######## multicycle_ctrl ########
File: config.mk
export PLATFORM = sky130hd
export DESIGN_NAME = multicycle_ctrl
export DESIGN_NICKNAME = d
export VERILOG_FILES = /design/src/rtl/multicycle_ctrl.sv
export SDC_FILE = /design/constraint.sdc
export NUM_CORES = 1
export LEC_CHECK = 0
export CAP_MARGIN = 40
export CORE_MARGIN = 4
export CORE_UTILIZATION = 34
export CTS_CLUSTER_SIZE = 25
export DETAILED_ROUTE_END_ITERATION = 8
export PLACE_DENSITY = 0.74
export SLEW_MARGIN = 10
export SYNTH_ARGS = -nofsm -noshare
export SYNTH_HDL_FRONTEND = slang
export SYNTH_SLANG_ARGS = --single-unit
File: constraint.sdc
create_clock -name clk -period 1.8 [get_ports clk]
set_clock_uncertainty 0.05 [all_clocks]
set_input_delay 0.36 -clock clk [delete_from_list [all_inputs] [get_ports clk]]
set_output_delay 0.36 -clock clk [all_outputs]
set_load 0.1 [all_outputs]
File: src/rtl/multicycle_ctrl.sv
// Main control FSM of the multicycle RV32I core: sequences the shared ALU, memory
// handshake and architectural write strobes, with a memory-wait watchdog.
module multicycle_ctrl #(
  parameter int MEM_TIMEOUT = 255,
  parameter int TO_W        = 8
) (
  input  logic        clk,
  input  logic        rst,
  input  logic [31:0] instr,
  input  logic        mem_ready,
  input  logic        Cond_Chk,
  output logic [6:0]  opcode_reg,
  output logic [3:0]  ALUControl_reg,
  output logic [1:0]  alu_src_a,
  output logic [1:0]  alu_src_b,
  output logic [1:0]  result_src,
  output logic        adr_src,
  output logic        mem_req,
  output logic        mem_we,
  output logic        ir_write,
  output logic        pc_write,
  output logic        reg_write,
  output logic        retire,
  output logic        illegal,
  output logic        mem_err,
  output logic [3:0]  state_o
);

  localparam logic [3:0] S_FETCH  = 4'd0;
  localparam logic [3:0] S_DECODE = 4'd1;
  localparam logic [3:0] S_MEMADR = 4'd2;
  localparam logic [3:0] S_MEMRD  = 4'd3;
  localparam logic [3:0] S_MEMWB  = 4'd4;
  localparam logic [3:0] S_MEMWR  = 4'd5;
  localparam logic [3:0] S_EXECR  = 4'd6;
  localparam logic [3:0] S_EXECI  = 4'd7;
  localparam logic [3:0] S_ALUWB  = 4'd8;
  localparam logic [3:0] S_BRANCH = 4'd9;
  localparam logic [3:0] S_JAL    = 4'd10;

  localparam logic [6:0] OP_LOAD  = 7'b0000011;
  localparam logic [6:0] OP_STORE = 7'b0100011;
  localparam logic [6:0] OP_R     = 7'b0110011;
  localparam logic [6:0] OP_I     = 7'b0010011;
  localparam logic [6:0] OP_B     = 7'b1100011;
  localparam logic [6:0] OP_JAL   = 7'b1101111;

  logic [3:0]      r_state;
  logic [3:0]      w_state_next;
  logic [TO_W-1:0] r_wdog;
  logic [6:0]      w_opcode;
  logic [2:0]      w_f3;
  logic            w_legal;
  logic            w_wait_state;
  logic            w_timeout;
  logic            w_unused;

  assign w_opcode = instr[6:0];
  assign w_f3     = instr[14:12];
  assign w_unused = &{1'b0, instr[31], instr[29:15], instr[11:7]};
  assign w_legal  = (w_opcode == OP_LOAD) || (w_opcode == OP_STORE) || (w_opcode == OP_R) ||
                    (w_opcode == OP_I) || (w_opcode == OP_B) || (w_opcode == OP_JAL);

  assign w_wait_state = (r_state == S_FETCH) || (r_state == S_MEMRD) || (r_state == S_MEMWR);
  // A ready in the terminal cycle still completes the access rather than aborting it.
  assign w_timeout = (MEM_TIMEOUT != 0) && w_wait_state && !mem_ready &&
                     (r_wdog == TO_W'(MEM_TIMEOUT));

  assign state_o = r_state;

  always_ff @(posedge clk or posedge rst) begin
    if (rst) begin
      r_state <= S_FETCH;
      r_wdog  <= '0;
    end else begin
      r_state <= w_state_next;
      if (w_wait_state && !mem_ready && !w_timeout) begin
        r_wdog <= r_wdog + TO_W'(1);
      end else begin
        r_wdog <= '0;
      end
    end
  end

  always_comb begin
    w_state_next = r_state;
    if (w_timeout) begin
      w_state_next = S_FETCH;
    end else begin
      case (r_state)
        S_FETCH:  if (mem_ready) w_state_next = S_DECODE;
        S_DECODE: begin
          case (w_opcode)
            OP_LOAD, OP_STORE: w_state_next = S_MEMADR;
            OP_R:              w_state_next = S_EXECR;
            OP_I:              w_state_next = S_EXECI;
            OP_B:              w_state_next = S_BRANCH;
            OP_JAL:            w_state_next = S_JAL;
            default:           w_state_next = S_FETCH;
          endcase
        end
        S_MEMADR: w_state_next = (w_opcode == OP_LOAD) ? S_MEMRD : S_MEMWR;
        S_MEMRD:  if (mem_ready) w_state_next = S_MEMWB;
        S_MEMWB:  w_state_next = S_FETCH;
        S_MEMWR:  if (mem_ready) w_state_next = S_FETCH;
        S_EXECR:  w_state_next = S_ALUWB;
        S_EXECI:  w_state_next = S_ALUWB;
        S_ALUWB:  w_state_next = S_FETCH;
        S_BRANCH: w_state_next = S_FETCH;
        S_JAL:    w_state_next = S_ALUWB;
        default:  w_state_next = S_FETCH;
      endcase
    end
  end

  always_comb begin
    opcode_reg     = OP_R;
    ALUControl_reg = 4'b0000;
    alu_src_a      = 2'b00;
    alu_src_b      = 2'b00;
    result_src     = 2'b00;
    adr_src        = 1'b0;
    mem_req        = 1'b0;
    mem_we         = 1'b0;
    ir_write       = 1'b0;
    pc_write       = 1'b0;
    reg_write      = 1'b0;
    retire         = 1'b0;
    illegal        = 1'b0;
    mem_err        = w_timeout && !rst;
    // Reset and watchdog abort both silence every strobe for the cycle.
    if (!rst && !w_timeout) begin
      case (r_state)
        S_FETCH: begin
          mem_req    = 1'b1;
          alu_src_b  = 2'b10;
          result_src = 2'b10;
          ir_write   = mem_ready;
          pc_write   = mem_ready;
        end
        S_DECODE: begin
          alu_src_a = 2'b01;
          alu_src_b = 2'b01;
          illegal   = !w_legal;
        end
        S_MEMADR: begin
          alu_src_a = 2'b10;
          alu_src_b = 2'b01;
        end
        S_MEMRD: begin
          mem_req = 1'b1;
          adr_src = 1'b1;
        end
        S_MEMWB: begin
          reg_write  = 1'b1;
          result_src = 2'b01;
          retire     = 1'b1;
        end
        S_MEMWR: begin
          mem_req = 1'b1;
          mem_we  = 1'b1;
          adr_src = 1'b1;
          retire  = mem_ready;
        end
        S_EXECR: begin
          alu_src_a      = 2'b10;
          opcode_reg     = w_opcode;
          ALUControl_reg = {instr[30], w_f3};
        end
        S_EXECI: begin
          alu_src_a      = 2'b10;
          alu_src_b      = 2'b01;
          opcode_reg     = w_opcode;
          // instr[30] is immediate data except for SRAI.
          ALUControl_reg = {(w_f3 == 3'b101) && instr[30], w_f3};
        end
        S_ALUWB: begin
          reg_write = 1'b1;
          retire    = 1'b1;
        end
        S_BRANCH: begin
          alu_src_a      = 2'b10;
          opcode_reg     = OP_B;
          ALUControl_reg = {1'b1, w_f3};
          pc_write       = Cond_Chk;
          retire         = 1'b1;
        end
        S_JAL: begin
          alu_src_a = 2'b01;
          alu_src_b = 2'b10;
          pc_write  = 1'b1;
        end
        default: ;
      endcase
    end
  end

endmodule

######## uart_block_rx ########
### config.mk
export PLATFORM = sky130hd
export DESIGN_NAME = uart_block_rx
export DESIGN_NICKNAME = d
export VERILOG_FILES = /design/src/rtl/uart_block_rx.sv
export SDC_FILE = /design/constraint.sdc
export NUM_CORES = 1
export LEC_CHECK = 0
export CAP_MARGIN = 30
export CORE_MARGIN = 5
export CORE_UTILIZATION = 32
export DETAILED_ROUTE_END_ITERATION = 8
export GPL_TIMING_DRIVEN = 0
export PLACE_DENSITY_LB_ADDON = 0.1
export SLEW_MARGIN = 30
export SYNTH_ARGS = -nofsm -noshare
export SYNTH_HDL_FRONTEND = slang
export SYNTH_SLANG_ARGS = --single-unit
### constraint.sdc
create_clock -name clk -period 4.45 [get_ports clk]
set_clock_uncertainty 0.1 [all_clocks]
set_input_delay 1.335 -clock clk [delete_from_list [all_inputs] [get_ports clk]]
set_output_delay 1.335 -clock clk [all_outputs]
set_load 0.005 [all_outputs]
### src/rtl/uart_block_rx.sv
// rtl/uart_block_rx.sv - 8N1 UART receiver assembling bytes into blocks; optional even parity via UART_RX_PARITY_EN
module uart_block_rx #(
    parameter int CLKS_PER_BIT    = 16,
    parameter int BYTES_PER_BLOCK = 16
) (
    input  logic                         clk,
    input  logic                         reset,
    input  logic                         en_rx,
    input  logic                         rx_serial,
    output logic [8*BYTES_PER_BLOCK-1:0] data_out,
    output logic                         u_rx_done,
    output logic                         frame_err,
    output logic                         busy
);

    localparam int BLK_W = 8 * BYTES_PER_BLOCK;
    localparam int CW    = $clog2(CLKS_PER_BIT);
    localparam int BCW   = $clog2(BYTES_PER_BLOCK);

    localparam logic [CW-1:0]  HALF_CNT  = CW'(CLKS_PER_BIT / 2 - 1);
    localparam logic [CW-1:0]  FULL_CNT  = CW'(CLKS_PER_BIT - 1);
    localparam logic [CW-1:0]  CNT_ONE   = CW'(1);
    localparam logic [BCW-1:0] LAST_BYTE = BCW'(BYTES_PER_BLOCK - 1);
    localparam logic [BCW-1:0] BYTE_ONE  = BCW'(1);

    typedef enum logic [2:0] {
        S_IDLE,
        S_START,
        S_DATA,
        S_PARITY,
        S_STOP
    } state_t;

    state_t             state_q;
    logic               sync1_q;
    logic               sync2_q;
    logic               line_prev_q;
    logic [CW-1:0]      clk_cnt_q;
    logic [2:0]         bit_idx_q;
    logic [7:0]         shift_q;
    logic [BLK_W-1:0]   block_q;
    logic [BCW-1:0]     byte_cnt_q;
    logic [BLK_W-1:0]   data_out_q;
    logic               done_q;
    logic               err_q;
    logic               line;
    logic               start_edge;
    logic               frame_ok;

    assign line       = sync2_q;
    assign start_edge = line_prev_q & ~line;

`ifdef UART_RX_PARITY_EN
    logic par_err_q;
    assign frame_ok = line & ~par_err_q;
`else
    assign frame_ok = line;
`endif

    // Two-flop synchronizer plus one delayed copy for falling-edge detection; idles high.
    always_ff @(posedge clk or negedge reset) begin
        if (!reset) begin
            sync1_q     <= 1'b1;
            sync2_q     <= 1'b1;
            line_prev_q <= 1'b1;
        end else begin
            sync1_q     <= rx_serial;
            sync2_q     <= sync1_q;
            line_prev_q <= sync2_q;
        end
    end

    // Frame FSM: mid-bit sampling, byte assembly into the block register, pulse generation.
    always_ff @(posedge clk or negedge reset) begin
        if (!reset) begin
            state_q    <= S_IDLE;
            clk_cnt_q  <= '0;
            bit_idx_q  <= '0;
            shift_q    <= '0;
            block_q    <= '0;
            byte_cnt_q <= '0;
            data_out_q <= '0;
            done_q     <= 1'b0;
            err_q      <= 1'b0;
`ifdef UART_RX_PARITY_EN
            par_err_q  <= 1'b0;
`endif
        end else begin
            done_q <= 1'b0;
            err_q  <= 1'b0;
            case (state_q)
                S_IDLE: begin
                    clk_cnt_q <= '0;
                    if (en_rx && start_edge) begin
                        state_q <= S_START;
                    end
                end
                S_START: begin
                    if (clk_cnt_q == HALF_CNT) begin
                        // A line already back high at mid start bit is a glitch, not a frame.
                        clk_cnt_q <= '0;
                        bit_idx_q <= '0;
                        state_q   <= line ? S_IDLE : S_DATA;
`ifdef UART_RX_PARITY_EN
                        par_err_q <= 1'b0;
`endif
                    end else begin
                        clk_cnt_q <= clk_cnt_q + CNT_ONE;
                    end
                end
                S_DATA: begin
                    if (clk_cnt_q == FULL_CNT) begin
                        clk_cnt_q <= '0;
                        shift_q   <= {line, shift_q[7:1]};
                        bit_idx_q <= bit_idx_q + 3'd1;
                        if (bit_idx_q == 3'd7) begin
`ifdef UART_RX_PARITY_EN
                            state_q <= S_PARITY;
`else
                            state_q <= S_STOP;
`endif
                        end
                    end else begin
                        clk_cnt_q <= clk_cnt_q + CNT_ONE;
                    end
                end
`ifdef UART_RX_PARITY_EN
                S_PARITY: begin
                    if (clk_cnt_q == FULL_CNT) begin
                        clk_cnt_q <= '0;
                        par_err_q <= line ^ (^shift_q);
                        state_q   <= S_STOP;
                    end else begin
                        clk_cnt_q <= clk_cnt_q + CNT_ONE;
                    end
                end
`endif
                S_STOP: begin
                    if (clk_cnt_q == FULL_CNT) begin
                        clk_cnt_q <= '0;
                        state_q   <= S_IDLE;
                        if (frame_ok) begin
                            block_q <= {block_q[BLK_W-9:0], shift_q};
                            if (byte_cnt_q == LAST_BYTE) begin
                                data_out_q <= {block_q[BLK_W-9:0], shift_q};
                                done_q     <= 1'b1;
                                byte_cnt_q <= '0;
                            end else begin
                                byte_cnt_q <= byte_cnt_q + BYTE_ONE;
                            end
                        end else begin
                            // Bad frame aborts the whole partial block; data_out keeps the last good block.
                            err_q      <= 1'b1;
                            byte_cnt_q <= '0;
                        end
                    end else begin
                        clk_cnt_q <= clk_cnt_q + CNT_ONE;
                    end
                end
                default: begin
                    state_q   <= S_IDLE;
                    clk_cnt_q <= '0;
                end
            endcase
        end
    end

    assign data_out  = data_out_q;
    assign u_rx_done = done_q;
    assign frame_err = err_q;
    assign busy      = (state_q != S_IDLE) || (byte_cnt_q != '0);

endmodule


==> screenshots <==
Routed clock nets over the placement.
panel A
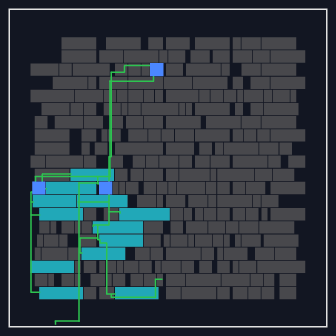
panel B
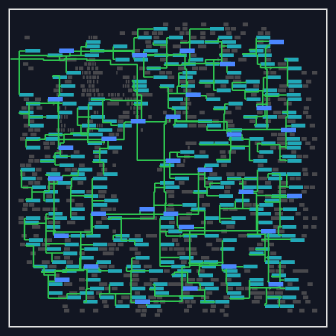
multicycle_ctrl is panel A.
uart_block_rx is panel B.
- most sequential cells: panel B

Key to panel A:
[clock wires] green | length: 223 um
[clock-net drivers] blue | count: 3
[flip-flops] cyan | count: 12
routed clock nets	4

Fig. 1: multicycle_ctrl, drive-strength map
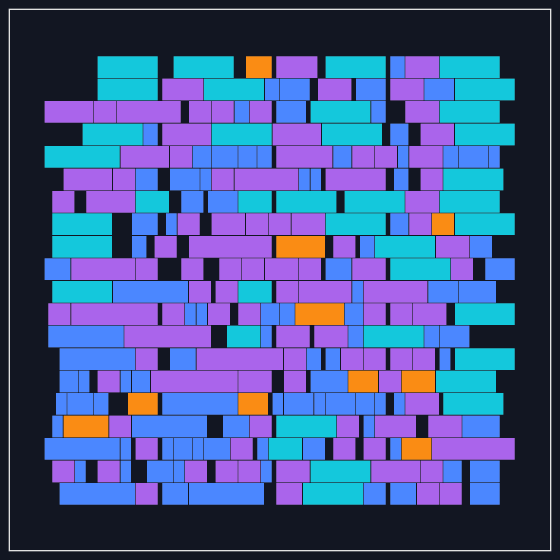
size	colour	cells	share
x3 and x4	purple	100	41%
x1 and smaller	blue	98	40%
x6 and larger	cyan	38	15%
x2	orange	10	4.1%

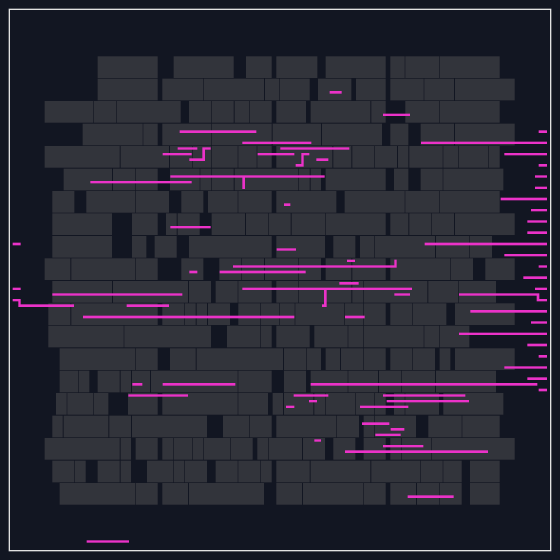
Fig. 2. Met3 routing (multicycle_ctrl).
share of all routed wire	6.7%
main direction	horizontal

==> results.yml, multicycle_ctrl <==
# generated from flow reports
critical_path:
  path_class: "reg2out"
  critPathCapture: "reg_write"
  rr_worst_depth: 6
status:
  violations: "negative setup slack"
  status: "finished with violations"
final_layout:
  flop_area_um2: 315.3
  drive_gt1_frac: 0.6016
  logic_area_um2: 1099
  comb_share: 0.3944
  final_nets: 284
  buffer_area_frac: 0.4578
  inverters: 4
  clock_buffers: 4
pwr:
  p_leak_nw: 1.177
  netSwitchingPower_mw: 1.293
  combPwrFrac: 0.782
  pwr-share-seq: 0.141
clock_network:
  cts-root-buf: "clkbuf_4"
  cts_tree: "done"
timing:
  setup_viol: 33
  setup_ws_ps: -768.9
floorplan:
  fp_util: 0.3609
  core_um2: 3103
  die-area_um2: 4276
detailed_routing:
  met2WireLength_mm: 3.234
[multicycle_ctrl: through the flow]
stage                     instance area, um2    util
after floorplan                         1370       -
after detailed placement                2522  0.8129
after global routing                    2785  0.8976
after CTS                               2651  0.8544
after global placement                  2522  0.8129
final                                   2785  0.8976
[multicycle_ctrl: flip-flops by register name (all words and copies together), names as in the netlist]
register / cells
r_wdog: 8
state_o: 4
[multicycle_ctrl: timing repair]
item / CTS / global route
setup buffers: 3 / 6
hold endpoints to repair: 0 / 0
cloned: 0 / 1
setup endpoints to repair: 28 / 30
resized: 21 / 18
pin swaps: 9 / 5
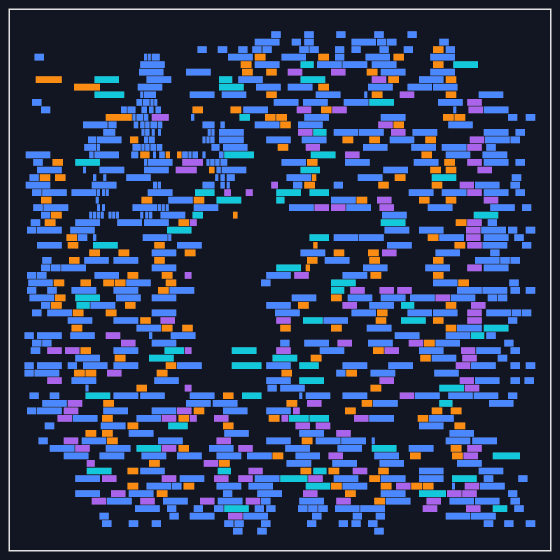
Fig. 3. Drive-strength map (uart_block_rx).
size	colour	cells	share
x2	orange	160	19%
x3 and x4	purple	114	14%
x1 and smaller	blue	506	60%
x6 and larger	cyan	62	7.4%

==> results.yml, uart_block_rx <==
# generated from flow reports
clock_network:
  clkTransAtPathRegs_ps: 60
  clock-sinks: 275
grt:
  use_met2: 0.1941
  grt_use_met1: 0.1745
critical_path:
  rrSetupSlack_ps: 2070
  critPathCaptureType: "primary output"
  cp_slowest_cell: "clkdlybuf4s50_1"
final_layout:
  logic_area_um2: 3722
  insertedDiodeCount: 0
job:
  maxCapViolCount: 0
yosys:
  synth_cell_types: 36
  synth_nets: 658
  ys_ff: 275
  synth_warnings: 0
  flop_cell: "dfrtp_1"
  xor_share: 0.0007981
  ys_sh_aoi: 0.009805
detailed_routing:
  firstDrtPassIters: 4
  wl_per_cell_um: 18.27
pwr:
  netSwitchingPower_mw: 1.131
  combPwrFrac: 0.031
status:
  status: "completed"
timing:
  finalHoldViolCount: 0
-- uart_block_rx: stage by stage --
stage / TNS, ps / power (mW)
after detailed placement: 0 / 2.764
after global routing: 0 / 5.555
after floorplan: 0 / 2.664
after CTS: 0 / 5.432
final: 0 / 5.331
after global placement: -2629950 / 2.747
-- uart_block_rx: how the worst max path moves through the flow --
stage,startpoint,to,cells after the start
2_1_floorplan,state_q[0],busy,3
6_report,byte_cnt_q[0],busy,5
3_5_place_dp,byte_cnt_q[0],busy,5
3_3_place_gp,reset,bit_idx_q[1],1
5_1_grt,state_q[0],busy,4
4_1_cts,byte_cnt_q[0],busy,5

######## neuron_feeder ########
$ cat src/rtl/nn_pkg.sv
// Shared definitions for the neuron feeder slice: data width, default
// geometry, the feeder state encoding and the signed operand type.
package nn_pkg;

  localparam int DATA_W       = 8;
  localparam int N_INPUTS_DEF = 4;
  localparam int PIPE_LAT_DEF = 3;

  typedef logic signed [DATA_W-1:0] nn_data_t;

  typedef enum logic [1:0] {
    FILL   = 2'd0,
    STREAM = 2'd1,
    DRAIN  = 2'd2,
    DONE   = 2'd3
  } feeder_state_t;

  // Index width for an n-entry table; a single entry still needs one bit.
  function automatic int idx_w(input int n);
    return (n > 1) ? $clog2(n) : 1;
  endfunction

endpackage

$ cat src/rtl/neuron_feeder_pair_buffer.sv
// pair_buffer: N_INPUTS x {x,w} register file. One write port (fill side)
// and one registered read port (stream side). The read register returns
// zero whenever no read is requested, so it can drive x_o/w_o directly
// and shows a clean zero operand outside of streaming.
module pair_buffer
  import nn_pkg::*;
#(
  parameter int N_INPUTS = N_INPUTS_DEF,
  localparam int IW      = idx_w(N_INPUTS)
) (
  input  logic                     clk,
  input  logic                     rst,
  input  logic                     wr_en,
  input  logic [IW-1:0]            wr_idx,
  input  logic signed [DATA_W-1:0] wr_x,
  input  logic signed [DATA_W-1:0] wr_w,
  input  logic                     rd_en,
  input  logic [IW-1:0]            rd_idx,
  output logic signed [DATA_W-1:0] rd_x,
  output logic signed [DATA_W-1:0] rd_w
);

  logic [2*DATA_W-1:0] mem [N_INPUTS];

  // Write port: store the accepted pair at the fill index.
  always_ff @(posedge clk) begin
    if (wr_en) begin
      mem[wr_idx] <= {wr_x, wr_w};
    end
  end

  // Registered read port: selected pair while streaming, zero otherwise.
  always_ff @(posedge clk or negedge rst) begin
    if (!rst) begin
      rd_x <= '0;
      rd_w <= '0;
    end else if (rd_en) begin
      {rd_x, rd_w} <= mem[rd_idx];
    end else begin
      rd_x <= '0;
      rd_w <= '0;
    end
  end

endmodule

$ cat src/rtl/neuron_feeder.sv
// neuron_feeder: buffers N_INPUTS x/w pairs from a valid/ready load port,
// replays them one per cycle to a neuron, waits PIPE_LAT edges, captures
// y_i and offers it on a valid/ready result port.
//
// Handshakes: a transfer happens on a rising edge where valid and ready are
// both high; valid, once raised, holds its data until that edge; ready may
// be high before valid. clear overrides both handshakes in its cycle.
//
// Optional feature macro: NEURON_FEEDER_REUSE_EN keeps the buffer after a
// result is taken, so a start pulse replays the same pairs; new pairs need
// clear first. Without it the buffer is refilled after every result.
module neuron_feeder
  import nn_pkg::*;
#(
  parameter int N_INPUTS = N_INPUTS_DEF,
  parameter int PIPE_LAT = PIPE_LAT_DEF
) (
  input  logic                     clk,
  input  logic                     rst,
  input  logic                     clear,
  input  logic                     start,
  input  logic                     load_valid,
  output logic                     load_ready,
  input  logic signed [DATA_W-1:0] load_x,
  input  logic signed [DATA_W-1:0] load_w,
  output logic signed [DATA_W-1:0] x_o,
  output logic signed [DATA_W-1:0] w_o,
  output logic                     mac_valid_o,
  output logic                     mac_clr_o,
  input  logic signed [DATA_W-1:0] y_i,
  output logic signed [DATA_W-1:0] result,
  output logic                     result_valid,
  input  logic                     result_ready,
  output logic                     busy,
  output logic [1:0]               dbg_state
);

  localparam int CW = $clog2(N_INPUTS + 1);
  localparam int IW = idx_w(N_INPUTS);
  localparam int LW = $clog2(PIPE_LAT + 1);

  localparam logic [CW-1:0] COUNT_FULL = CW'(N_INPUTS);
  localparam logic [CW-1:0] COUNT_LAST = CW'(N_INPUTS - 1);
  localparam logic [IW-1:0] IDX_LAST   = IW'(N_INPUTS - 1);
  localparam logic [LW-1:0] LAT_END    = LW'(PIPE_LAT - 1);

  feeder_state_t state;
  logic [CW-1:0] count;
  logic [IW-1:0] idx;
  logic [LW-1:0] lat;

  logic wr_en;
  logic rd_en;
  logic start_go;

  assign load_ready = (state == FILL) && (count < COUNT_FULL);
  assign busy       = (state != FILL);
  assign dbg_state  = state;

  assign wr_en = load_valid && load_ready && !clear;
  assign rd_en = (state == STREAM) && !clear;

`ifdef NEURON_FEEDER_REUSE_EN
  assign start_go = start && (state == FILL) && (count == COUNT_FULL);
`else
  logic unused_start;
  assign unused_start = start;
  assign start_go     = 1'b0;
`endif

  pair_buffer #(.N_INPUTS(N_INPUTS)) u_buf (
    .clk    (clk),
    .rst    (rst),
    .wr_en  (wr_en),
    .wr_idx (count[IW-1:0]),
    .wr_x   (load_x),
    .wr_w   (load_w),
    .rd_en  (rd_en),
    .rd_idx (idx),
    .rd_x   (x_o),
    .rd_w   (w_o)
  );

  // Sequencer: fill, stream, wait out neuron latency, hold result.
  always_ff @(posedge clk or negedge rst) begin
    if (!rst) begin
      state        <= FILL;
      count        <= '0;
      idx          <= '0;
      lat          <= '0;
      mac_valid_o  <= 1'b0;
      mac_clr_o    <= 1'b0;
      result       <= '0;
      result_valid <= 1'b0;
    end else if (clear) begin
      state        <= FILL;
      count        <= '0;
      idx          <= '0;
      lat          <= '0;
      mac_valid_o  <= 1'b0;
      mac_clr_o    <= 1'b0;
      result_valid <= 1'b0;
    end else begin
      case (state)
        FILL: begin
          mac_valid_o <= 1'b0;
          mac_clr_o   <= 1'b0;
          if (wr_en) begin
            count <= count + CW'(1);
            idx   <= '0;
            if (count == COUNT_LAST) begin
              state <= STREAM;
            end
          end else if (start_go) begin
            idx   <= '0;
            state <= STREAM;
          end
        end
        STREAM: begin
          mac_valid_o <= 1'b1;
          mac_clr_o   <= (idx == '0);
          if (idx == IDX_LAST) begin
            idx   <= '0;
            lat   <= '0;
            state <= DRAIN;
          end else begin
            idx <= idx + IW'(1);
          end
        end
        DRAIN: begin
          mac_valid_o <= 1'b0;
          mac_clr_o   <= 1'b0;
          if (lat == LAT_END) begin
            lat          <= '0;
            result       <= y_i;
            result_valid <= 1'b1;
            state        <= DONE;
          end else begin
            lat <= lat + LW'(1);
          end
        end
        DONE: begin
          if (result_ready) begin
            result_valid <= 1'b0;
            state        <= FILL;
`ifndef NEURON_FEEDER_REUSE_EN
            count        <= '0;
`endif
          end
        end
        default: state <= FILL;
      endcase
    end
  end

endmodule

$ cat config.mk
export PLATFORM = sky130hd
export DESIGN_NAME = neuron_feeder
export DESIGN_NICKNAME = d
export VERILOG_FILES = /design/src/rtl/nn_pkg.sv /design/src/rtl/neuron_feeder_pair_buffer.sv /design/src/rtl/neuron_feeder.sv
export SDC_FILE = /design/constraint.sdc
export NUM_CORES = 1
export LEC_CHECK = 0
export CORE_ASPECT_RATIO = 1.75
export CORE_UTILIZATION = 40
export DETAILED_ROUTE_END_ITERATION = 16
export PLACE_DENSITY = 0.71
export SLEW_MARGIN = 40
export SYNTH_ARGS = -nofsm -noshare
export SYNTH_HDL_FRONTEND = slang
export SYNTH_SLANG_ARGS = --single-unit
$ cat constraint.sdc
create_clock -name clk -period 3.7 [get_ports clk]
set_input_delay 0.74 -clock clk [delete_from_list [all_inputs] [get_ports clk]]
set_output_delay 0.74 -clock clk [all_outputs]
set_load 0.02 [all_outputs]
######## vend_change_sequencer ########
$ cat config.mk
export PLATFORM = sky130hd
export DESIGN_NAME = vend_change_sequencer
export DESIGN_NICKNAME = d
export VERILOG_FILES = /design/src/rtl/vend_pkg.sv /design/src/rtl/coin_inventory.sv /design/src/rtl/vend_change_sequencer.sv
export SDC_FILE = /design/constraint.sdc
export NUM_CORES = 1
export LEC_CHECK = 0
export CAP_MARGIN = 20
export CELL_PAD_IN_SITES_DETAIL_PLACEMENT = 0
export CELL_PAD_IN_SITES_GLOBAL_PLACEMENT = 1
export CORE_MARGIN = 3
export CORE_UTILIZATION = 35
export DETAILED_ROUTE_END_ITERATION = 8
export PLACE_DENSITY = 0.72
export RECOVER_POWER = 100
export SETUP_SLACK_MARGIN = 0.5
export SYNTH_ARGS = -nofsm -noshare
export SYNTH_HDL_FRONTEND = slang
export SYNTH_SLANG_ARGS = --single-unit
$ cat constraint.sdc
create_clock -name clk -period 2.3 [get_ports clk]
set_input_delay 0.46 -clock clk [delete_from_list [all_inputs] [get_ports clk]]
set_output_delay 0.46 -clock clk [all_outputs]
set_load 0.02 [all_outputs]
$ cat src/rtl/vend_pkg.sv
// Shared definitions for the vending change-payout datapath:
// payout FSM state encoding and coin values expressed in nickel units.
package vend_pkg;

    typedef enum logic [2:0] {
        ST_IDLE        = 3'd0,
        ST_SEL         = 3'd1,
        ST_DIME_WAIT   = 3'd2,
        ST_NICKEL_WAIT = 3'd3,
        ST_DONE        = 3'd4
    } state_e;

    // Coin face values in nickel units.
    localparam int DIME_NU   = 2;
    localparam int NICKEL_NU = 1;

endpackage

$ cat src/rtl/coin_inventory.sv
// Saturating coin counter for one hopper. Refill and a single-coin
// decrement may land in the same cycle; both are applied, and the result
// clamps at the all-ones value of the counter.
module coin_inventory #(
    parameter int INV_W = 6,
    parameter int INIT  = 20
) (
    input  logic             clk,
    input  logic             rst_n,
    input  logic             refill_valid,
    input  logic [INV_W-1:0] refill_amt,
    input  logic             dec,
    output logic [INV_W-1:0] cnt,
    output logic             nonzero
);

    localparam logic [INV_W:0] CNT_MAX = {1'b0, {INV_W{1'b1}}};
    localparam logic [INV_W:0] ONE     = (INV_W+1)'(1);

    logic [INV_W-1:0] cnt_q;
    logic [INV_W-1:0] cnt_d;
    logic [INV_W:0]   sum_add;
    logic [INV_W:0]   sum_net;

    // Next count: add refill in a widened sum, take off the ejected coin,
    // then clamp. The zero guard only matters if dec arrives on an empty
    // counter, which the sequencer never allows.
    always_comb begin
        sum_add = {1'b0, cnt_q} + (refill_valid ? {1'b0, refill_amt} : '0);
        sum_net = (dec && (sum_add != '0)) ? (sum_add - ONE) : sum_add;
        cnt_d   = (sum_net > CNT_MAX) ? CNT_MAX[INV_W-1:0] : sum_net[INV_W-1:0];
    end

    // Count register, loaded with the initial stock on reset.
    always_ff @(posedge clk or negedge rst_n) begin
        if (!rst_n) begin
            cnt_q <= INV_W'(INIT);
        end else begin
            cnt_q <= cnt_d;
        end
    end

    assign cnt     = cnt_q;
    assign nonzero = |cnt_q;

endmodule

$ cat src/rtl/vend_change_sequencer.sv
// Change-payout sequencer: accepts an amount in nickel units, ejects coins
// one at a time through req/ack handshakes (dimes first, then nickels),
// tracks both hopper inventories and reports any unpaid shortfall.
// Optional build macro HOPPER_TIMEOUT_EN adds an ack watchdog with sticky
// per-hopper jam flags (dime_jam / nickel_jam ports).
module vend_change_sequencer
    import vend_pkg::*;
#(
    parameter int CREDIT_W    = 5,
    parameter int INV_W       = 6,
    parameter int DIME_INIT   = 20,
    parameter int NICKEL_INIT = 20
`ifdef HOPPER_TIMEOUT_EN
    ,
    parameter int TIMEOUT_CYC = 255
`endif
) (
    input  logic                clk,
    input  logic                rst_n,
    input  logic                change_valid,
    input  logic [CREDIT_W-1:0] change_amt,
    output logic                change_ready,
    output logic                dime_req,
    input  logic                dime_ack,
    output logic                nickel_req,
    input  logic                nickel_ack,
    input  logic                refill_valid,
    input  logic [INV_W-1:0]    refill_dimes,
    input  logic [INV_W-1:0]    refill_nickels,
    output logic [INV_W-1:0]    dime_cnt,
    output logic [INV_W-1:0]    nickel_cnt,
    output logic                exact_change_only,
    output logic                done,
    output logic [CREDIT_W-1:0] shortfall
`ifdef HOPPER_TIMEOUT_EN
    ,
    output logic                dime_jam,
    output logic                nickel_jam
`endif
);

    localparam logic [CREDIT_W-1:0] DIME_AMT   = CREDIT_W'(DIME_NU);
    localparam logic [CREDIT_W-1:0] NICKEL_AMT = CREDIT_W'(NICKEL_NU);

    state_e              state_q;
    state_e              state_d;
    logic [CREDIT_W-1:0] remaining_q;
    logic [CREDIT_W-1:0] remaining_d;
    logic [CREDIT_W-1:0] shortfall_q;
    logic [CREDIT_W-1:0] shortfall_d;
    logic                dime_req_q;
    logic                nickel_req_q;
    logic                done_q;

    logic                dime_dec;
    logic                nickel_dec;
    logic                dime_nz;
    logic                nickel_nz;
    logic                dime_avail;
    logic                nickel_avail;
    logic                dime_timeout;
    logic                nickel_timeout;

    // A coin is counted only when its hopper acks while its request is up;
    // the request is high exactly in the matching wait state.
    assign dime_dec   = (state_q == ST_DIME_WAIT)   && dime_ack;
    assign nickel_dec = (state_q == ST_NICKEL_WAIT) && nickel_ack;

`ifdef HOPPER_TIMEOUT_EN
    localparam int             WD_W    = (TIMEOUT_CYC > 1) ? $clog2(TIMEOUT_CYC) : 1;
    localparam logic [WD_W-1:0] WD_LAST = WD_W'(TIMEOUT_CYC - 1);

    logic [WD_W-1:0] wd_q;
    logic [WD_W-1:0] wd_d;
    logic            dime_jam_q;
    logic            dime_jam_d;
    logic            nickel_jam_q;
    logic            nickel_jam_d;
    logic            in_wait;
    logic            ack_now;
    logic            wd_expired;

    // Watchdog: counts wait-state cycles without an ack. An ack on the
    // final watchdog cycle still wins over the timeout. A jam raised in the
    // same cycle as a refill of that coin stays set.
    always_comb begin
        in_wait        = (state_q == ST_DIME_WAIT) || (state_q == ST_NICKEL_WAIT);
        ack_now        = dime_dec || nickel_dec;
        wd_expired     = in_wait && !ack_now && (wd_q == WD_LAST);
        dime_timeout   = wd_expired && (state_q == ST_DIME_WAIT);
        nickel_timeout = wd_expired && (state_q == ST_NICKEL_WAIT);
        wd_d           = (in_wait && !ack_now && !wd_expired) ? (wd_q + 1'b1) : '0;

        dime_jam_d = dime_jam_q;
        if (dime_timeout) begin
            dime_jam_d = 1'b1;
        end else if (refill_valid && (refill_dimes != '0)) begin
            dime_jam_d = 1'b0;
        end

        nickel_jam_d = nickel_jam_q;
        if (nickel_timeout) begin
            nickel_jam_d = 1'b1;
        end else if (refill_valid && (refill_nickels != '0)) begin
            nickel_jam_d = 1'b0;
        end
    end

    // Watchdog counter and sticky jam flags.
    always_ff @(posedge clk or negedge rst_n) begin
        if (!rst_n) begin
            wd_q         <= '0;
            dime_jam_q   <= 1'b0;
            nickel_jam_q <= 1'b0;
        end else begin
            wd_q         <= wd_d;
            dime_jam_q   <= dime_jam_d;
            nickel_jam_q <= nickel_jam_d;
        end
    end

    // A jammed hopper looks empty to coin selection.
    assign dime_avail   = dime_nz && !dime_jam_q;
    assign nickel_avail = nickel_nz && !nickel_jam_q;
    assign dime_jam     = dime_jam_q;
    assign nickel_jam   = nickel_jam_q;
`else
    assign dime_timeout   = 1'b0;
    assign nickel_timeout = 1'b0;
    assign dime_avail     = dime_nz;
    assign nickel_avail   = nickel_nz;
`endif

    // Payout FSM: pick the largest affordable coin, wait for its ack,
    // repeat until nothing more can be paid, then pulse done.
    always_comb begin
        state_d     = state_q;
        remaining_d = remaining_q;
        shortfall_d = shortfall_q;

        case (state_q)
            ST_IDLE: begin
                if (change_valid) begin
                    remaining_d = change_amt;
                    if (change_amt == '0) begin
                        shortfall_d = '0;
                        state_d     = ST_DONE;
                    end else begin
                        state_d = ST_SEL;
                    end
                end
            end
            ST_SEL: begin
                if ((remaining_q >= DIME_AMT) && dime_avail) begin
                    state_d = ST_DIME_WAIT;
                end else if ((remaining_q >= NICKEL_AMT) && nickel_avail) begin
                    state_d = ST_NICKEL_WAIT;
                end else begin
                    shortfall_d = remaining_q;
                    state_d     = ST_DONE;
                end
            end
            ST_DIME_WAIT: begin
                if (dime_dec) begin
                    remaining_d = remaining_q - DIME_AMT;
                    state_d     = ST_SEL;
                end else if (dime_timeout) begin
                    state_d = ST_SEL;
                end
            end
            ST_NICKEL_WAIT: begin
                if (nickel_dec) begin
                    remaining_d = remaining_q - NICKEL_AMT;
                    state_d     = ST_SEL;
                end else if (nickel_timeout) begin
                    state_d = ST_SEL;
                end
            end
            ST_DONE: begin
                state_d = ST_IDLE;
            end
            default: begin
                state_d = ST_IDLE;
            end
        endcase
    end

    // FSM state and registered outputs; requests and done follow the
    // next state so they appear on the same edge the state changes.
    always_ff @(posedge clk or negedge rst_n) begin
        if (!rst_n) begin
            state_q      <= ST_IDLE;
            remaining_q  <= '0;
            shortfall_q  <= '0;
            dime_req_q   <= 1'b0;
            nickel_req_q <= 1'b0;
            done_q       <= 1'b0;
        end else begin
            state_q      <= state_d;
            remaining_q  <= remaining_d;
            shortfall_q  <= shortfall_d;
            dime_req_q   <= (state_d == ST_DIME_WAIT);
            nickel_req_q <= (state_d == ST_NICKEL_WAIT);
            done_q       <= (state_d == ST_DONE);
        end
    end

    coin_inventory #(
        .INV_W (INV_W),
        .INIT  (DIME_INIT)
    ) u_dime_inv (
        .clk          (clk),
        .rst_n        (rst_n),
        .refill_valid (refill_valid),
        .refill_amt   (refill_dimes),
        .dec          (dime_dec),
        .cnt          (dime_cnt),
        .nonzero      (dime_nz)
    );

    coin_inventory #(
        .INV_W (INV_W),
        .INIT  (NICKEL_INIT)
    ) u_nickel_inv (
        .clk          (clk),
        .rst_n        (rst_n),
        .refill_valid (refill_valid),
        .refill_amt   (refill_nickels),
        .dec          (nickel_dec),
        .cnt          (nickel_cnt),
        .nonzero      (nickel_nz)
    );

    assign change_ready      = (state_q == ST_IDLE);
    assign dime_req          = dime_req_q;
    assign nickel_req        = nickel_req_q;
    assign done              = done_q;
    assign shortfall         = shortfall_q;
    assign exact_change_only = (nickel_cnt == '0);

endmodule

Fig. 4: vend_change_sequencer, routed clock nets over the placement
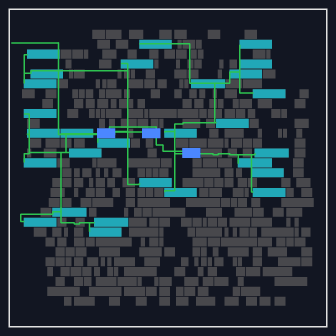
[flip-flops] cyan | count: 28
[clock wires] green | length: 414 um
[clock-net drivers] blue | count: 3
routed clock nets	4

==> results.yml, vend_change_sequencer <==
# generated from flow reports
status:
  status: "finished with violations"
  violations: "max-capacitance violations, max-slew violations, negative setup slack"
job:
  maxCapViolCount: 1
pwr:
  vdd_ir_drop_max_mv: 0.7958
  p_clk_mw: 0.314
yosys:
  avgSynthCellArea_um2: 8.821
  top_area_frac: 0.2619
timing:
  setup_viol: 4
  drv_slew: 29
  setup_ws_ps: -97.40
  period_minus_slack_ps: 2397
critical_path:
  critPathMaxFanout: 4
  rr_worst_depth: 10
final_layout:
  clock_buffers: 4
  clockNetworkAreaShare: 0.01445
worst_hold_path:
  hold_path.class: "reg2reg"
-- vend_change_sequencer: cell families (layout without fill, tap and decap cells) --
family | after synthesis | in the layout
mux | 2 | 2
xor+xnor | 7 | 7
flops | 28 | 28
buf+inv | 25 | 135
compound gates | 75 | 75
fa+ha+maj | 23 | 23
simple gates | 100 | 100
-- vend_change_sequencer: metal layers --
metal | track usage | wire, um | vias to the layer above
met5 | 0 | 0 | -
met2 | 0.3264 | 3603 | 38
met1 | 0.2346 | 2942 | 1127
met4 | 0.03399 | 70 | 0
li1 | - | - | 1163
met3 | 0.02554 | 170 | 6
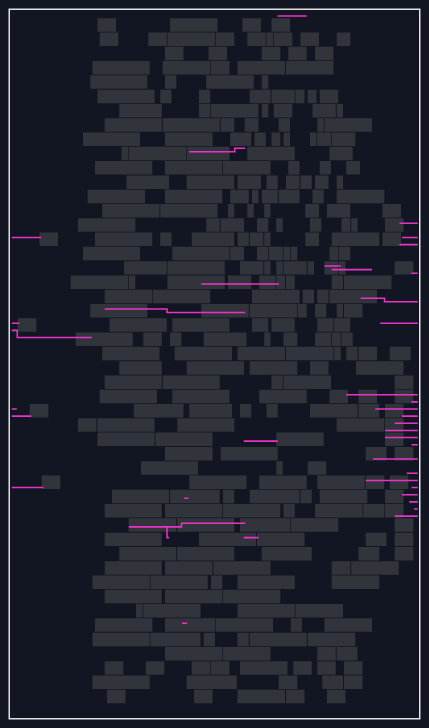
Fig. 5. Met3 routing (neuron_feeder).
longest straight run	14.7 um
wire length on this layer	234 um
share of all routed wire	3.4%

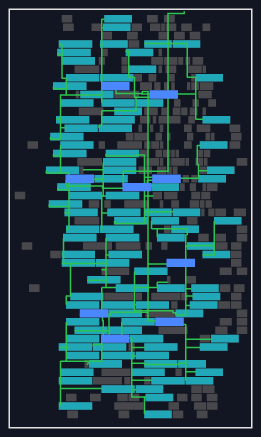
Fig. 6. Routed clock nets over the placement (neuron_feeder).
[clock-net drivers] blue | count: 9
[clock wires] green | length: 1020 um
[flip-flops] cyan | count: 100
routed clock nets	10

==> results.yml, neuron_feeder <==
# generated from flow reports
status:
  status: "completed"
worst_hold_path:
  hold_path.class: "in2async"
clock_network:
  clock-sinks: 100
  cts_buffers: 9
timing:
  tightest_slew_ps: 785.0
final_layout:
  inverters: 9
  logic_area_um2: 1095
  area_growth_pct: 24.84
  buffer_area_frac: 0.1274
  buffers: 66
critical_path:
  cp_common_cell: "inv_1"
pwr:
  netSwitchingPower_mw: 0.8019
  sw_frac_of_total: 0.2723
  internal-power_mw: 2.143
yosys:
  synthTopLogicFamily: "multiplexers"
[neuron_feeder: per-layer routing]
layer,wire [um],global-route usage,vias to the layer above
li1,-,-,1007
met1,2620,0.1480,1110
met2,3982,0.2807,44
met3,233,0.03378,9
met4,148,0.06080,0
met5,0,0,-
[neuron_feeder: Yosys cell counts, types with 5 or more instances]
master / count
nor2b_1: 5
edfxtp_1: 64
nor2_1: 9
mux4_1: 8
mux4_2: 8
a21oi_1: 5
ha_1: 11
inv_1: 9
dfrtp_1: 36
nand2_1: 6
mux2_2: 11
and3_1: 17
clkbuf_1: 5

==> screenshots <==
Drive-strength map.
Plate I
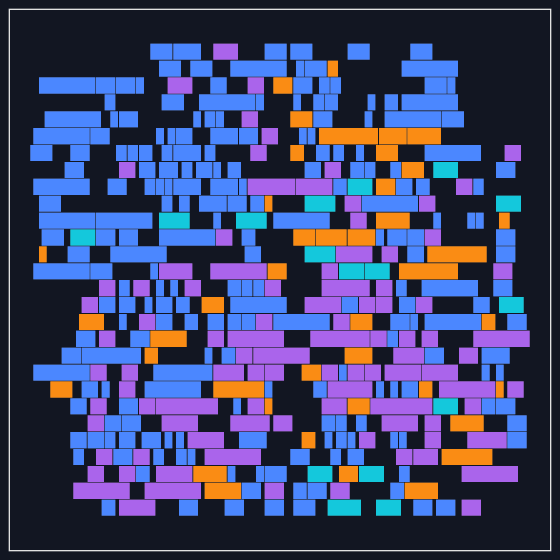
Plate II
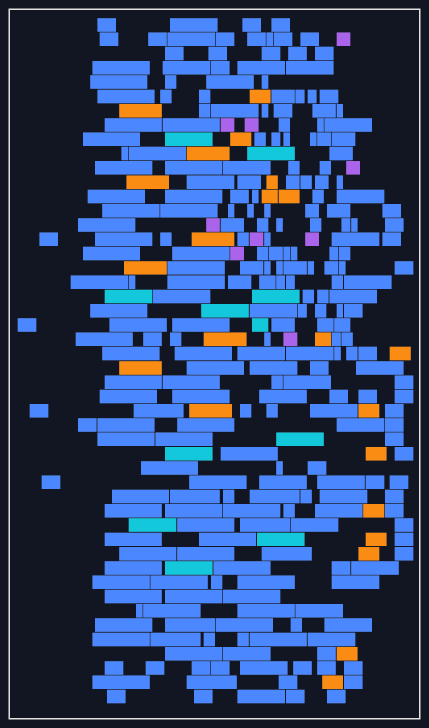
vend_change_sequencer -> Plate I
neuron_feeder -> Plate II

Key to Plate I:
size	colour	cells	share
x1 and smaller	blue	218	59%
x3 and x4	purple	95	26%
x6 and larger	cyan	16	4.3%
x2	orange	41	11%


######## rpn_exec_unit ########
Fig. 7: rpn_exec_unit, routing congestion
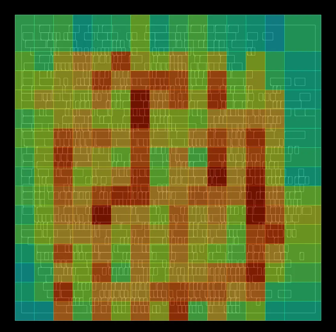

==> src/rtl/rpn_pkg.sv <==
// Shared definitions for the RPN calculator datapath blocks.
// Holds opcode encodings and the execute-stage state encodings.
package rpn_pkg;

    localparam logic [2:0] OP_ADD = 3'd0;
    localparam logic [2:0] OP_SUB = 3'd1;
    localparam logic [2:0] OP_MUL = 3'd2;
    localparam logic [2:0] OP_AND = 3'd3;
    localparam logic [2:0] OP_OR  = 3'd4;
    localparam logic [2:0] OP_XOR = 3'd5;

    // Execute-unit sequencer states
    localparam logic [2:0] EX_IDLE  = 3'd0;
    localparam logic [2:0] EX_RDB   = 3'd1;
    localparam logic [2:0] EX_RDA   = 3'd2;
    localparam logic [2:0] EX_LATA  = 3'd3;
    localparam logic [2:0] EX_EXEC  = 3'd4;
    localparam logic [2:0] EX_WRITE = 3'd5;
    localparam logic [2:0] EX_DONE  = 3'd6;

endpackage

==> src/rtl/rpn_alu.sv <==
// Combinational ALU for the RPN execute stage.
// Computes A op B modulo 2^WIDTH and flags carry/borrow/high-product overflow.
module rpn_alu
    import rpn_pkg::*;
#(
    parameter int WIDTH = 8
) (
    input  logic [WIDTH-1:0] a,
    input  logic [WIDTH-1:0] b,
    input  logic [2:0]       op,
    output logic [WIDTH-1:0] result,
    output logic             ovf
);

    logic [WIDTH:0]     sum;
    logic [WIDTH:0]     diff;
    logic [2*WIDTH-1:0] prod;

    always_comb begin
        sum  = {1'b0, a} + {1'b0, b};
        diff = {1'b0, a} - {1'b0, b};
        prod = {{WIDTH{1'b0}}, a} * {{WIDTH{1'b0}}, b};
        result = '0;
        ovf    = 1'b0;
        case (op)
            OP_ADD: begin
                result = sum[WIDTH-1:0];
                ovf    = sum[WIDTH];
            end
            OP_SUB: begin
                // Top bit of the extended difference is the borrow (A < B)
                result = diff[WIDTH-1:0];
                ovf    = diff[WIDTH];
            end
            OP_MUL: begin
                result = prod[WIDTH-1:0];
                ovf    = |prod[2*WIDTH-1:WIDTH];
            end
            OP_AND:  result = a & b;
            OP_OR:   result = a | b;
            OP_XOR:  result = a ^ b;
            default: result = '0;
        endcase
    end

endmodule

==> src/rtl/rpn_exec_unit.sv <==
// Execute stage of the RPN calculator: pops two operands, applies the ALU op,
// pushes the result and hands the decremented SP back to the SP register.
module rpn_exec_unit
    import rpn_pkg::*;
#(
    parameter int WIDTH  = 8,
    parameter int ADDR_W = 8
) (
    input  logic              CLOCK_50,
    input  logic              reset,
    input  logic              start,
    input  logic [2:0]        op,
    input  logic [ADDR_W-1:0] sp_in,
    output logic [ADDR_W-1:0] mem_addr,
    output logic [WIDTH-1:0]  mem_wdata,
    output logic              mem_we,
    input  logic [WIDTH-1:0]  mem_rdata,
    output logic [ADDR_W-1:0] sp_out,
    output logic              sp_we,
    output logic              busy,
    output logic              done,
    output logic              error,
    output logic              ovf
);

    logic [2:0]        state;
    logic [2:0]        op_q;
    logic [ADDR_W-1:0] sp_q;
    logic [WIDTH-1:0]  a_q;
    logic [WIDTH-1:0]  b_q;
    logic [WIDTH-1:0]  alu_result;
    logic              alu_ovf;

    rpn_alu #(
        .WIDTH (WIDTH)
    ) u_alu (
        .a      (a_q),
        .b      (b_q),
        .op     (op_q),
        .result (alu_result),
        .ovf    (alu_ovf)
    );

    // All outputs are registered and set one edge ahead of the state they belong to,
    // so nothing combinational reaches an output from start.
    always_ff @(posedge CLOCK_50) begin
        if (reset) begin
            state     <= EX_IDLE;
            op_q      <= '0;
            sp_q      <= '0;
            a_q       <= '0;
            b_q       <= '0;
            mem_addr  <= '0;
            mem_wdata <= '0;
            mem_we    <= 1'b0;
            sp_out    <= '0;
            sp_we     <= 1'b0;
            busy      <= 1'b0;
            done      <= 1'b0;
            error     <= 1'b0;
            ovf       <= 1'b0;
        end else begin
            case (state)
                EX_IDLE: begin
                    if (start) begin
                        error <= 1'b0;
                        ovf   <= 1'b0;
                        op_q  <= op;
                        sp_q  <= sp_in;
                        if (sp_in < ADDR_W'(2) || op > OP_XOR) begin
                            error <= 1'b1;
                            done  <= 1'b1;
                            state <= EX_DONE;
                        end else begin
                            busy     <= 1'b1;
                            mem_addr <= sp_in - ADDR_W'(1);
                            state    <= EX_RDB;
                        end
                    end
                end
                EX_RDB: begin
                    mem_addr <= sp_q - ADDR_W'(2);
                    state    <= EX_RDA;
                end
                EX_RDA: begin
                    b_q   <= mem_rdata;
                    state <= EX_LATA;
                end
                EX_LATA: begin
                    a_q   <= mem_rdata;
                    state <= EX_EXEC;
                end
                EX_EXEC: begin
                    // mem_addr still holds sp-2 from RDB, which is the write slot
                    mem_wdata <= alu_result;
                    ovf       <= alu_ovf;
                    mem_we    <= 1'b1;
                    sp_out    <= sp_q - ADDR_W'(1);
                    sp_we     <= 1'b1;
                    state     <= EX_WRITE;
                end
                EX_WRITE: begin
                    mem_we <= 1'b0;
                    sp_we  <= 1'b0;
                    busy   <= 1'b0;
                    done   <= 1'b1;
                    state  <= EX_DONE;
                end
                EX_DONE: begin
                    done  <= 1'b0;
                    state <= EX_IDLE;
                end
                default: begin
                    mem_we <= 1'b0;
                    sp_we  <= 1'b0;
                    busy   <= 1'b0;
                    done   <= 1'b0;
                    state  <= EX_IDLE;
                end
            endcase
        end
    end

endmodule

==> config.mk <==
export PLATFORM = sky130hd
export DESIGN_NAME = rpn_exec_unit
export DESIGN_NICKNAME = d
export VERILOG_FILES = /design/src/rtl/rpn_pkg.sv /design/src/rtl/rpn_alu.sv /design/src/rtl/rpn_exec_unit.sv
export SDC_FILE = /design/constraint.sdc
export NUM_CORES = 1
export LEC_CHECK = 0
export ABC_AREA = 1
export CAP_MARGIN = 20
export CORE_MARGIN = 2
export CORE_UTILIZATION = 55
export CTS_CLUSTER_DIAMETER = 200
export DETAILED_ROUTE_END_ITERATION = 10
export MAX_ROUTING_LAYER = met4
export PLACE_DENSITY = 0.78
export SLEW_MARGIN = 20
export SYNTH_ARGS = -nofsm -noshare
export SYNTH_HDL_FRONTEND = slang
export SYNTH_HIERARCHICAL = 1
export SYNTH_SLANG_ARGS = --single-unit
export TNS_END_PERCENT = 1
==> constraint.sdc <==
create_clock -name CLOCK_50 -period 4.8 [get_ports CLOCK_50]
set_input_delay 0.72 -clock CLOCK_50 [delete_from_list [all_inputs] [get_ports CLOCK_50]]
set_output_delay 0.72 -clock CLOCK_50 [all_outputs]
set_load 0.1 [all_outputs]
######## division_repeated_sub_flat ########
File: config.mk
export PLATFORM = sky130hd
export DESIGN_NAME = division_repeated_sub_flat
export DESIGN_NICKNAME = d
export VERILOG_FILES = /design/src/rtl/division_repeated_sub_if.sv /design/src/rtl/division_repeated_sub.sv /design/src/flat_wrapper.sv
export SDC_FILE = /design/constraint.sdc
export NUM_CORES = 1
export LEC_CHECK = 0
export ABC_AREA = 1
export CORE_MARGIN = 1.5
export CORE_UTILIZATION = 43
export CTS_CLUSTER_SIZE = 10
export DETAILED_ROUTE_END_ITERATION = 8
export PLACE_DENSITY_LB_ADDON = 0.25
export RECOVER_POWER = 25
export SETUP_SLACK_MARGIN = 0.02
export SLEW_MARGIN = 25
export SYNTH_ARGS = -nofsm -noshare
export SYNTH_HDL_FRONTEND = slang
export SYNTH_SLANG_ARGS = --single-unit
File: constraint.sdc
create_clock -name clk -period 2.1 [get_ports clk]
set_clock_uncertainty 0.1 [all_clocks]
set_input_delay 0.315 -clock clk [delete_from_list [all_inputs] [get_ports clk]]
set_output_delay 0.315 -clock clk [all_outputs]
set_load 0.1 [all_outputs]
File: src/rtl/division_repeated_sub_if.sv
// Request/result bundle for the repeated-subtraction divider.
// Request side: a transfer happens on an edge where valid_in && ready_out; result side: on valid_out && ready_in.
interface division_repeated_sub_if #(
  parameter int DW = 8,
  parameter int SW = 4
);
  logic [DW-1:0] in_dividend;
  logic [SW-1:0] in_divisor;
  logic          valid_in;
  logic          ready_out;
  logic [DW-1:0] quotient;
  logic [SW-1:0] remainder;
  logic          div_by_zero;
  logic          valid_out;
  logic          ready_in;

  modport slave (
    input  in_dividend, in_divisor, valid_in, ready_in,
    output ready_out, quotient, remainder, div_by_zero, valid_out
  );

  modport master (
    output in_dividend, in_divisor, valid_in, ready_in,
    input  ready_out, quotient, remainder, div_by_zero, valid_out
  );
endinterface

File: src/rtl/division_repeated_sub.sv
// Unsigned divider: subtracts the divisor from the running remainder once per cycle,
// counting subtractions, then presents the result under valid_out/ready_in backpressure.
module division_repeated_sub #(
  parameter int DW = 8,
  parameter int SW = 4
) (
  input  logic                    clk,
  input  logic                    rst_n,
  division_repeated_sub_if.slave  bus,
  output logic [1:0]              dbg_state
);

  typedef enum logic [1:0] {IDLE = 2'd0, CALC = 2'd1, DONE = 2'd2} state_t;

  state_t        state;
  state_t        state_nx;
  logic [DW-1:0] rem_reg;
  logic [DW-1:0] quo_reg;
  logic [SW-1:0] div_reg;
  logic [DW-1:0] div_ext;
  logic          div_zero;
  logic          can_sub;

  assign div_ext  = DW'(div_reg);
  assign div_zero = (div_reg == '0);
  assign can_sub  = (rem_reg >= div_ext);

  always_ff @(posedge clk or negedge rst_n) begin
    if (!rst_n) state <= IDLE;
    else        state <= state_nx;
  end

  always_comb begin
    state_nx = state;
    case (state)
      IDLE:    if (bus.valid_in) state_nx = CALC;
      CALC:    if (div_zero || !can_sub) state_nx = DONE;
      DONE:    if (bus.ready_in) state_nx = IDLE;
      default: state_nx = IDLE;
    endcase
  end

  // Handshake flags come straight off the state register, so they only move on edges.
  always_comb begin
    bus.ready_out = (state == IDLE);
    bus.valid_out = (state == DONE);
    dbg_state     = state;
  end

  always_ff @(posedge clk or negedge rst_n) begin
    if (!rst_n) begin
      rem_reg         <= '0;
      quo_reg         <= '0;
      div_reg         <= '0;
      bus.quotient    <= '0;
      bus.remainder   <= '0;
      bus.div_by_zero <= 1'b0;
    end else begin
      case (state)
        IDLE: begin
          if (bus.valid_in) begin
            rem_reg <= bus.in_dividend;
            div_reg <= bus.in_divisor;
            quo_reg <= '0;
          end
        end
        CALC: begin
          if (div_zero) begin
            bus.quotient    <= '1;
            bus.remainder   <= '0;
            bus.div_by_zero <= 1'b1;
          end else if (can_sub) begin
            rem_reg <= rem_reg - div_ext;
            quo_reg <= quo_reg + DW'(1);
          end else begin
            // rem_reg < divisor here, so the low SW bits hold the whole remainder.
            bus.quotient    <= quo_reg;
            bus.remainder   <= rem_reg[SW-1:0];
            bus.div_by_zero <= 1'b0;
          end
        end
        default: ;
      endcase
    end
  end

endmodule

File: src/flat_wrapper.sv
// flat-port wrapper written by rule: the top's interface ports become plain ports
module division_repeated_sub_flat 
#(
  parameter int DW = 8,
  parameter int SW = 4
)
  (clk, rst_n, dbg_state, bus_in_dividend, bus_in_divisor, bus_valid_in, bus_ready_in, bus_ready_out, bus_quotient, bus_remainder, bus_div_by_zero, bus_valid_out);
  division_repeated_sub_if #(.DW(DW), .SW(SW)) bus_i ();
  input  logic clk;
  input  logic rst_n;
  output logic [1:0] dbg_state;
  input wire logic [$bits(bus_i.in_dividend)-1:0] bus_in_dividend;
  input wire logic [$bits(bus_i.in_divisor)-1:0] bus_in_divisor;
  input wire logic [$bits(bus_i.valid_in)-1:0] bus_valid_in;
  input wire logic [$bits(bus_i.ready_in)-1:0] bus_ready_in;
  output wire logic [$bits(bus_i.ready_out)-1:0] bus_ready_out;
  output wire logic [$bits(bus_i.quotient)-1:0] bus_quotient;
  output wire logic [$bits(bus_i.remainder)-1:0] bus_remainder;
  output wire logic [$bits(bus_i.div_by_zero)-1:0] bus_div_by_zero;
  output wire logic [$bits(bus_i.valid_out)-1:0] bus_valid_out;
  assign bus_i.in_dividend = bus_in_dividend;
  assign bus_i.in_divisor = bus_in_divisor;
  assign bus_i.valid_in = bus_valid_in;
  assign bus_i.ready_in = bus_ready_in;
  assign bus_ready_out = bus_i.ready_out;
  assign bus_quotient = bus_i.quotient;
  assign bus_remainder = bus_i.remainder;
  assign bus_div_by_zero = bus_i.div_by_zero;
  assign bus_valid_out = bus_i.valid_out;
  division_repeated_sub #(.DW(DW), .SW(SW)) u_core (.clk(clk), .rst_n(rst_n), .bus(bus_i), .dbg_state(dbg_state));
endmodule
######## enemy_spawner_flat ########
===== src/rtl/enemy_spawner_if.sv =====
// Signal bundle between the enemy spawner sequencer and its game-side environment.
// The slave side is the spawner; the master side supplies run/collision/pos_y.
interface enemy_spawner_if;
    logic       run;
    logic       collision;
    logic [9:0] enemy_pos_y;
    logic [9:0] offset_x;
    logic [9:0] offset_y;
    logic       enable;
    logic [1:0] lane;
    logic       crashed;
    logic [7:0] score;

    modport master (
        output run, collision, enemy_pos_y,
        input  offset_x, offset_y, enable, lane, crashed, score
    );

    modport slave (
        input  run, collision, enemy_pos_y,
        output offset_x, offset_y, enable, lane, crashed, score
    );
endinterface


===== src/rtl/enemy_spawner.sv =====
// Enemy car sequencer: picks a pseudo-random lane, pulses a respawn, watches for the car
// leaving the screen, keeps score and freezes on collision.
module enemy_spawner #(
    parameter int          NUM_LANES  = 4,
    parameter int          LANE_X0    = 160,
    parameter int          LANE_PITCH = 80,
    parameter int          START_Y    = 0,
    parameter int          EXIT_Y     = 600,
    parameter int          SPAWN_GAP  = 60,
    parameter logic [15:0] LFSR_SEED  = 16'hACE1
) (
    input logic             clk,
    input logic             reset,
    enemy_spawner_if.slave  bus
);

    typedef enum logic [2:0] {IDLE, PICK, LOAD, ACTIVE, GAP, HALT} state_t;

    localparam int          GW       = (SPAWN_GAP > 1) ? $clog2(SPAWN_GAP) : 1;
    localparam logic [GW-1:0] GAP_LOAD = GW'(SPAWN_GAP - 1);
    localparam logic [9:0]  X0       = 10'(LANE_X0);
    localparam logic [9:0]  PITCH    = 10'(LANE_PITCH);
    localparam logic [9:0]  Y0       = 10'(START_Y);
    localparam logic [9:0]  EXIT     = 10'(EXIT_Y);
    localparam logic [2:0]  NL       = 3'(NUM_LANES);
    localparam logic [15:0] TAPS     = 16'hB400;

    state_t        state, state_nxt;
    logic [15:0]   lfsr, lfsr_nxt, lfsr_step;
    logic [1:0]    lane_q, lane_nxt, pick_lane;
    logic [9:0]    offset_x_q, offset_x_nxt, offset_y_q, pick_x;
    logic          enable_q, enable_nxt;
    logic          crashed_q, crashed_nxt;
    logic [7:0]    score_q, score_nxt;
    logic [GW-1:0] gap_cnt, gap_nxt;
    logic          first_active, first_nxt;
    logic [2:0]    r3, l3;

    // Galois LFSR, right-shifting; a stuck-at-zero register recovers to the seed
    always_comb begin
        lfsr_step = {1'b0, lfsr[15:1]} ^ (lfsr[0] ? TAPS : 16'h0000);
        lfsr_nxt  = (lfsr == 16'h0000) ? LFSR_SEED : lfsr_step;
    end

    always_comb begin
        r3 = {1'b0, lfsr[1:0]};
        if (r3 >= NL) r3 = r3 - NL;
        if (NUM_LANES == 1) r3 = 3'd0;
        l3 = {1'b0, lane_q} + 3'd1;
        if (l3 >= NL) l3 = 3'd0;
        // never respawn in the lane the previous car used
        if (NUM_LANES > 1 && r3[1:0] == lane_q) r3 = l3;
        pick_lane = r3[1:0];
        pick_x    = X0 + PITCH * {8'd0, pick_lane};
    end

    always_ff @(posedge clk) begin
        if (reset) begin
            state        <= IDLE;
            lfsr         <= LFSR_SEED;
            lane_q       <= 2'd0;
            offset_x_q   <= X0;
            offset_y_q   <= Y0;
            enable_q     <= 1'b0;
            crashed_q    <= 1'b0;
            score_q      <= 8'd0;
            gap_cnt      <= '0;
            first_active <= 1'b0;
        end else begin
            state        <= state_nxt;
            lfsr         <= lfsr_nxt;
            lane_q       <= lane_nxt;
            offset_x_q   <= offset_x_nxt;
            offset_y_q   <= Y0;
            enable_q     <= enable_nxt;
            crashed_q    <= crashed_nxt;
            score_q      <= score_nxt;
            gap_cnt      <= gap_nxt;
            first_active <= first_nxt;
        end
    end

    always_comb begin
        state_nxt    = state;
        lane_nxt     = lane_q;
        offset_x_nxt = offset_x_q;
        score_nxt    = score_q;
        gap_nxt      = gap_cnt;
        first_nxt    = 1'b0;

        unique case (state)
            IDLE: begin
                if (bus.run) state_nxt = PICK;
            end
            PICK: begin
                lane_nxt     = pick_lane;
                offset_x_nxt = pick_x;
                state_nxt    = LOAD;
            end
            LOAD: begin
                state_nxt = ACTIVE;
                first_nxt = 1'b1;
            end
            ACTIVE: begin
                // Enemy pos_y is still stale on the first ACTIVE cycle
                if (bus.collision) begin
                    state_nxt = HALT;
                end else if (!first_active && bus.enemy_pos_y >= EXIT) begin
                    state_nxt = GAP;
                    score_nxt = (score_q == 8'hFF) ? score_q : score_q + 8'd1;
                    gap_nxt   = GAP_LOAD;
                end
            end
            GAP: begin
                if (gap_cnt == '0) state_nxt = PICK;
                else               gap_nxt   = gap_cnt - 1'b1;
            end
            HALT: begin
                state_nxt = HALT;
            end
            default: state_nxt = IDLE;
        endcase

        if (state != HALT && !bus.run) begin
            state_nxt    = IDLE;
            lane_nxt     = lane_q;
            offset_x_nxt = offset_x_q;
            score_nxt    = score_q;
            first_nxt    = 1'b0;
        end

        enable_nxt  = (state_nxt == LOAD);
        crashed_nxt = (state_nxt == HALT);
    end

    assign bus.offset_x = offset_x_q;
    assign bus.offset_y = offset_y_q;
    assign bus.enable   = enable_q;
    assign bus.lane     = lane_q;
    assign bus.crashed  = crashed_q;
    assign bus.score    = score_q;

endmodule

===== src/flat_wrapper.sv =====
// flat-port wrapper written by rule: the top's interface ports become plain ports
module enemy_spawner_flat 
#(
    parameter int          NUM_LANES  = 4,
    parameter int          LANE_X0    = 160,
    parameter int          LANE_PITCH = 80,
    parameter int          START_Y    = 0,
    parameter int          EXIT_Y     = 600,
    parameter int          SPAWN_GAP  = 60,
    parameter logic [15:0] LFSR_SEED  = 16'hACE1
)
  (clk, reset, bus_run, bus_collision, bus_enemy_pos_y, bus_offset_x, bus_offset_y, bus_enable, bus_lane, bus_crashed, bus_score);
  enemy_spawner_if bus_i ();
  input logic clk;
  input logic reset;
  input wire logic [$bits(bus_i.run)-1:0] bus_run;
  input wire logic [$bits(bus_i.collision)-1:0] bus_collision;
  input wire logic [$bits(bus_i.enemy_pos_y)-1:0] bus_enemy_pos_y;
  output wire logic [$bits(bus_i.offset_x)-1:0] bus_offset_x;
  output wire logic [$bits(bus_i.offset_y)-1:0] bus_offset_y;
  output wire logic [$bits(bus_i.enable)-1:0] bus_enable;
  output wire logic [$bits(bus_i.lane)-1:0] bus_lane;
  output wire logic [$bits(bus_i.crashed)-1:0] bus_crashed;
  output wire logic [$bits(bus_i.score)-1:0] bus_score;
  assign bus_i.run = bus_run;
  assign bus_i.collision = bus_collision;
  assign bus_i.enemy_pos_y = bus_enemy_pos_y;
  assign bus_offset_x = bus_i.offset_x;
  assign bus_offset_y = bus_i.offset_y;
  assign bus_enable = bus_i.enable;
  assign bus_lane = bus_i.lane;
  assign bus_crashed = bus_i.crashed;
  assign bus_score = bus_i.score;
  enemy_spawner #(.NUM_LANES(NUM_LANES), .LANE_X0(LANE_X0), .LANE_PITCH(LANE_PITCH), .START_Y(START_Y), .EXIT_Y(EXIT_Y), .SPAWN_GAP(SPAWN_GAP), .LFSR_SEED(LFSR_SEED)) u_core (.clk(clk), .reset(reset), .bus(bus_i));
endmodule

===== config.mk =====
export PLATFORM = sky130hd
export DESIGN_NAME = enemy_spawner_flat
export DESIGN_NICKNAME = d
export VERILOG_FILES = /design/src/rtl/enemy_spawner_if.sv /design/src/rtl/enemy_spawner.sv /design/src/flat_wrapper.sv
export SDC_FILE = /design/constraint.sdc
export NUM_CORES = 1
export LEC_CHECK = 0
export ABC_AREA = 1
export CAP_MARGIN = 20
export CORE_UTILIZATION = 25
export CTS_CLUSTER_SIZE = 30
export DETAILED_ROUTE_END_ITERATION = 8
export PLACE_DENSITY = 0.45
export SLEW_MARGIN = 10
export SYNTH_ARGS = -nofsm -noshare
export SYNTH_HDL_FRONTEND = slang
export SYNTH_SLANG_ARGS = --single-unit

===== constraint.sdc =====
create_clock -name clk -period 3.4 [get_ports clk]
set_clock_uncertainty 0.2 [all_clocks]
set_input_delay 0.68 -clock clk [delete_from_list [all_inputs] [get_ports clk]]
set_output_delay 0.68 -clock clk [all_outputs]
set_load 0.05 [all_outputs]

######## second_game_sequencer ########
[config.mk]
export PLATFORM = sky130hd
export DESIGN_NAME = second_game_sequencer
export DESIGN_NICKNAME = d
export VERILOG_FILES = /design/src/rtl/second_game_pkg.sv /design/src/rtl/second_game_step_timer.sv /design/src/rtl/second_game_sequencer.sv
export SDC_FILE = /design/constraint.sdc
export NUM_CORES = 1
export LEC_CHECK = 0
export ABC_AREA = 1
export CORE_AREA = 10 10 113 115
export CTS_CLUSTER_SIZE = 12
export DETAILED_ROUTE_END_ITERATION = 7
export DIE_AREA = 0 0 123 125
export PLACE_DENSITY_LB_ADDON = 0.12
export SLEW_MARGIN = 20
export SYNTH_ARGS = -nofsm -noshare
export SYNTH_HDL_FRONTEND = slang
export SYNTH_HIERARCHICAL = 1
export SYNTH_SLANG_ARGS = --single-unit
[constraint.sdc]
create_clock -name clk -period 6.15 [get_ports clk]
set_input_delay 1.23 -clock clk [delete_from_list [all_inputs] [get_ports clk]]
set_output_delay 1.23 -clock clk [all_outputs]
set_load 0.005 [all_outputs]
[src/rtl/second_game_pkg.sv]
// Shared state encoding and widths for the obstacle-dodge session controller.
package second_game_pkg;

    localparam int PERIOD_W  = 20;
    localparam int LEVEL_MAX = 15;

    typedef enum logic [2:0] {
        IDLE      = 3'd0,
        RESTART   = 3'd1,
        COUNTDOWN = 3'd2,
        RUN       = 3'd3,
        PAUSED    = 3'd4,
        GAME_OVER = 3'd5
    } state_t;

endpackage

[src/rtl/second_game_step_timer.sv]
// Obstacle step timer: period counter, step pulse and the level/speed schedule.
module second_game_step_timer
    import second_game_pkg::*;
#(
    parameter int STEP_PERIOD_INIT = 262144,
    parameter int STEP_PERIOD_MIN  = 65536,
    parameter int STEP_PERIOD_DEC  = 16384,
    parameter int LEVEL_STEPS      = 600
) (
    input  logic       clk,
    input  logic       arst_n,
    input  logic       enable,
    input  logic       reload,
    output logic       step_due,
    output logic       step,
    output logic [3:0] level
);

    localparam int LSTEP_W = $clog2(LEVEL_STEPS + 1);
    localparam logic [PERIOD_W-1:0] P_INIT = PERIOD_W'(STEP_PERIOD_INIT);
    localparam logic [PERIOD_W-1:0] P_MIN  = PERIOD_W'(STEP_PERIOD_MIN);
    localparam logic [PERIOD_W-1:0] P_ONE  = PERIOD_W'(1);
    localparam logic signed [PERIOD_W:0] DEC_S = (PERIOD_W + 1)'(STEP_PERIOD_DEC);
    localparam logic signed [PERIOD_W:0] MIN_S = (PERIOD_W + 1)'(STEP_PERIOD_MIN);

    logic [PERIOD_W-1:0]        cnt;
    logic [PERIOD_W-1:0]        period;
    logic [PERIOD_W-1:0]        next_period;
    logic [LSTEP_W-1:0]         lvl_cnt;
    logic signed [PERIOD_W:0]   period_dec;
    logic                       level_up;

    assign step_due = enable && (cnt == period - P_ONE);
    assign level_up = step_due && (lvl_cnt == LSTEP_W'(LEVEL_STEPS - 1));

    // Signed one-bit-wider subtraction so the clamp sees negative results instead of a wrap.
    assign period_dec  = $signed({1'b0, period}) - DEC_S;
    assign next_period = (period_dec < MIN_S) ? P_MIN : period_dec[PERIOD_W-1:0];

    always_ff @(posedge clk or negedge arst_n) begin
        if (!arst_n) begin
            cnt     <= '0;
            period  <= P_INIT;
            lvl_cnt <= '0;
            level   <= '0;
            step    <= 1'b0;
        end else if (reload) begin
            cnt     <= '0;
            period  <= P_INIT;
            lvl_cnt <= '0;
            level   <= '0;
            step    <= 1'b0;
        end else begin
            step <= step_due;
            if (enable) begin
                cnt <= step_due ? '0 : cnt + P_ONE;
            end
            if (step_due) begin
                if (level_up) begin
                    lvl_cnt <= '0;
                    period  <= next_period;
                    if (level != 4'(LEVEL_MAX)) begin
                        level <= level + 4'd1;
                    end
                end else begin
                    lvl_cnt <= lvl_cnt + LSTEP_W'(1);
                end
            end
        end
    end

endmodule

[src/rtl/second_game_sequencer.sv]
// Session controller for the second game engine: lifecycle FSM, engine controls and score.
// Optional best-score register enabled by defining SECOND_GAME_BEST_SCORE_EN.
//
// state     | meaning
// IDLE      | waiting for start, engine paused
// RESTART   | engine restart held low for RESTART_CYCLES
// COUNTDOWN | counting frames before play
// RUN       | engine running, steps generated
// PAUSED    | engine frozen, timer phase held
// GAME_OVER | score frozen, start accepted after GAMEOVER_FRAMES
module second_game_sequencer
    import second_game_pkg::*;
#(
    parameter int STEP_PERIOD_INIT = 262144,
    parameter int STEP_PERIOD_MIN  = 65536,
    parameter int STEP_PERIOD_DEC  = 16384,
    parameter int LEVEL_STEPS      = 600,
    parameter int RESTART_CYCLES   = 4,
    parameter int COUNTDOWN_FRAMES = 180,
    parameter int GAMEOVER_FRAMES  = 120,
    parameter int SCORE_W          = 16
) (
    input  logic               clk,
    input  logic               arst_n,
    input  logic               i_start,
    input  logic               i_pause_toggle,
    input  logic               i_engine_lose,
    input  logic               i_frame_start,
    output logic               o_engine_rst_n,
    output logic               o_is_pause,
    output logic               o_step,
    output logic [2:0]         o_state,
    output logic [3:0]         o_level,
    output logic [SCORE_W-1:0] o_score,
    output logic [SCORE_W-1:0] o_best_score
);

    localparam int FRAME_MAX = (COUNTDOWN_FRAMES > GAMEOVER_FRAMES) ? COUNTDOWN_FRAMES : GAMEOVER_FRAMES;
    localparam int FRAME_W   = $clog2(FRAME_MAX + 1);
    localparam int RST_W     = $clog2(RESTART_CYCLES + 1);

    state_t             state;
    state_t             state_next;
    logic [RST_W-1:0]   rst_cnt;
    logic [FRAME_W-1:0] frame_cnt;
    logic               gameover_done;
    logic               reload;
    logic               timer_en;
    logic               step_due;

    assign gameover_done = (frame_cnt == FRAME_W'(GAMEOVER_FRAMES));

    always_ff @(posedge clk or negedge arst_n) begin
        if (!arst_n) begin
            state <= IDLE;
        end else begin
            state <= state_next;
        end
    end

    always_comb begin
        state_next     = state;
        o_engine_rst_n = 1'b1;
        o_is_pause     = 1'b1;
        timer_en       = 1'b0;
        case (state)
            IDLE:      if (i_start) state_next = RESTART;
            RESTART: begin
                o_engine_rst_n = 1'b0;
                if (rst_cnt == RST_W'(RESTART_CYCLES - 1)) state_next = COUNTDOWN;
            end
            COUNTDOWN: if (i_frame_start && frame_cnt == FRAME_W'(COUNTDOWN_FRAMES - 1)) state_next = RUN;
            RUN: begin
                o_is_pause = 1'b0;
                // Lose wins over pause; a due step in a leaving cycle is dropped.
                timer_en   = !i_engine_lose && !i_pause_toggle;
                if (i_engine_lose)       state_next = GAME_OVER;
                else if (i_pause_toggle) state_next = PAUSED;
            end
            PAUSED: begin
                if (i_start)             state_next = RESTART;
                else if (i_pause_toggle) state_next = RUN;
            end
            GAME_OVER: if (gameover_done && i_start) state_next = RESTART;
            default:   state_next = IDLE;
        endcase
        reload = (state_next == RESTART) && (state != RESTART);
    end

    always_ff @(posedge clk or negedge arst_n) begin
        if (!arst_n) begin
            rst_cnt   <= '0;
            frame_cnt <= '0;
        end else if (state_next != state) begin
            rst_cnt   <= '0;
            frame_cnt <= '0;
        end else begin
            if (state == RESTART) rst_cnt <= rst_cnt + RST_W'(1);
            if (i_frame_start && (state == COUNTDOWN || (state == GAME_OVER && !gameover_done))) begin
                frame_cnt <= frame_cnt + FRAME_W'(1);
            end
        end
    end

    always_ff @(posedge clk or negedge arst_n) begin
        if (!arst_n) begin
            o_score <= '0;
        end else if (reload) begin
            o_score <= '0;
        end else if (step_due && (o_score != '1)) begin
            o_score <= o_score + SCORE_W'(1);
        end
    end

`ifdef SECOND_GAME_BEST_SCORE_EN
    logic [SCORE_W-1:0] best_score;

    always_ff @(posedge clk or negedge arst_n) begin
        if (!arst_n) begin
            best_score <= '0;
        end else if (state == RUN && state_next == GAME_OVER && o_score > best_score) begin
            best_score <= o_score;
        end
    end

    assign o_best_score = best_score;
`else
    assign o_best_score = '0;
`endif

    assign o_state = state;

    second_game_step_timer #(
        .STEP_PERIOD_INIT (STEP_PERIOD_INIT),
        .STEP_PERIOD_MIN  (STEP_PERIOD_MIN),
        .STEP_PERIOD_DEC  (STEP_PERIOD_DEC),
        .LEVEL_STEPS      (LEVEL_STEPS)
    ) u_step_timer (
        .clk      (clk),
        .arst_n   (arst_n),
        .enable   (timer_en),
        .reload   (reload),
        .step_due (step_due),
        .step     (o_step),
        .level    (o_level)
    );

endmodule


==> gallery <==
Met3 routing.
shot_01.png
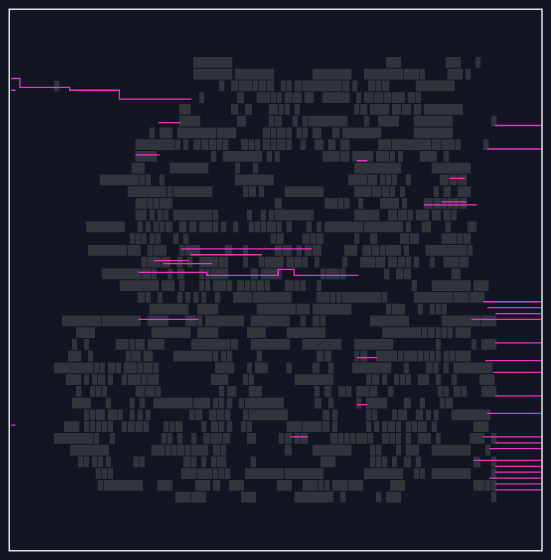
shot_02.png
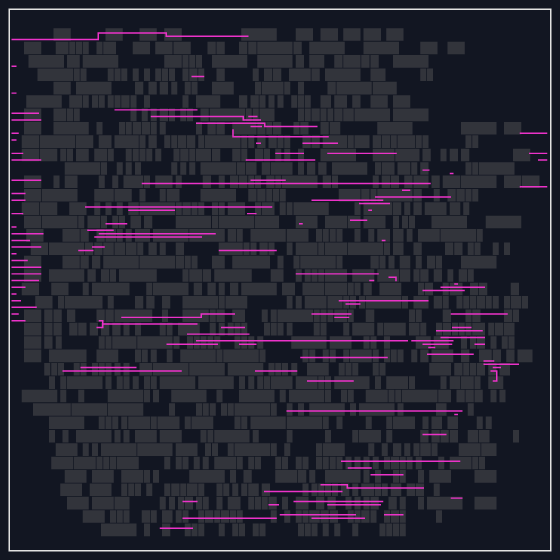
shot_03.png
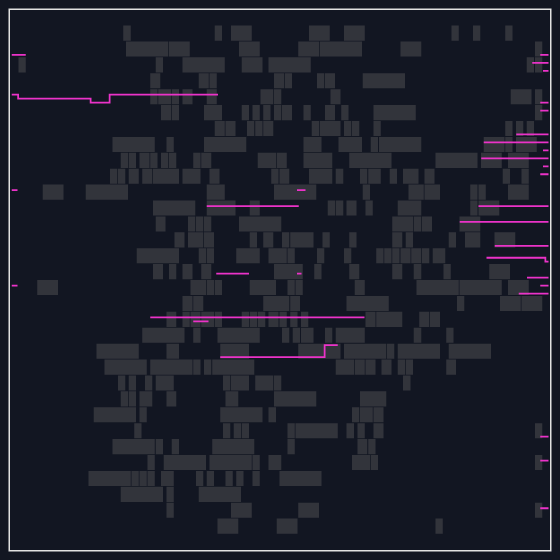
shot_04.png
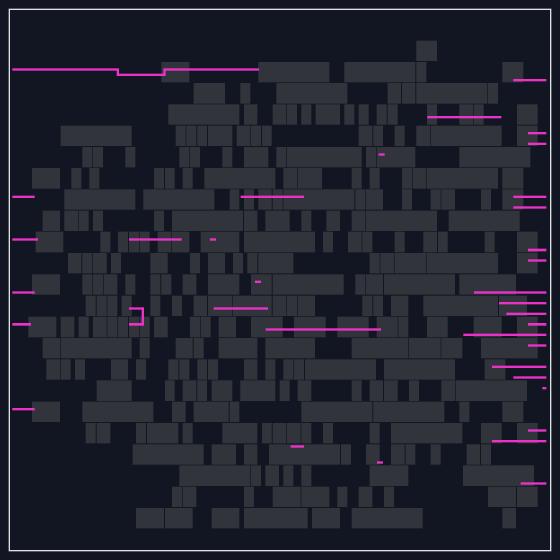
enemy_spawner_flat is shot_03.png.
second_game_sequencer is shot_01.png.
division_repeated_sub_flat is shot_04.png.
rpn_exec_unit is shot_02.png.

Key to shot_03.png:
wire length on this layer	219 um
main direction	horizontal
share of all routed wire	5.3%

Fig. 8: rpn_exec_unit, drive-strength map
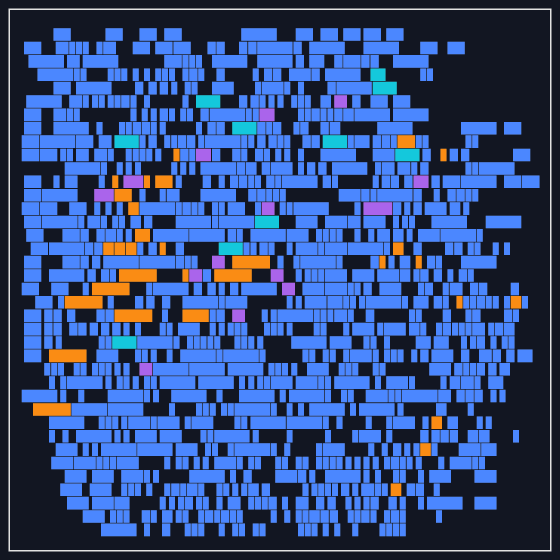
size	colour	cells	share
x6 and larger	cyan	10	1.0%
x2	orange	31	3.2%
x3 and x4	purple	14	1.4%
x1 and smaller	blue	919	94%

## Picture notes: Fig. 7
met2 GRT Util: 0.4127
global route hottest layer: met2
GRT met1 Usage: 0.4121

==> results.yml, rpn_exec_unit <==
# generated from flow reports
final_layout:
  layout.cells.non_filler: 1114
  buffers: 57
  buffer_area_frac: 0.08029
  flops: 59
  comb_cells: 651
  comb_share: 0.5929
  final_nets: 1093
yosys:
  netlist_area_um2: 6146
  synth_cell_types: 41
  common_cells: "nand2_1, inv_1, nor2_1"
  avgSynthCellArea_um2: 6.594
  synth-area-yosys_um2: 6146
critical_path:
  critPathMaxFanout: 11
  critPathCapture: "ovf"
  worst_r2r_startpoint: "a_q[5]"
detailed_routing:
  drt_iter0_drc: 448
  routed.top_layer: "met4"
  wl_met3_mm: 1.040
job:
  maxCapViolCount: 0
status:
  status: "completed"
floorplan:
  rows: 38
  ios: 52
-- rpn_exec_unit: cells by family (layout without fill, tap and decap cells) --
| logic type | count (synthesis) | count (layout) | share of synthesized area |
|---|---|---|---|
| compound gates | 136 | 136 | 0.1224 |
| xor+xnor | 5 | 5 | 0.007125 |
| fa+ha+maj | 102 | 102 | 0.2541 |
| buf+inv | 222 | 264 | 0.1407 |
| flops | 59 | 59 | 0.1922 |
| simple gates | 408 | 408 | 0.2836 |
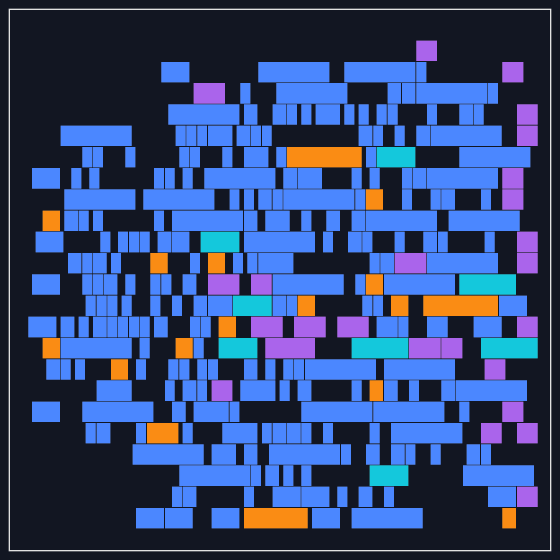
Fig. 9. Drive-strength map (division_repeated_sub_flat).
size	colour	cells	share
x3 and x4	purple	25	9.0%
x6 and larger	cyan	8	2.9%
x1 and smaller	blue	229	82%
x2	orange	17	6.1%

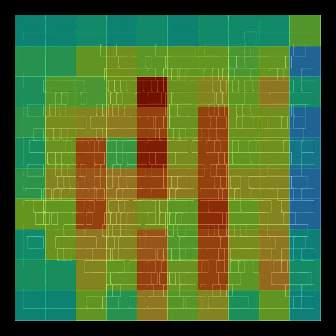
Fig. 10. Routing congestion (division_repeated_sub_flat).
GRT met1 Usage: 0.2458
met2 GRT Util: 0.2682
wire per inst: 12.14 um
Final Util: 0.5789
M3 GR Usage: 0.03801

==> results.yml, division_repeated_sub_flat <==
# generated from flow reports
detailed_routing:
  met1_length_mm: 1.962
  drt_iter0_drc: 53
  drt_wl_total_mm: 3.994
  met2WireLength_mm: 1.782
worst_hold_path:
  whs_endpoint: "u_core.bus.remainder[1]"
critical_path:
  crit_arrival_ps: 2080
  critPathCapture: "u_core.bus.div_by_zero"
  worst_setup_path_start_kind: "register"
final_layout:
  clock_buffers: 6
  comb_share: 0.3955
  fill_cells: 396
  layout.cells.non_filler: 329
floorplan:
  die-width_um: 69.16
  rows: 23
status:
  status: "completed"
timing:
  timing.final.crit_share: 0.9437
  totalNegativeSetupSlack_ps: 0
  setup_ws_ps: 118.2
clock_network:
  cts_buffers: 5
grt:
  grt_pass1_vias: 1541
placement:
  dpl_cell_area_um2: 2257
yosys:
  edf_count: 0
  synth_nets: 262
  synth_top_cell_by_area: "dfrtp_1"
  xor_share: 0.03258
  syn_inst: 240
job:
  warnings: 26
-- division_repeated_sub_flat: critical path: cells and delay by family (launching register included) --
family | cells | cell delay (ps)
buffers and inverters | 1 | 160
adder cells (fa/ha/maj) | 2 | 620
AND-OR/OR-AND | 1 | 70
flip-flops | 1 | 400
AND/OR/NAND/NOR | 6 | 560
-- division_repeated_sub_flat: repair_timing --
item | 4_1_cts | 5_1_grt
buffers inserted | 0 | 0
endpoints found under the setup margin | 0 | 30
gates resized | 0 | 7
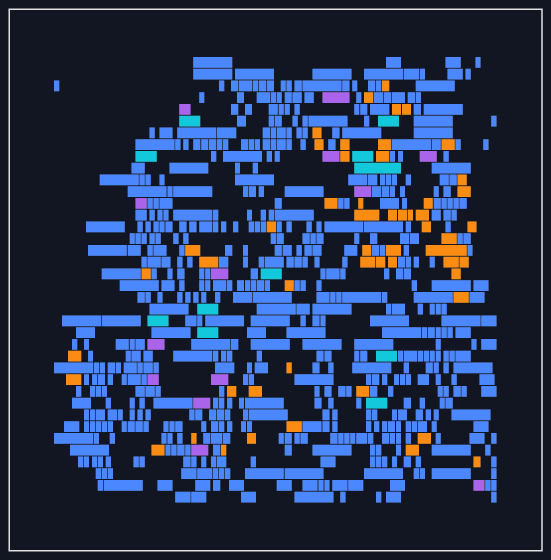
Fig. 11. Drive-strength map (second_game_sequencer).
size	colour	cells	share
x3 and x4	purple	13	2.0%
x2	orange	53	8.0%
x1 and smaller	blue	583	88%
x6 and larger	cyan	11	1.7%

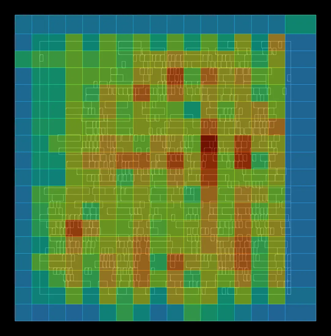
Fig. 12. Routing congestion (second_game_sequencer).
All-Layer GR Usage: 0.1308
Final Util: 0.4880
M3 GR Usage: 0.02925
wire per inst: 12.15 um
GRT met1 Usage: 0.1721

==> results.yml, second_game_sequencer <==
# generated from flow reports
status:
  status: "completed"
detailed_routing:
  drc: 0
  met1_length_mm: 4.657
timing:
  drv_slew: 0
  timing.final.crit_share: 0.6124
critical_path:
  r2r-end: "u_step_timer/cnt[16]"
yosys:
  edf_count: 0
  synth_cell_types: 40
  avgSynthCellArea_um2: 7.453
  ys_seq_share: 0.3848
  top_area_frac: 0.3791
final_layout:
  largest_reg_flops: 20
placement:
  gp_congestion: 0.8512
==> second_game_sequencer: cells in the mapped netlist (2+ instances only) <==
library cell    n
or2_2           4
nor3b_1         2
nand3_1        40
inv_1          87
o21ai_2         9
a21oi_2         2
nor2_4          5
dfrtp_1        70
buf_4          16
ha_1           11
nand2_2        11
nor3_2          2
a21oi_1        13
inv_2           5
xor2_1         12
xnor2_1        10
nor2_2          8
nor2_1         79
nand4_1        26
buf_2           2
o21ai_1         4
buf_6           4
nand2_4         3
nand2_1       139
o21ai_0        19
nor3_1         18
nand3_2         6
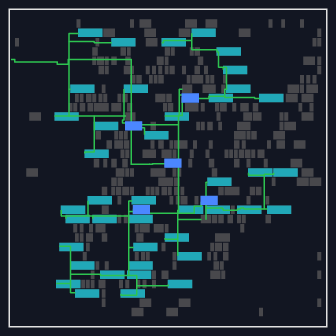
Fig. 13. Routed clock nets over the placement (enemy_spawner_flat).
[flip-flops] cyan | count: 41
[clock-net drivers] blue | count: 5
[clock wires] green | length: 520 um
routed clock nets	6

==> results.yml, enemy_spawner_flat <==
# generated from flow reports
grt:
  grt_busiest_layer: "met2"
clock_network:
  clock-sinks: 41
  hold_buffers: 0
  cts_buffers: 5
yosys:
  synthTopLogicFamily: "simple AND/OR/NAND/NOR gates"
  synth_warnings: 0
  async_flop_share: 0
  common_cells: "nand2_1, dfxtp_1, inv_1"
detailed_routing:
  viasPerCell: 4.155
status:
  status: "completed"
final_layout:
  comb_cells: 194
  flops: 41
job:
  warnings: 30
timing:
  finalHoldViolCount: 0
critical_path:
  rr_worst_depth: 8
placement:
  dpl_cell_area_um2: 2359
[enemy_spawner_flat: registers in the layout (all words and copies together) (netlist names)]
signal / count
u_core.bus.enable: 1
u_core.bus.score: 8
u_core.bus.crashed: 1
u_core.gap_cnt: 6
u_core.bus.offset_x: 4
u_core.lfsr: 16
u_core.bus.lane: 1
u_core.first_active: 1
u_core.state: 3
[enemy_spawner_flat: worst min-delay path: stages (launching register included)]
cell and delay [ps]:
dfxtp_1 320, inv_1 40, nand2_1 50


==> layout pictures side by side <==
Gate families picked out.
(a)
The bar under the picture is 20 um long.
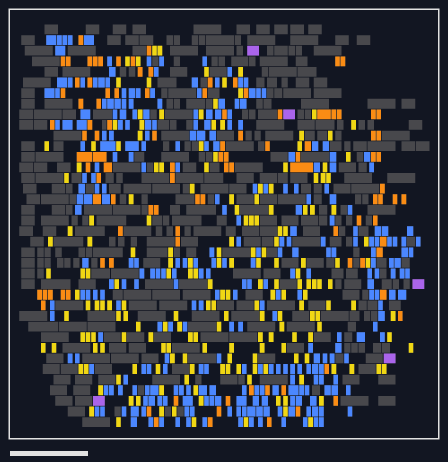
(b)
The bar under the picture is 20 um long.
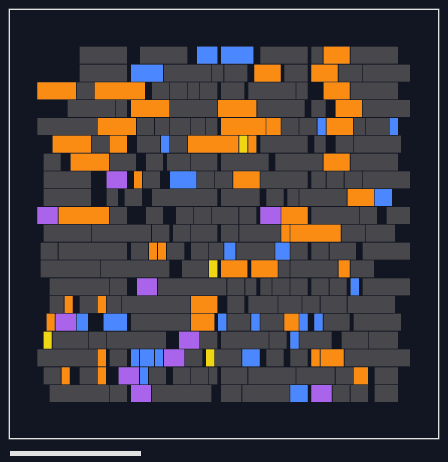
(c)
The bar under the picture is 20 um long.
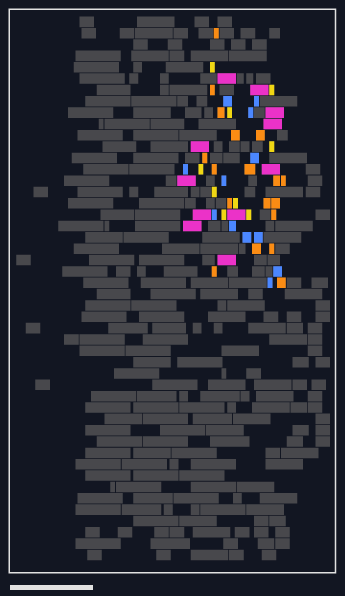
(d)
The bar under the picture is 20 um long.
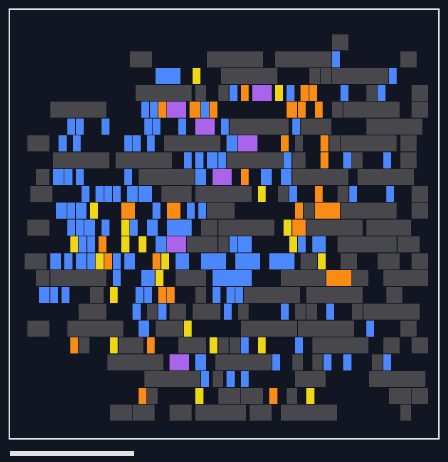
(e)
The bar under the picture is 20 um long.
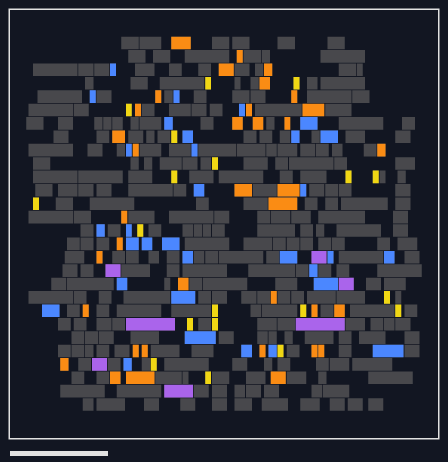
(f)
The bar under the picture is 50 um long.
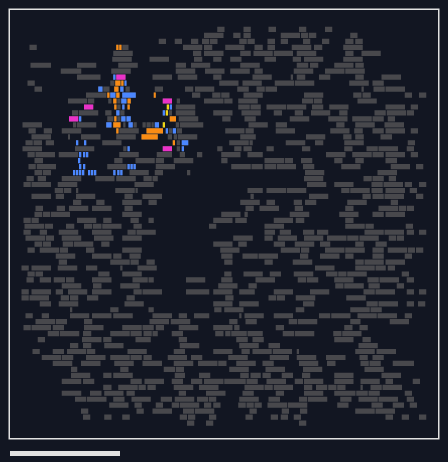
For multicycle_ctrl, see (b).
For neuron_feeder, see (c).
For vend_change_sequencer, see (e).
For division_repeated_sub_flat, see (d).
For rpn_exec_unit, see (a).
For uart_block_rx, see (f).
- most cells: (f)
- largest die: (f)


==> notes/layouts.md <==
Pictures saved along the way, in no particular order.

Routing congestion.
image #1
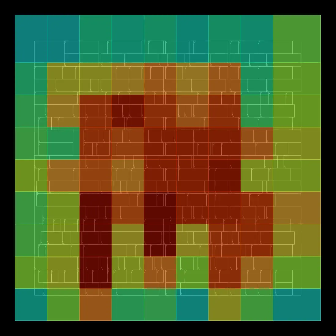
image #2
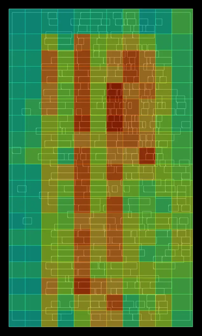
image #3
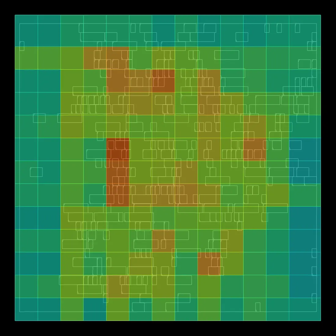
image #4
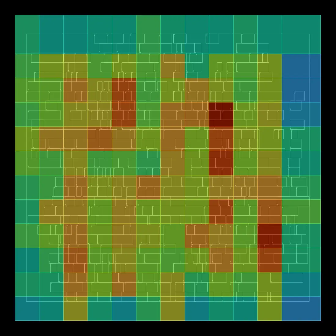
image #5
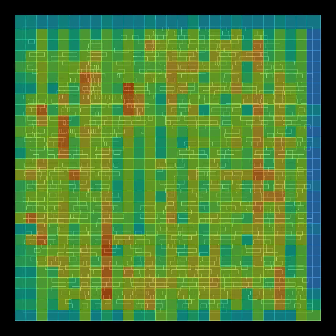
For uart_block_rx, see image #5.
For vend_change_sequencer, see image #4.
For neuron_feeder, see image #2.
For multicycle_ctrl, see image #1.
For enemy_spawner_flat, see image #3.
Of these, most wire per cell: image #1

Power is estimated from default activity; no workload was simulated.
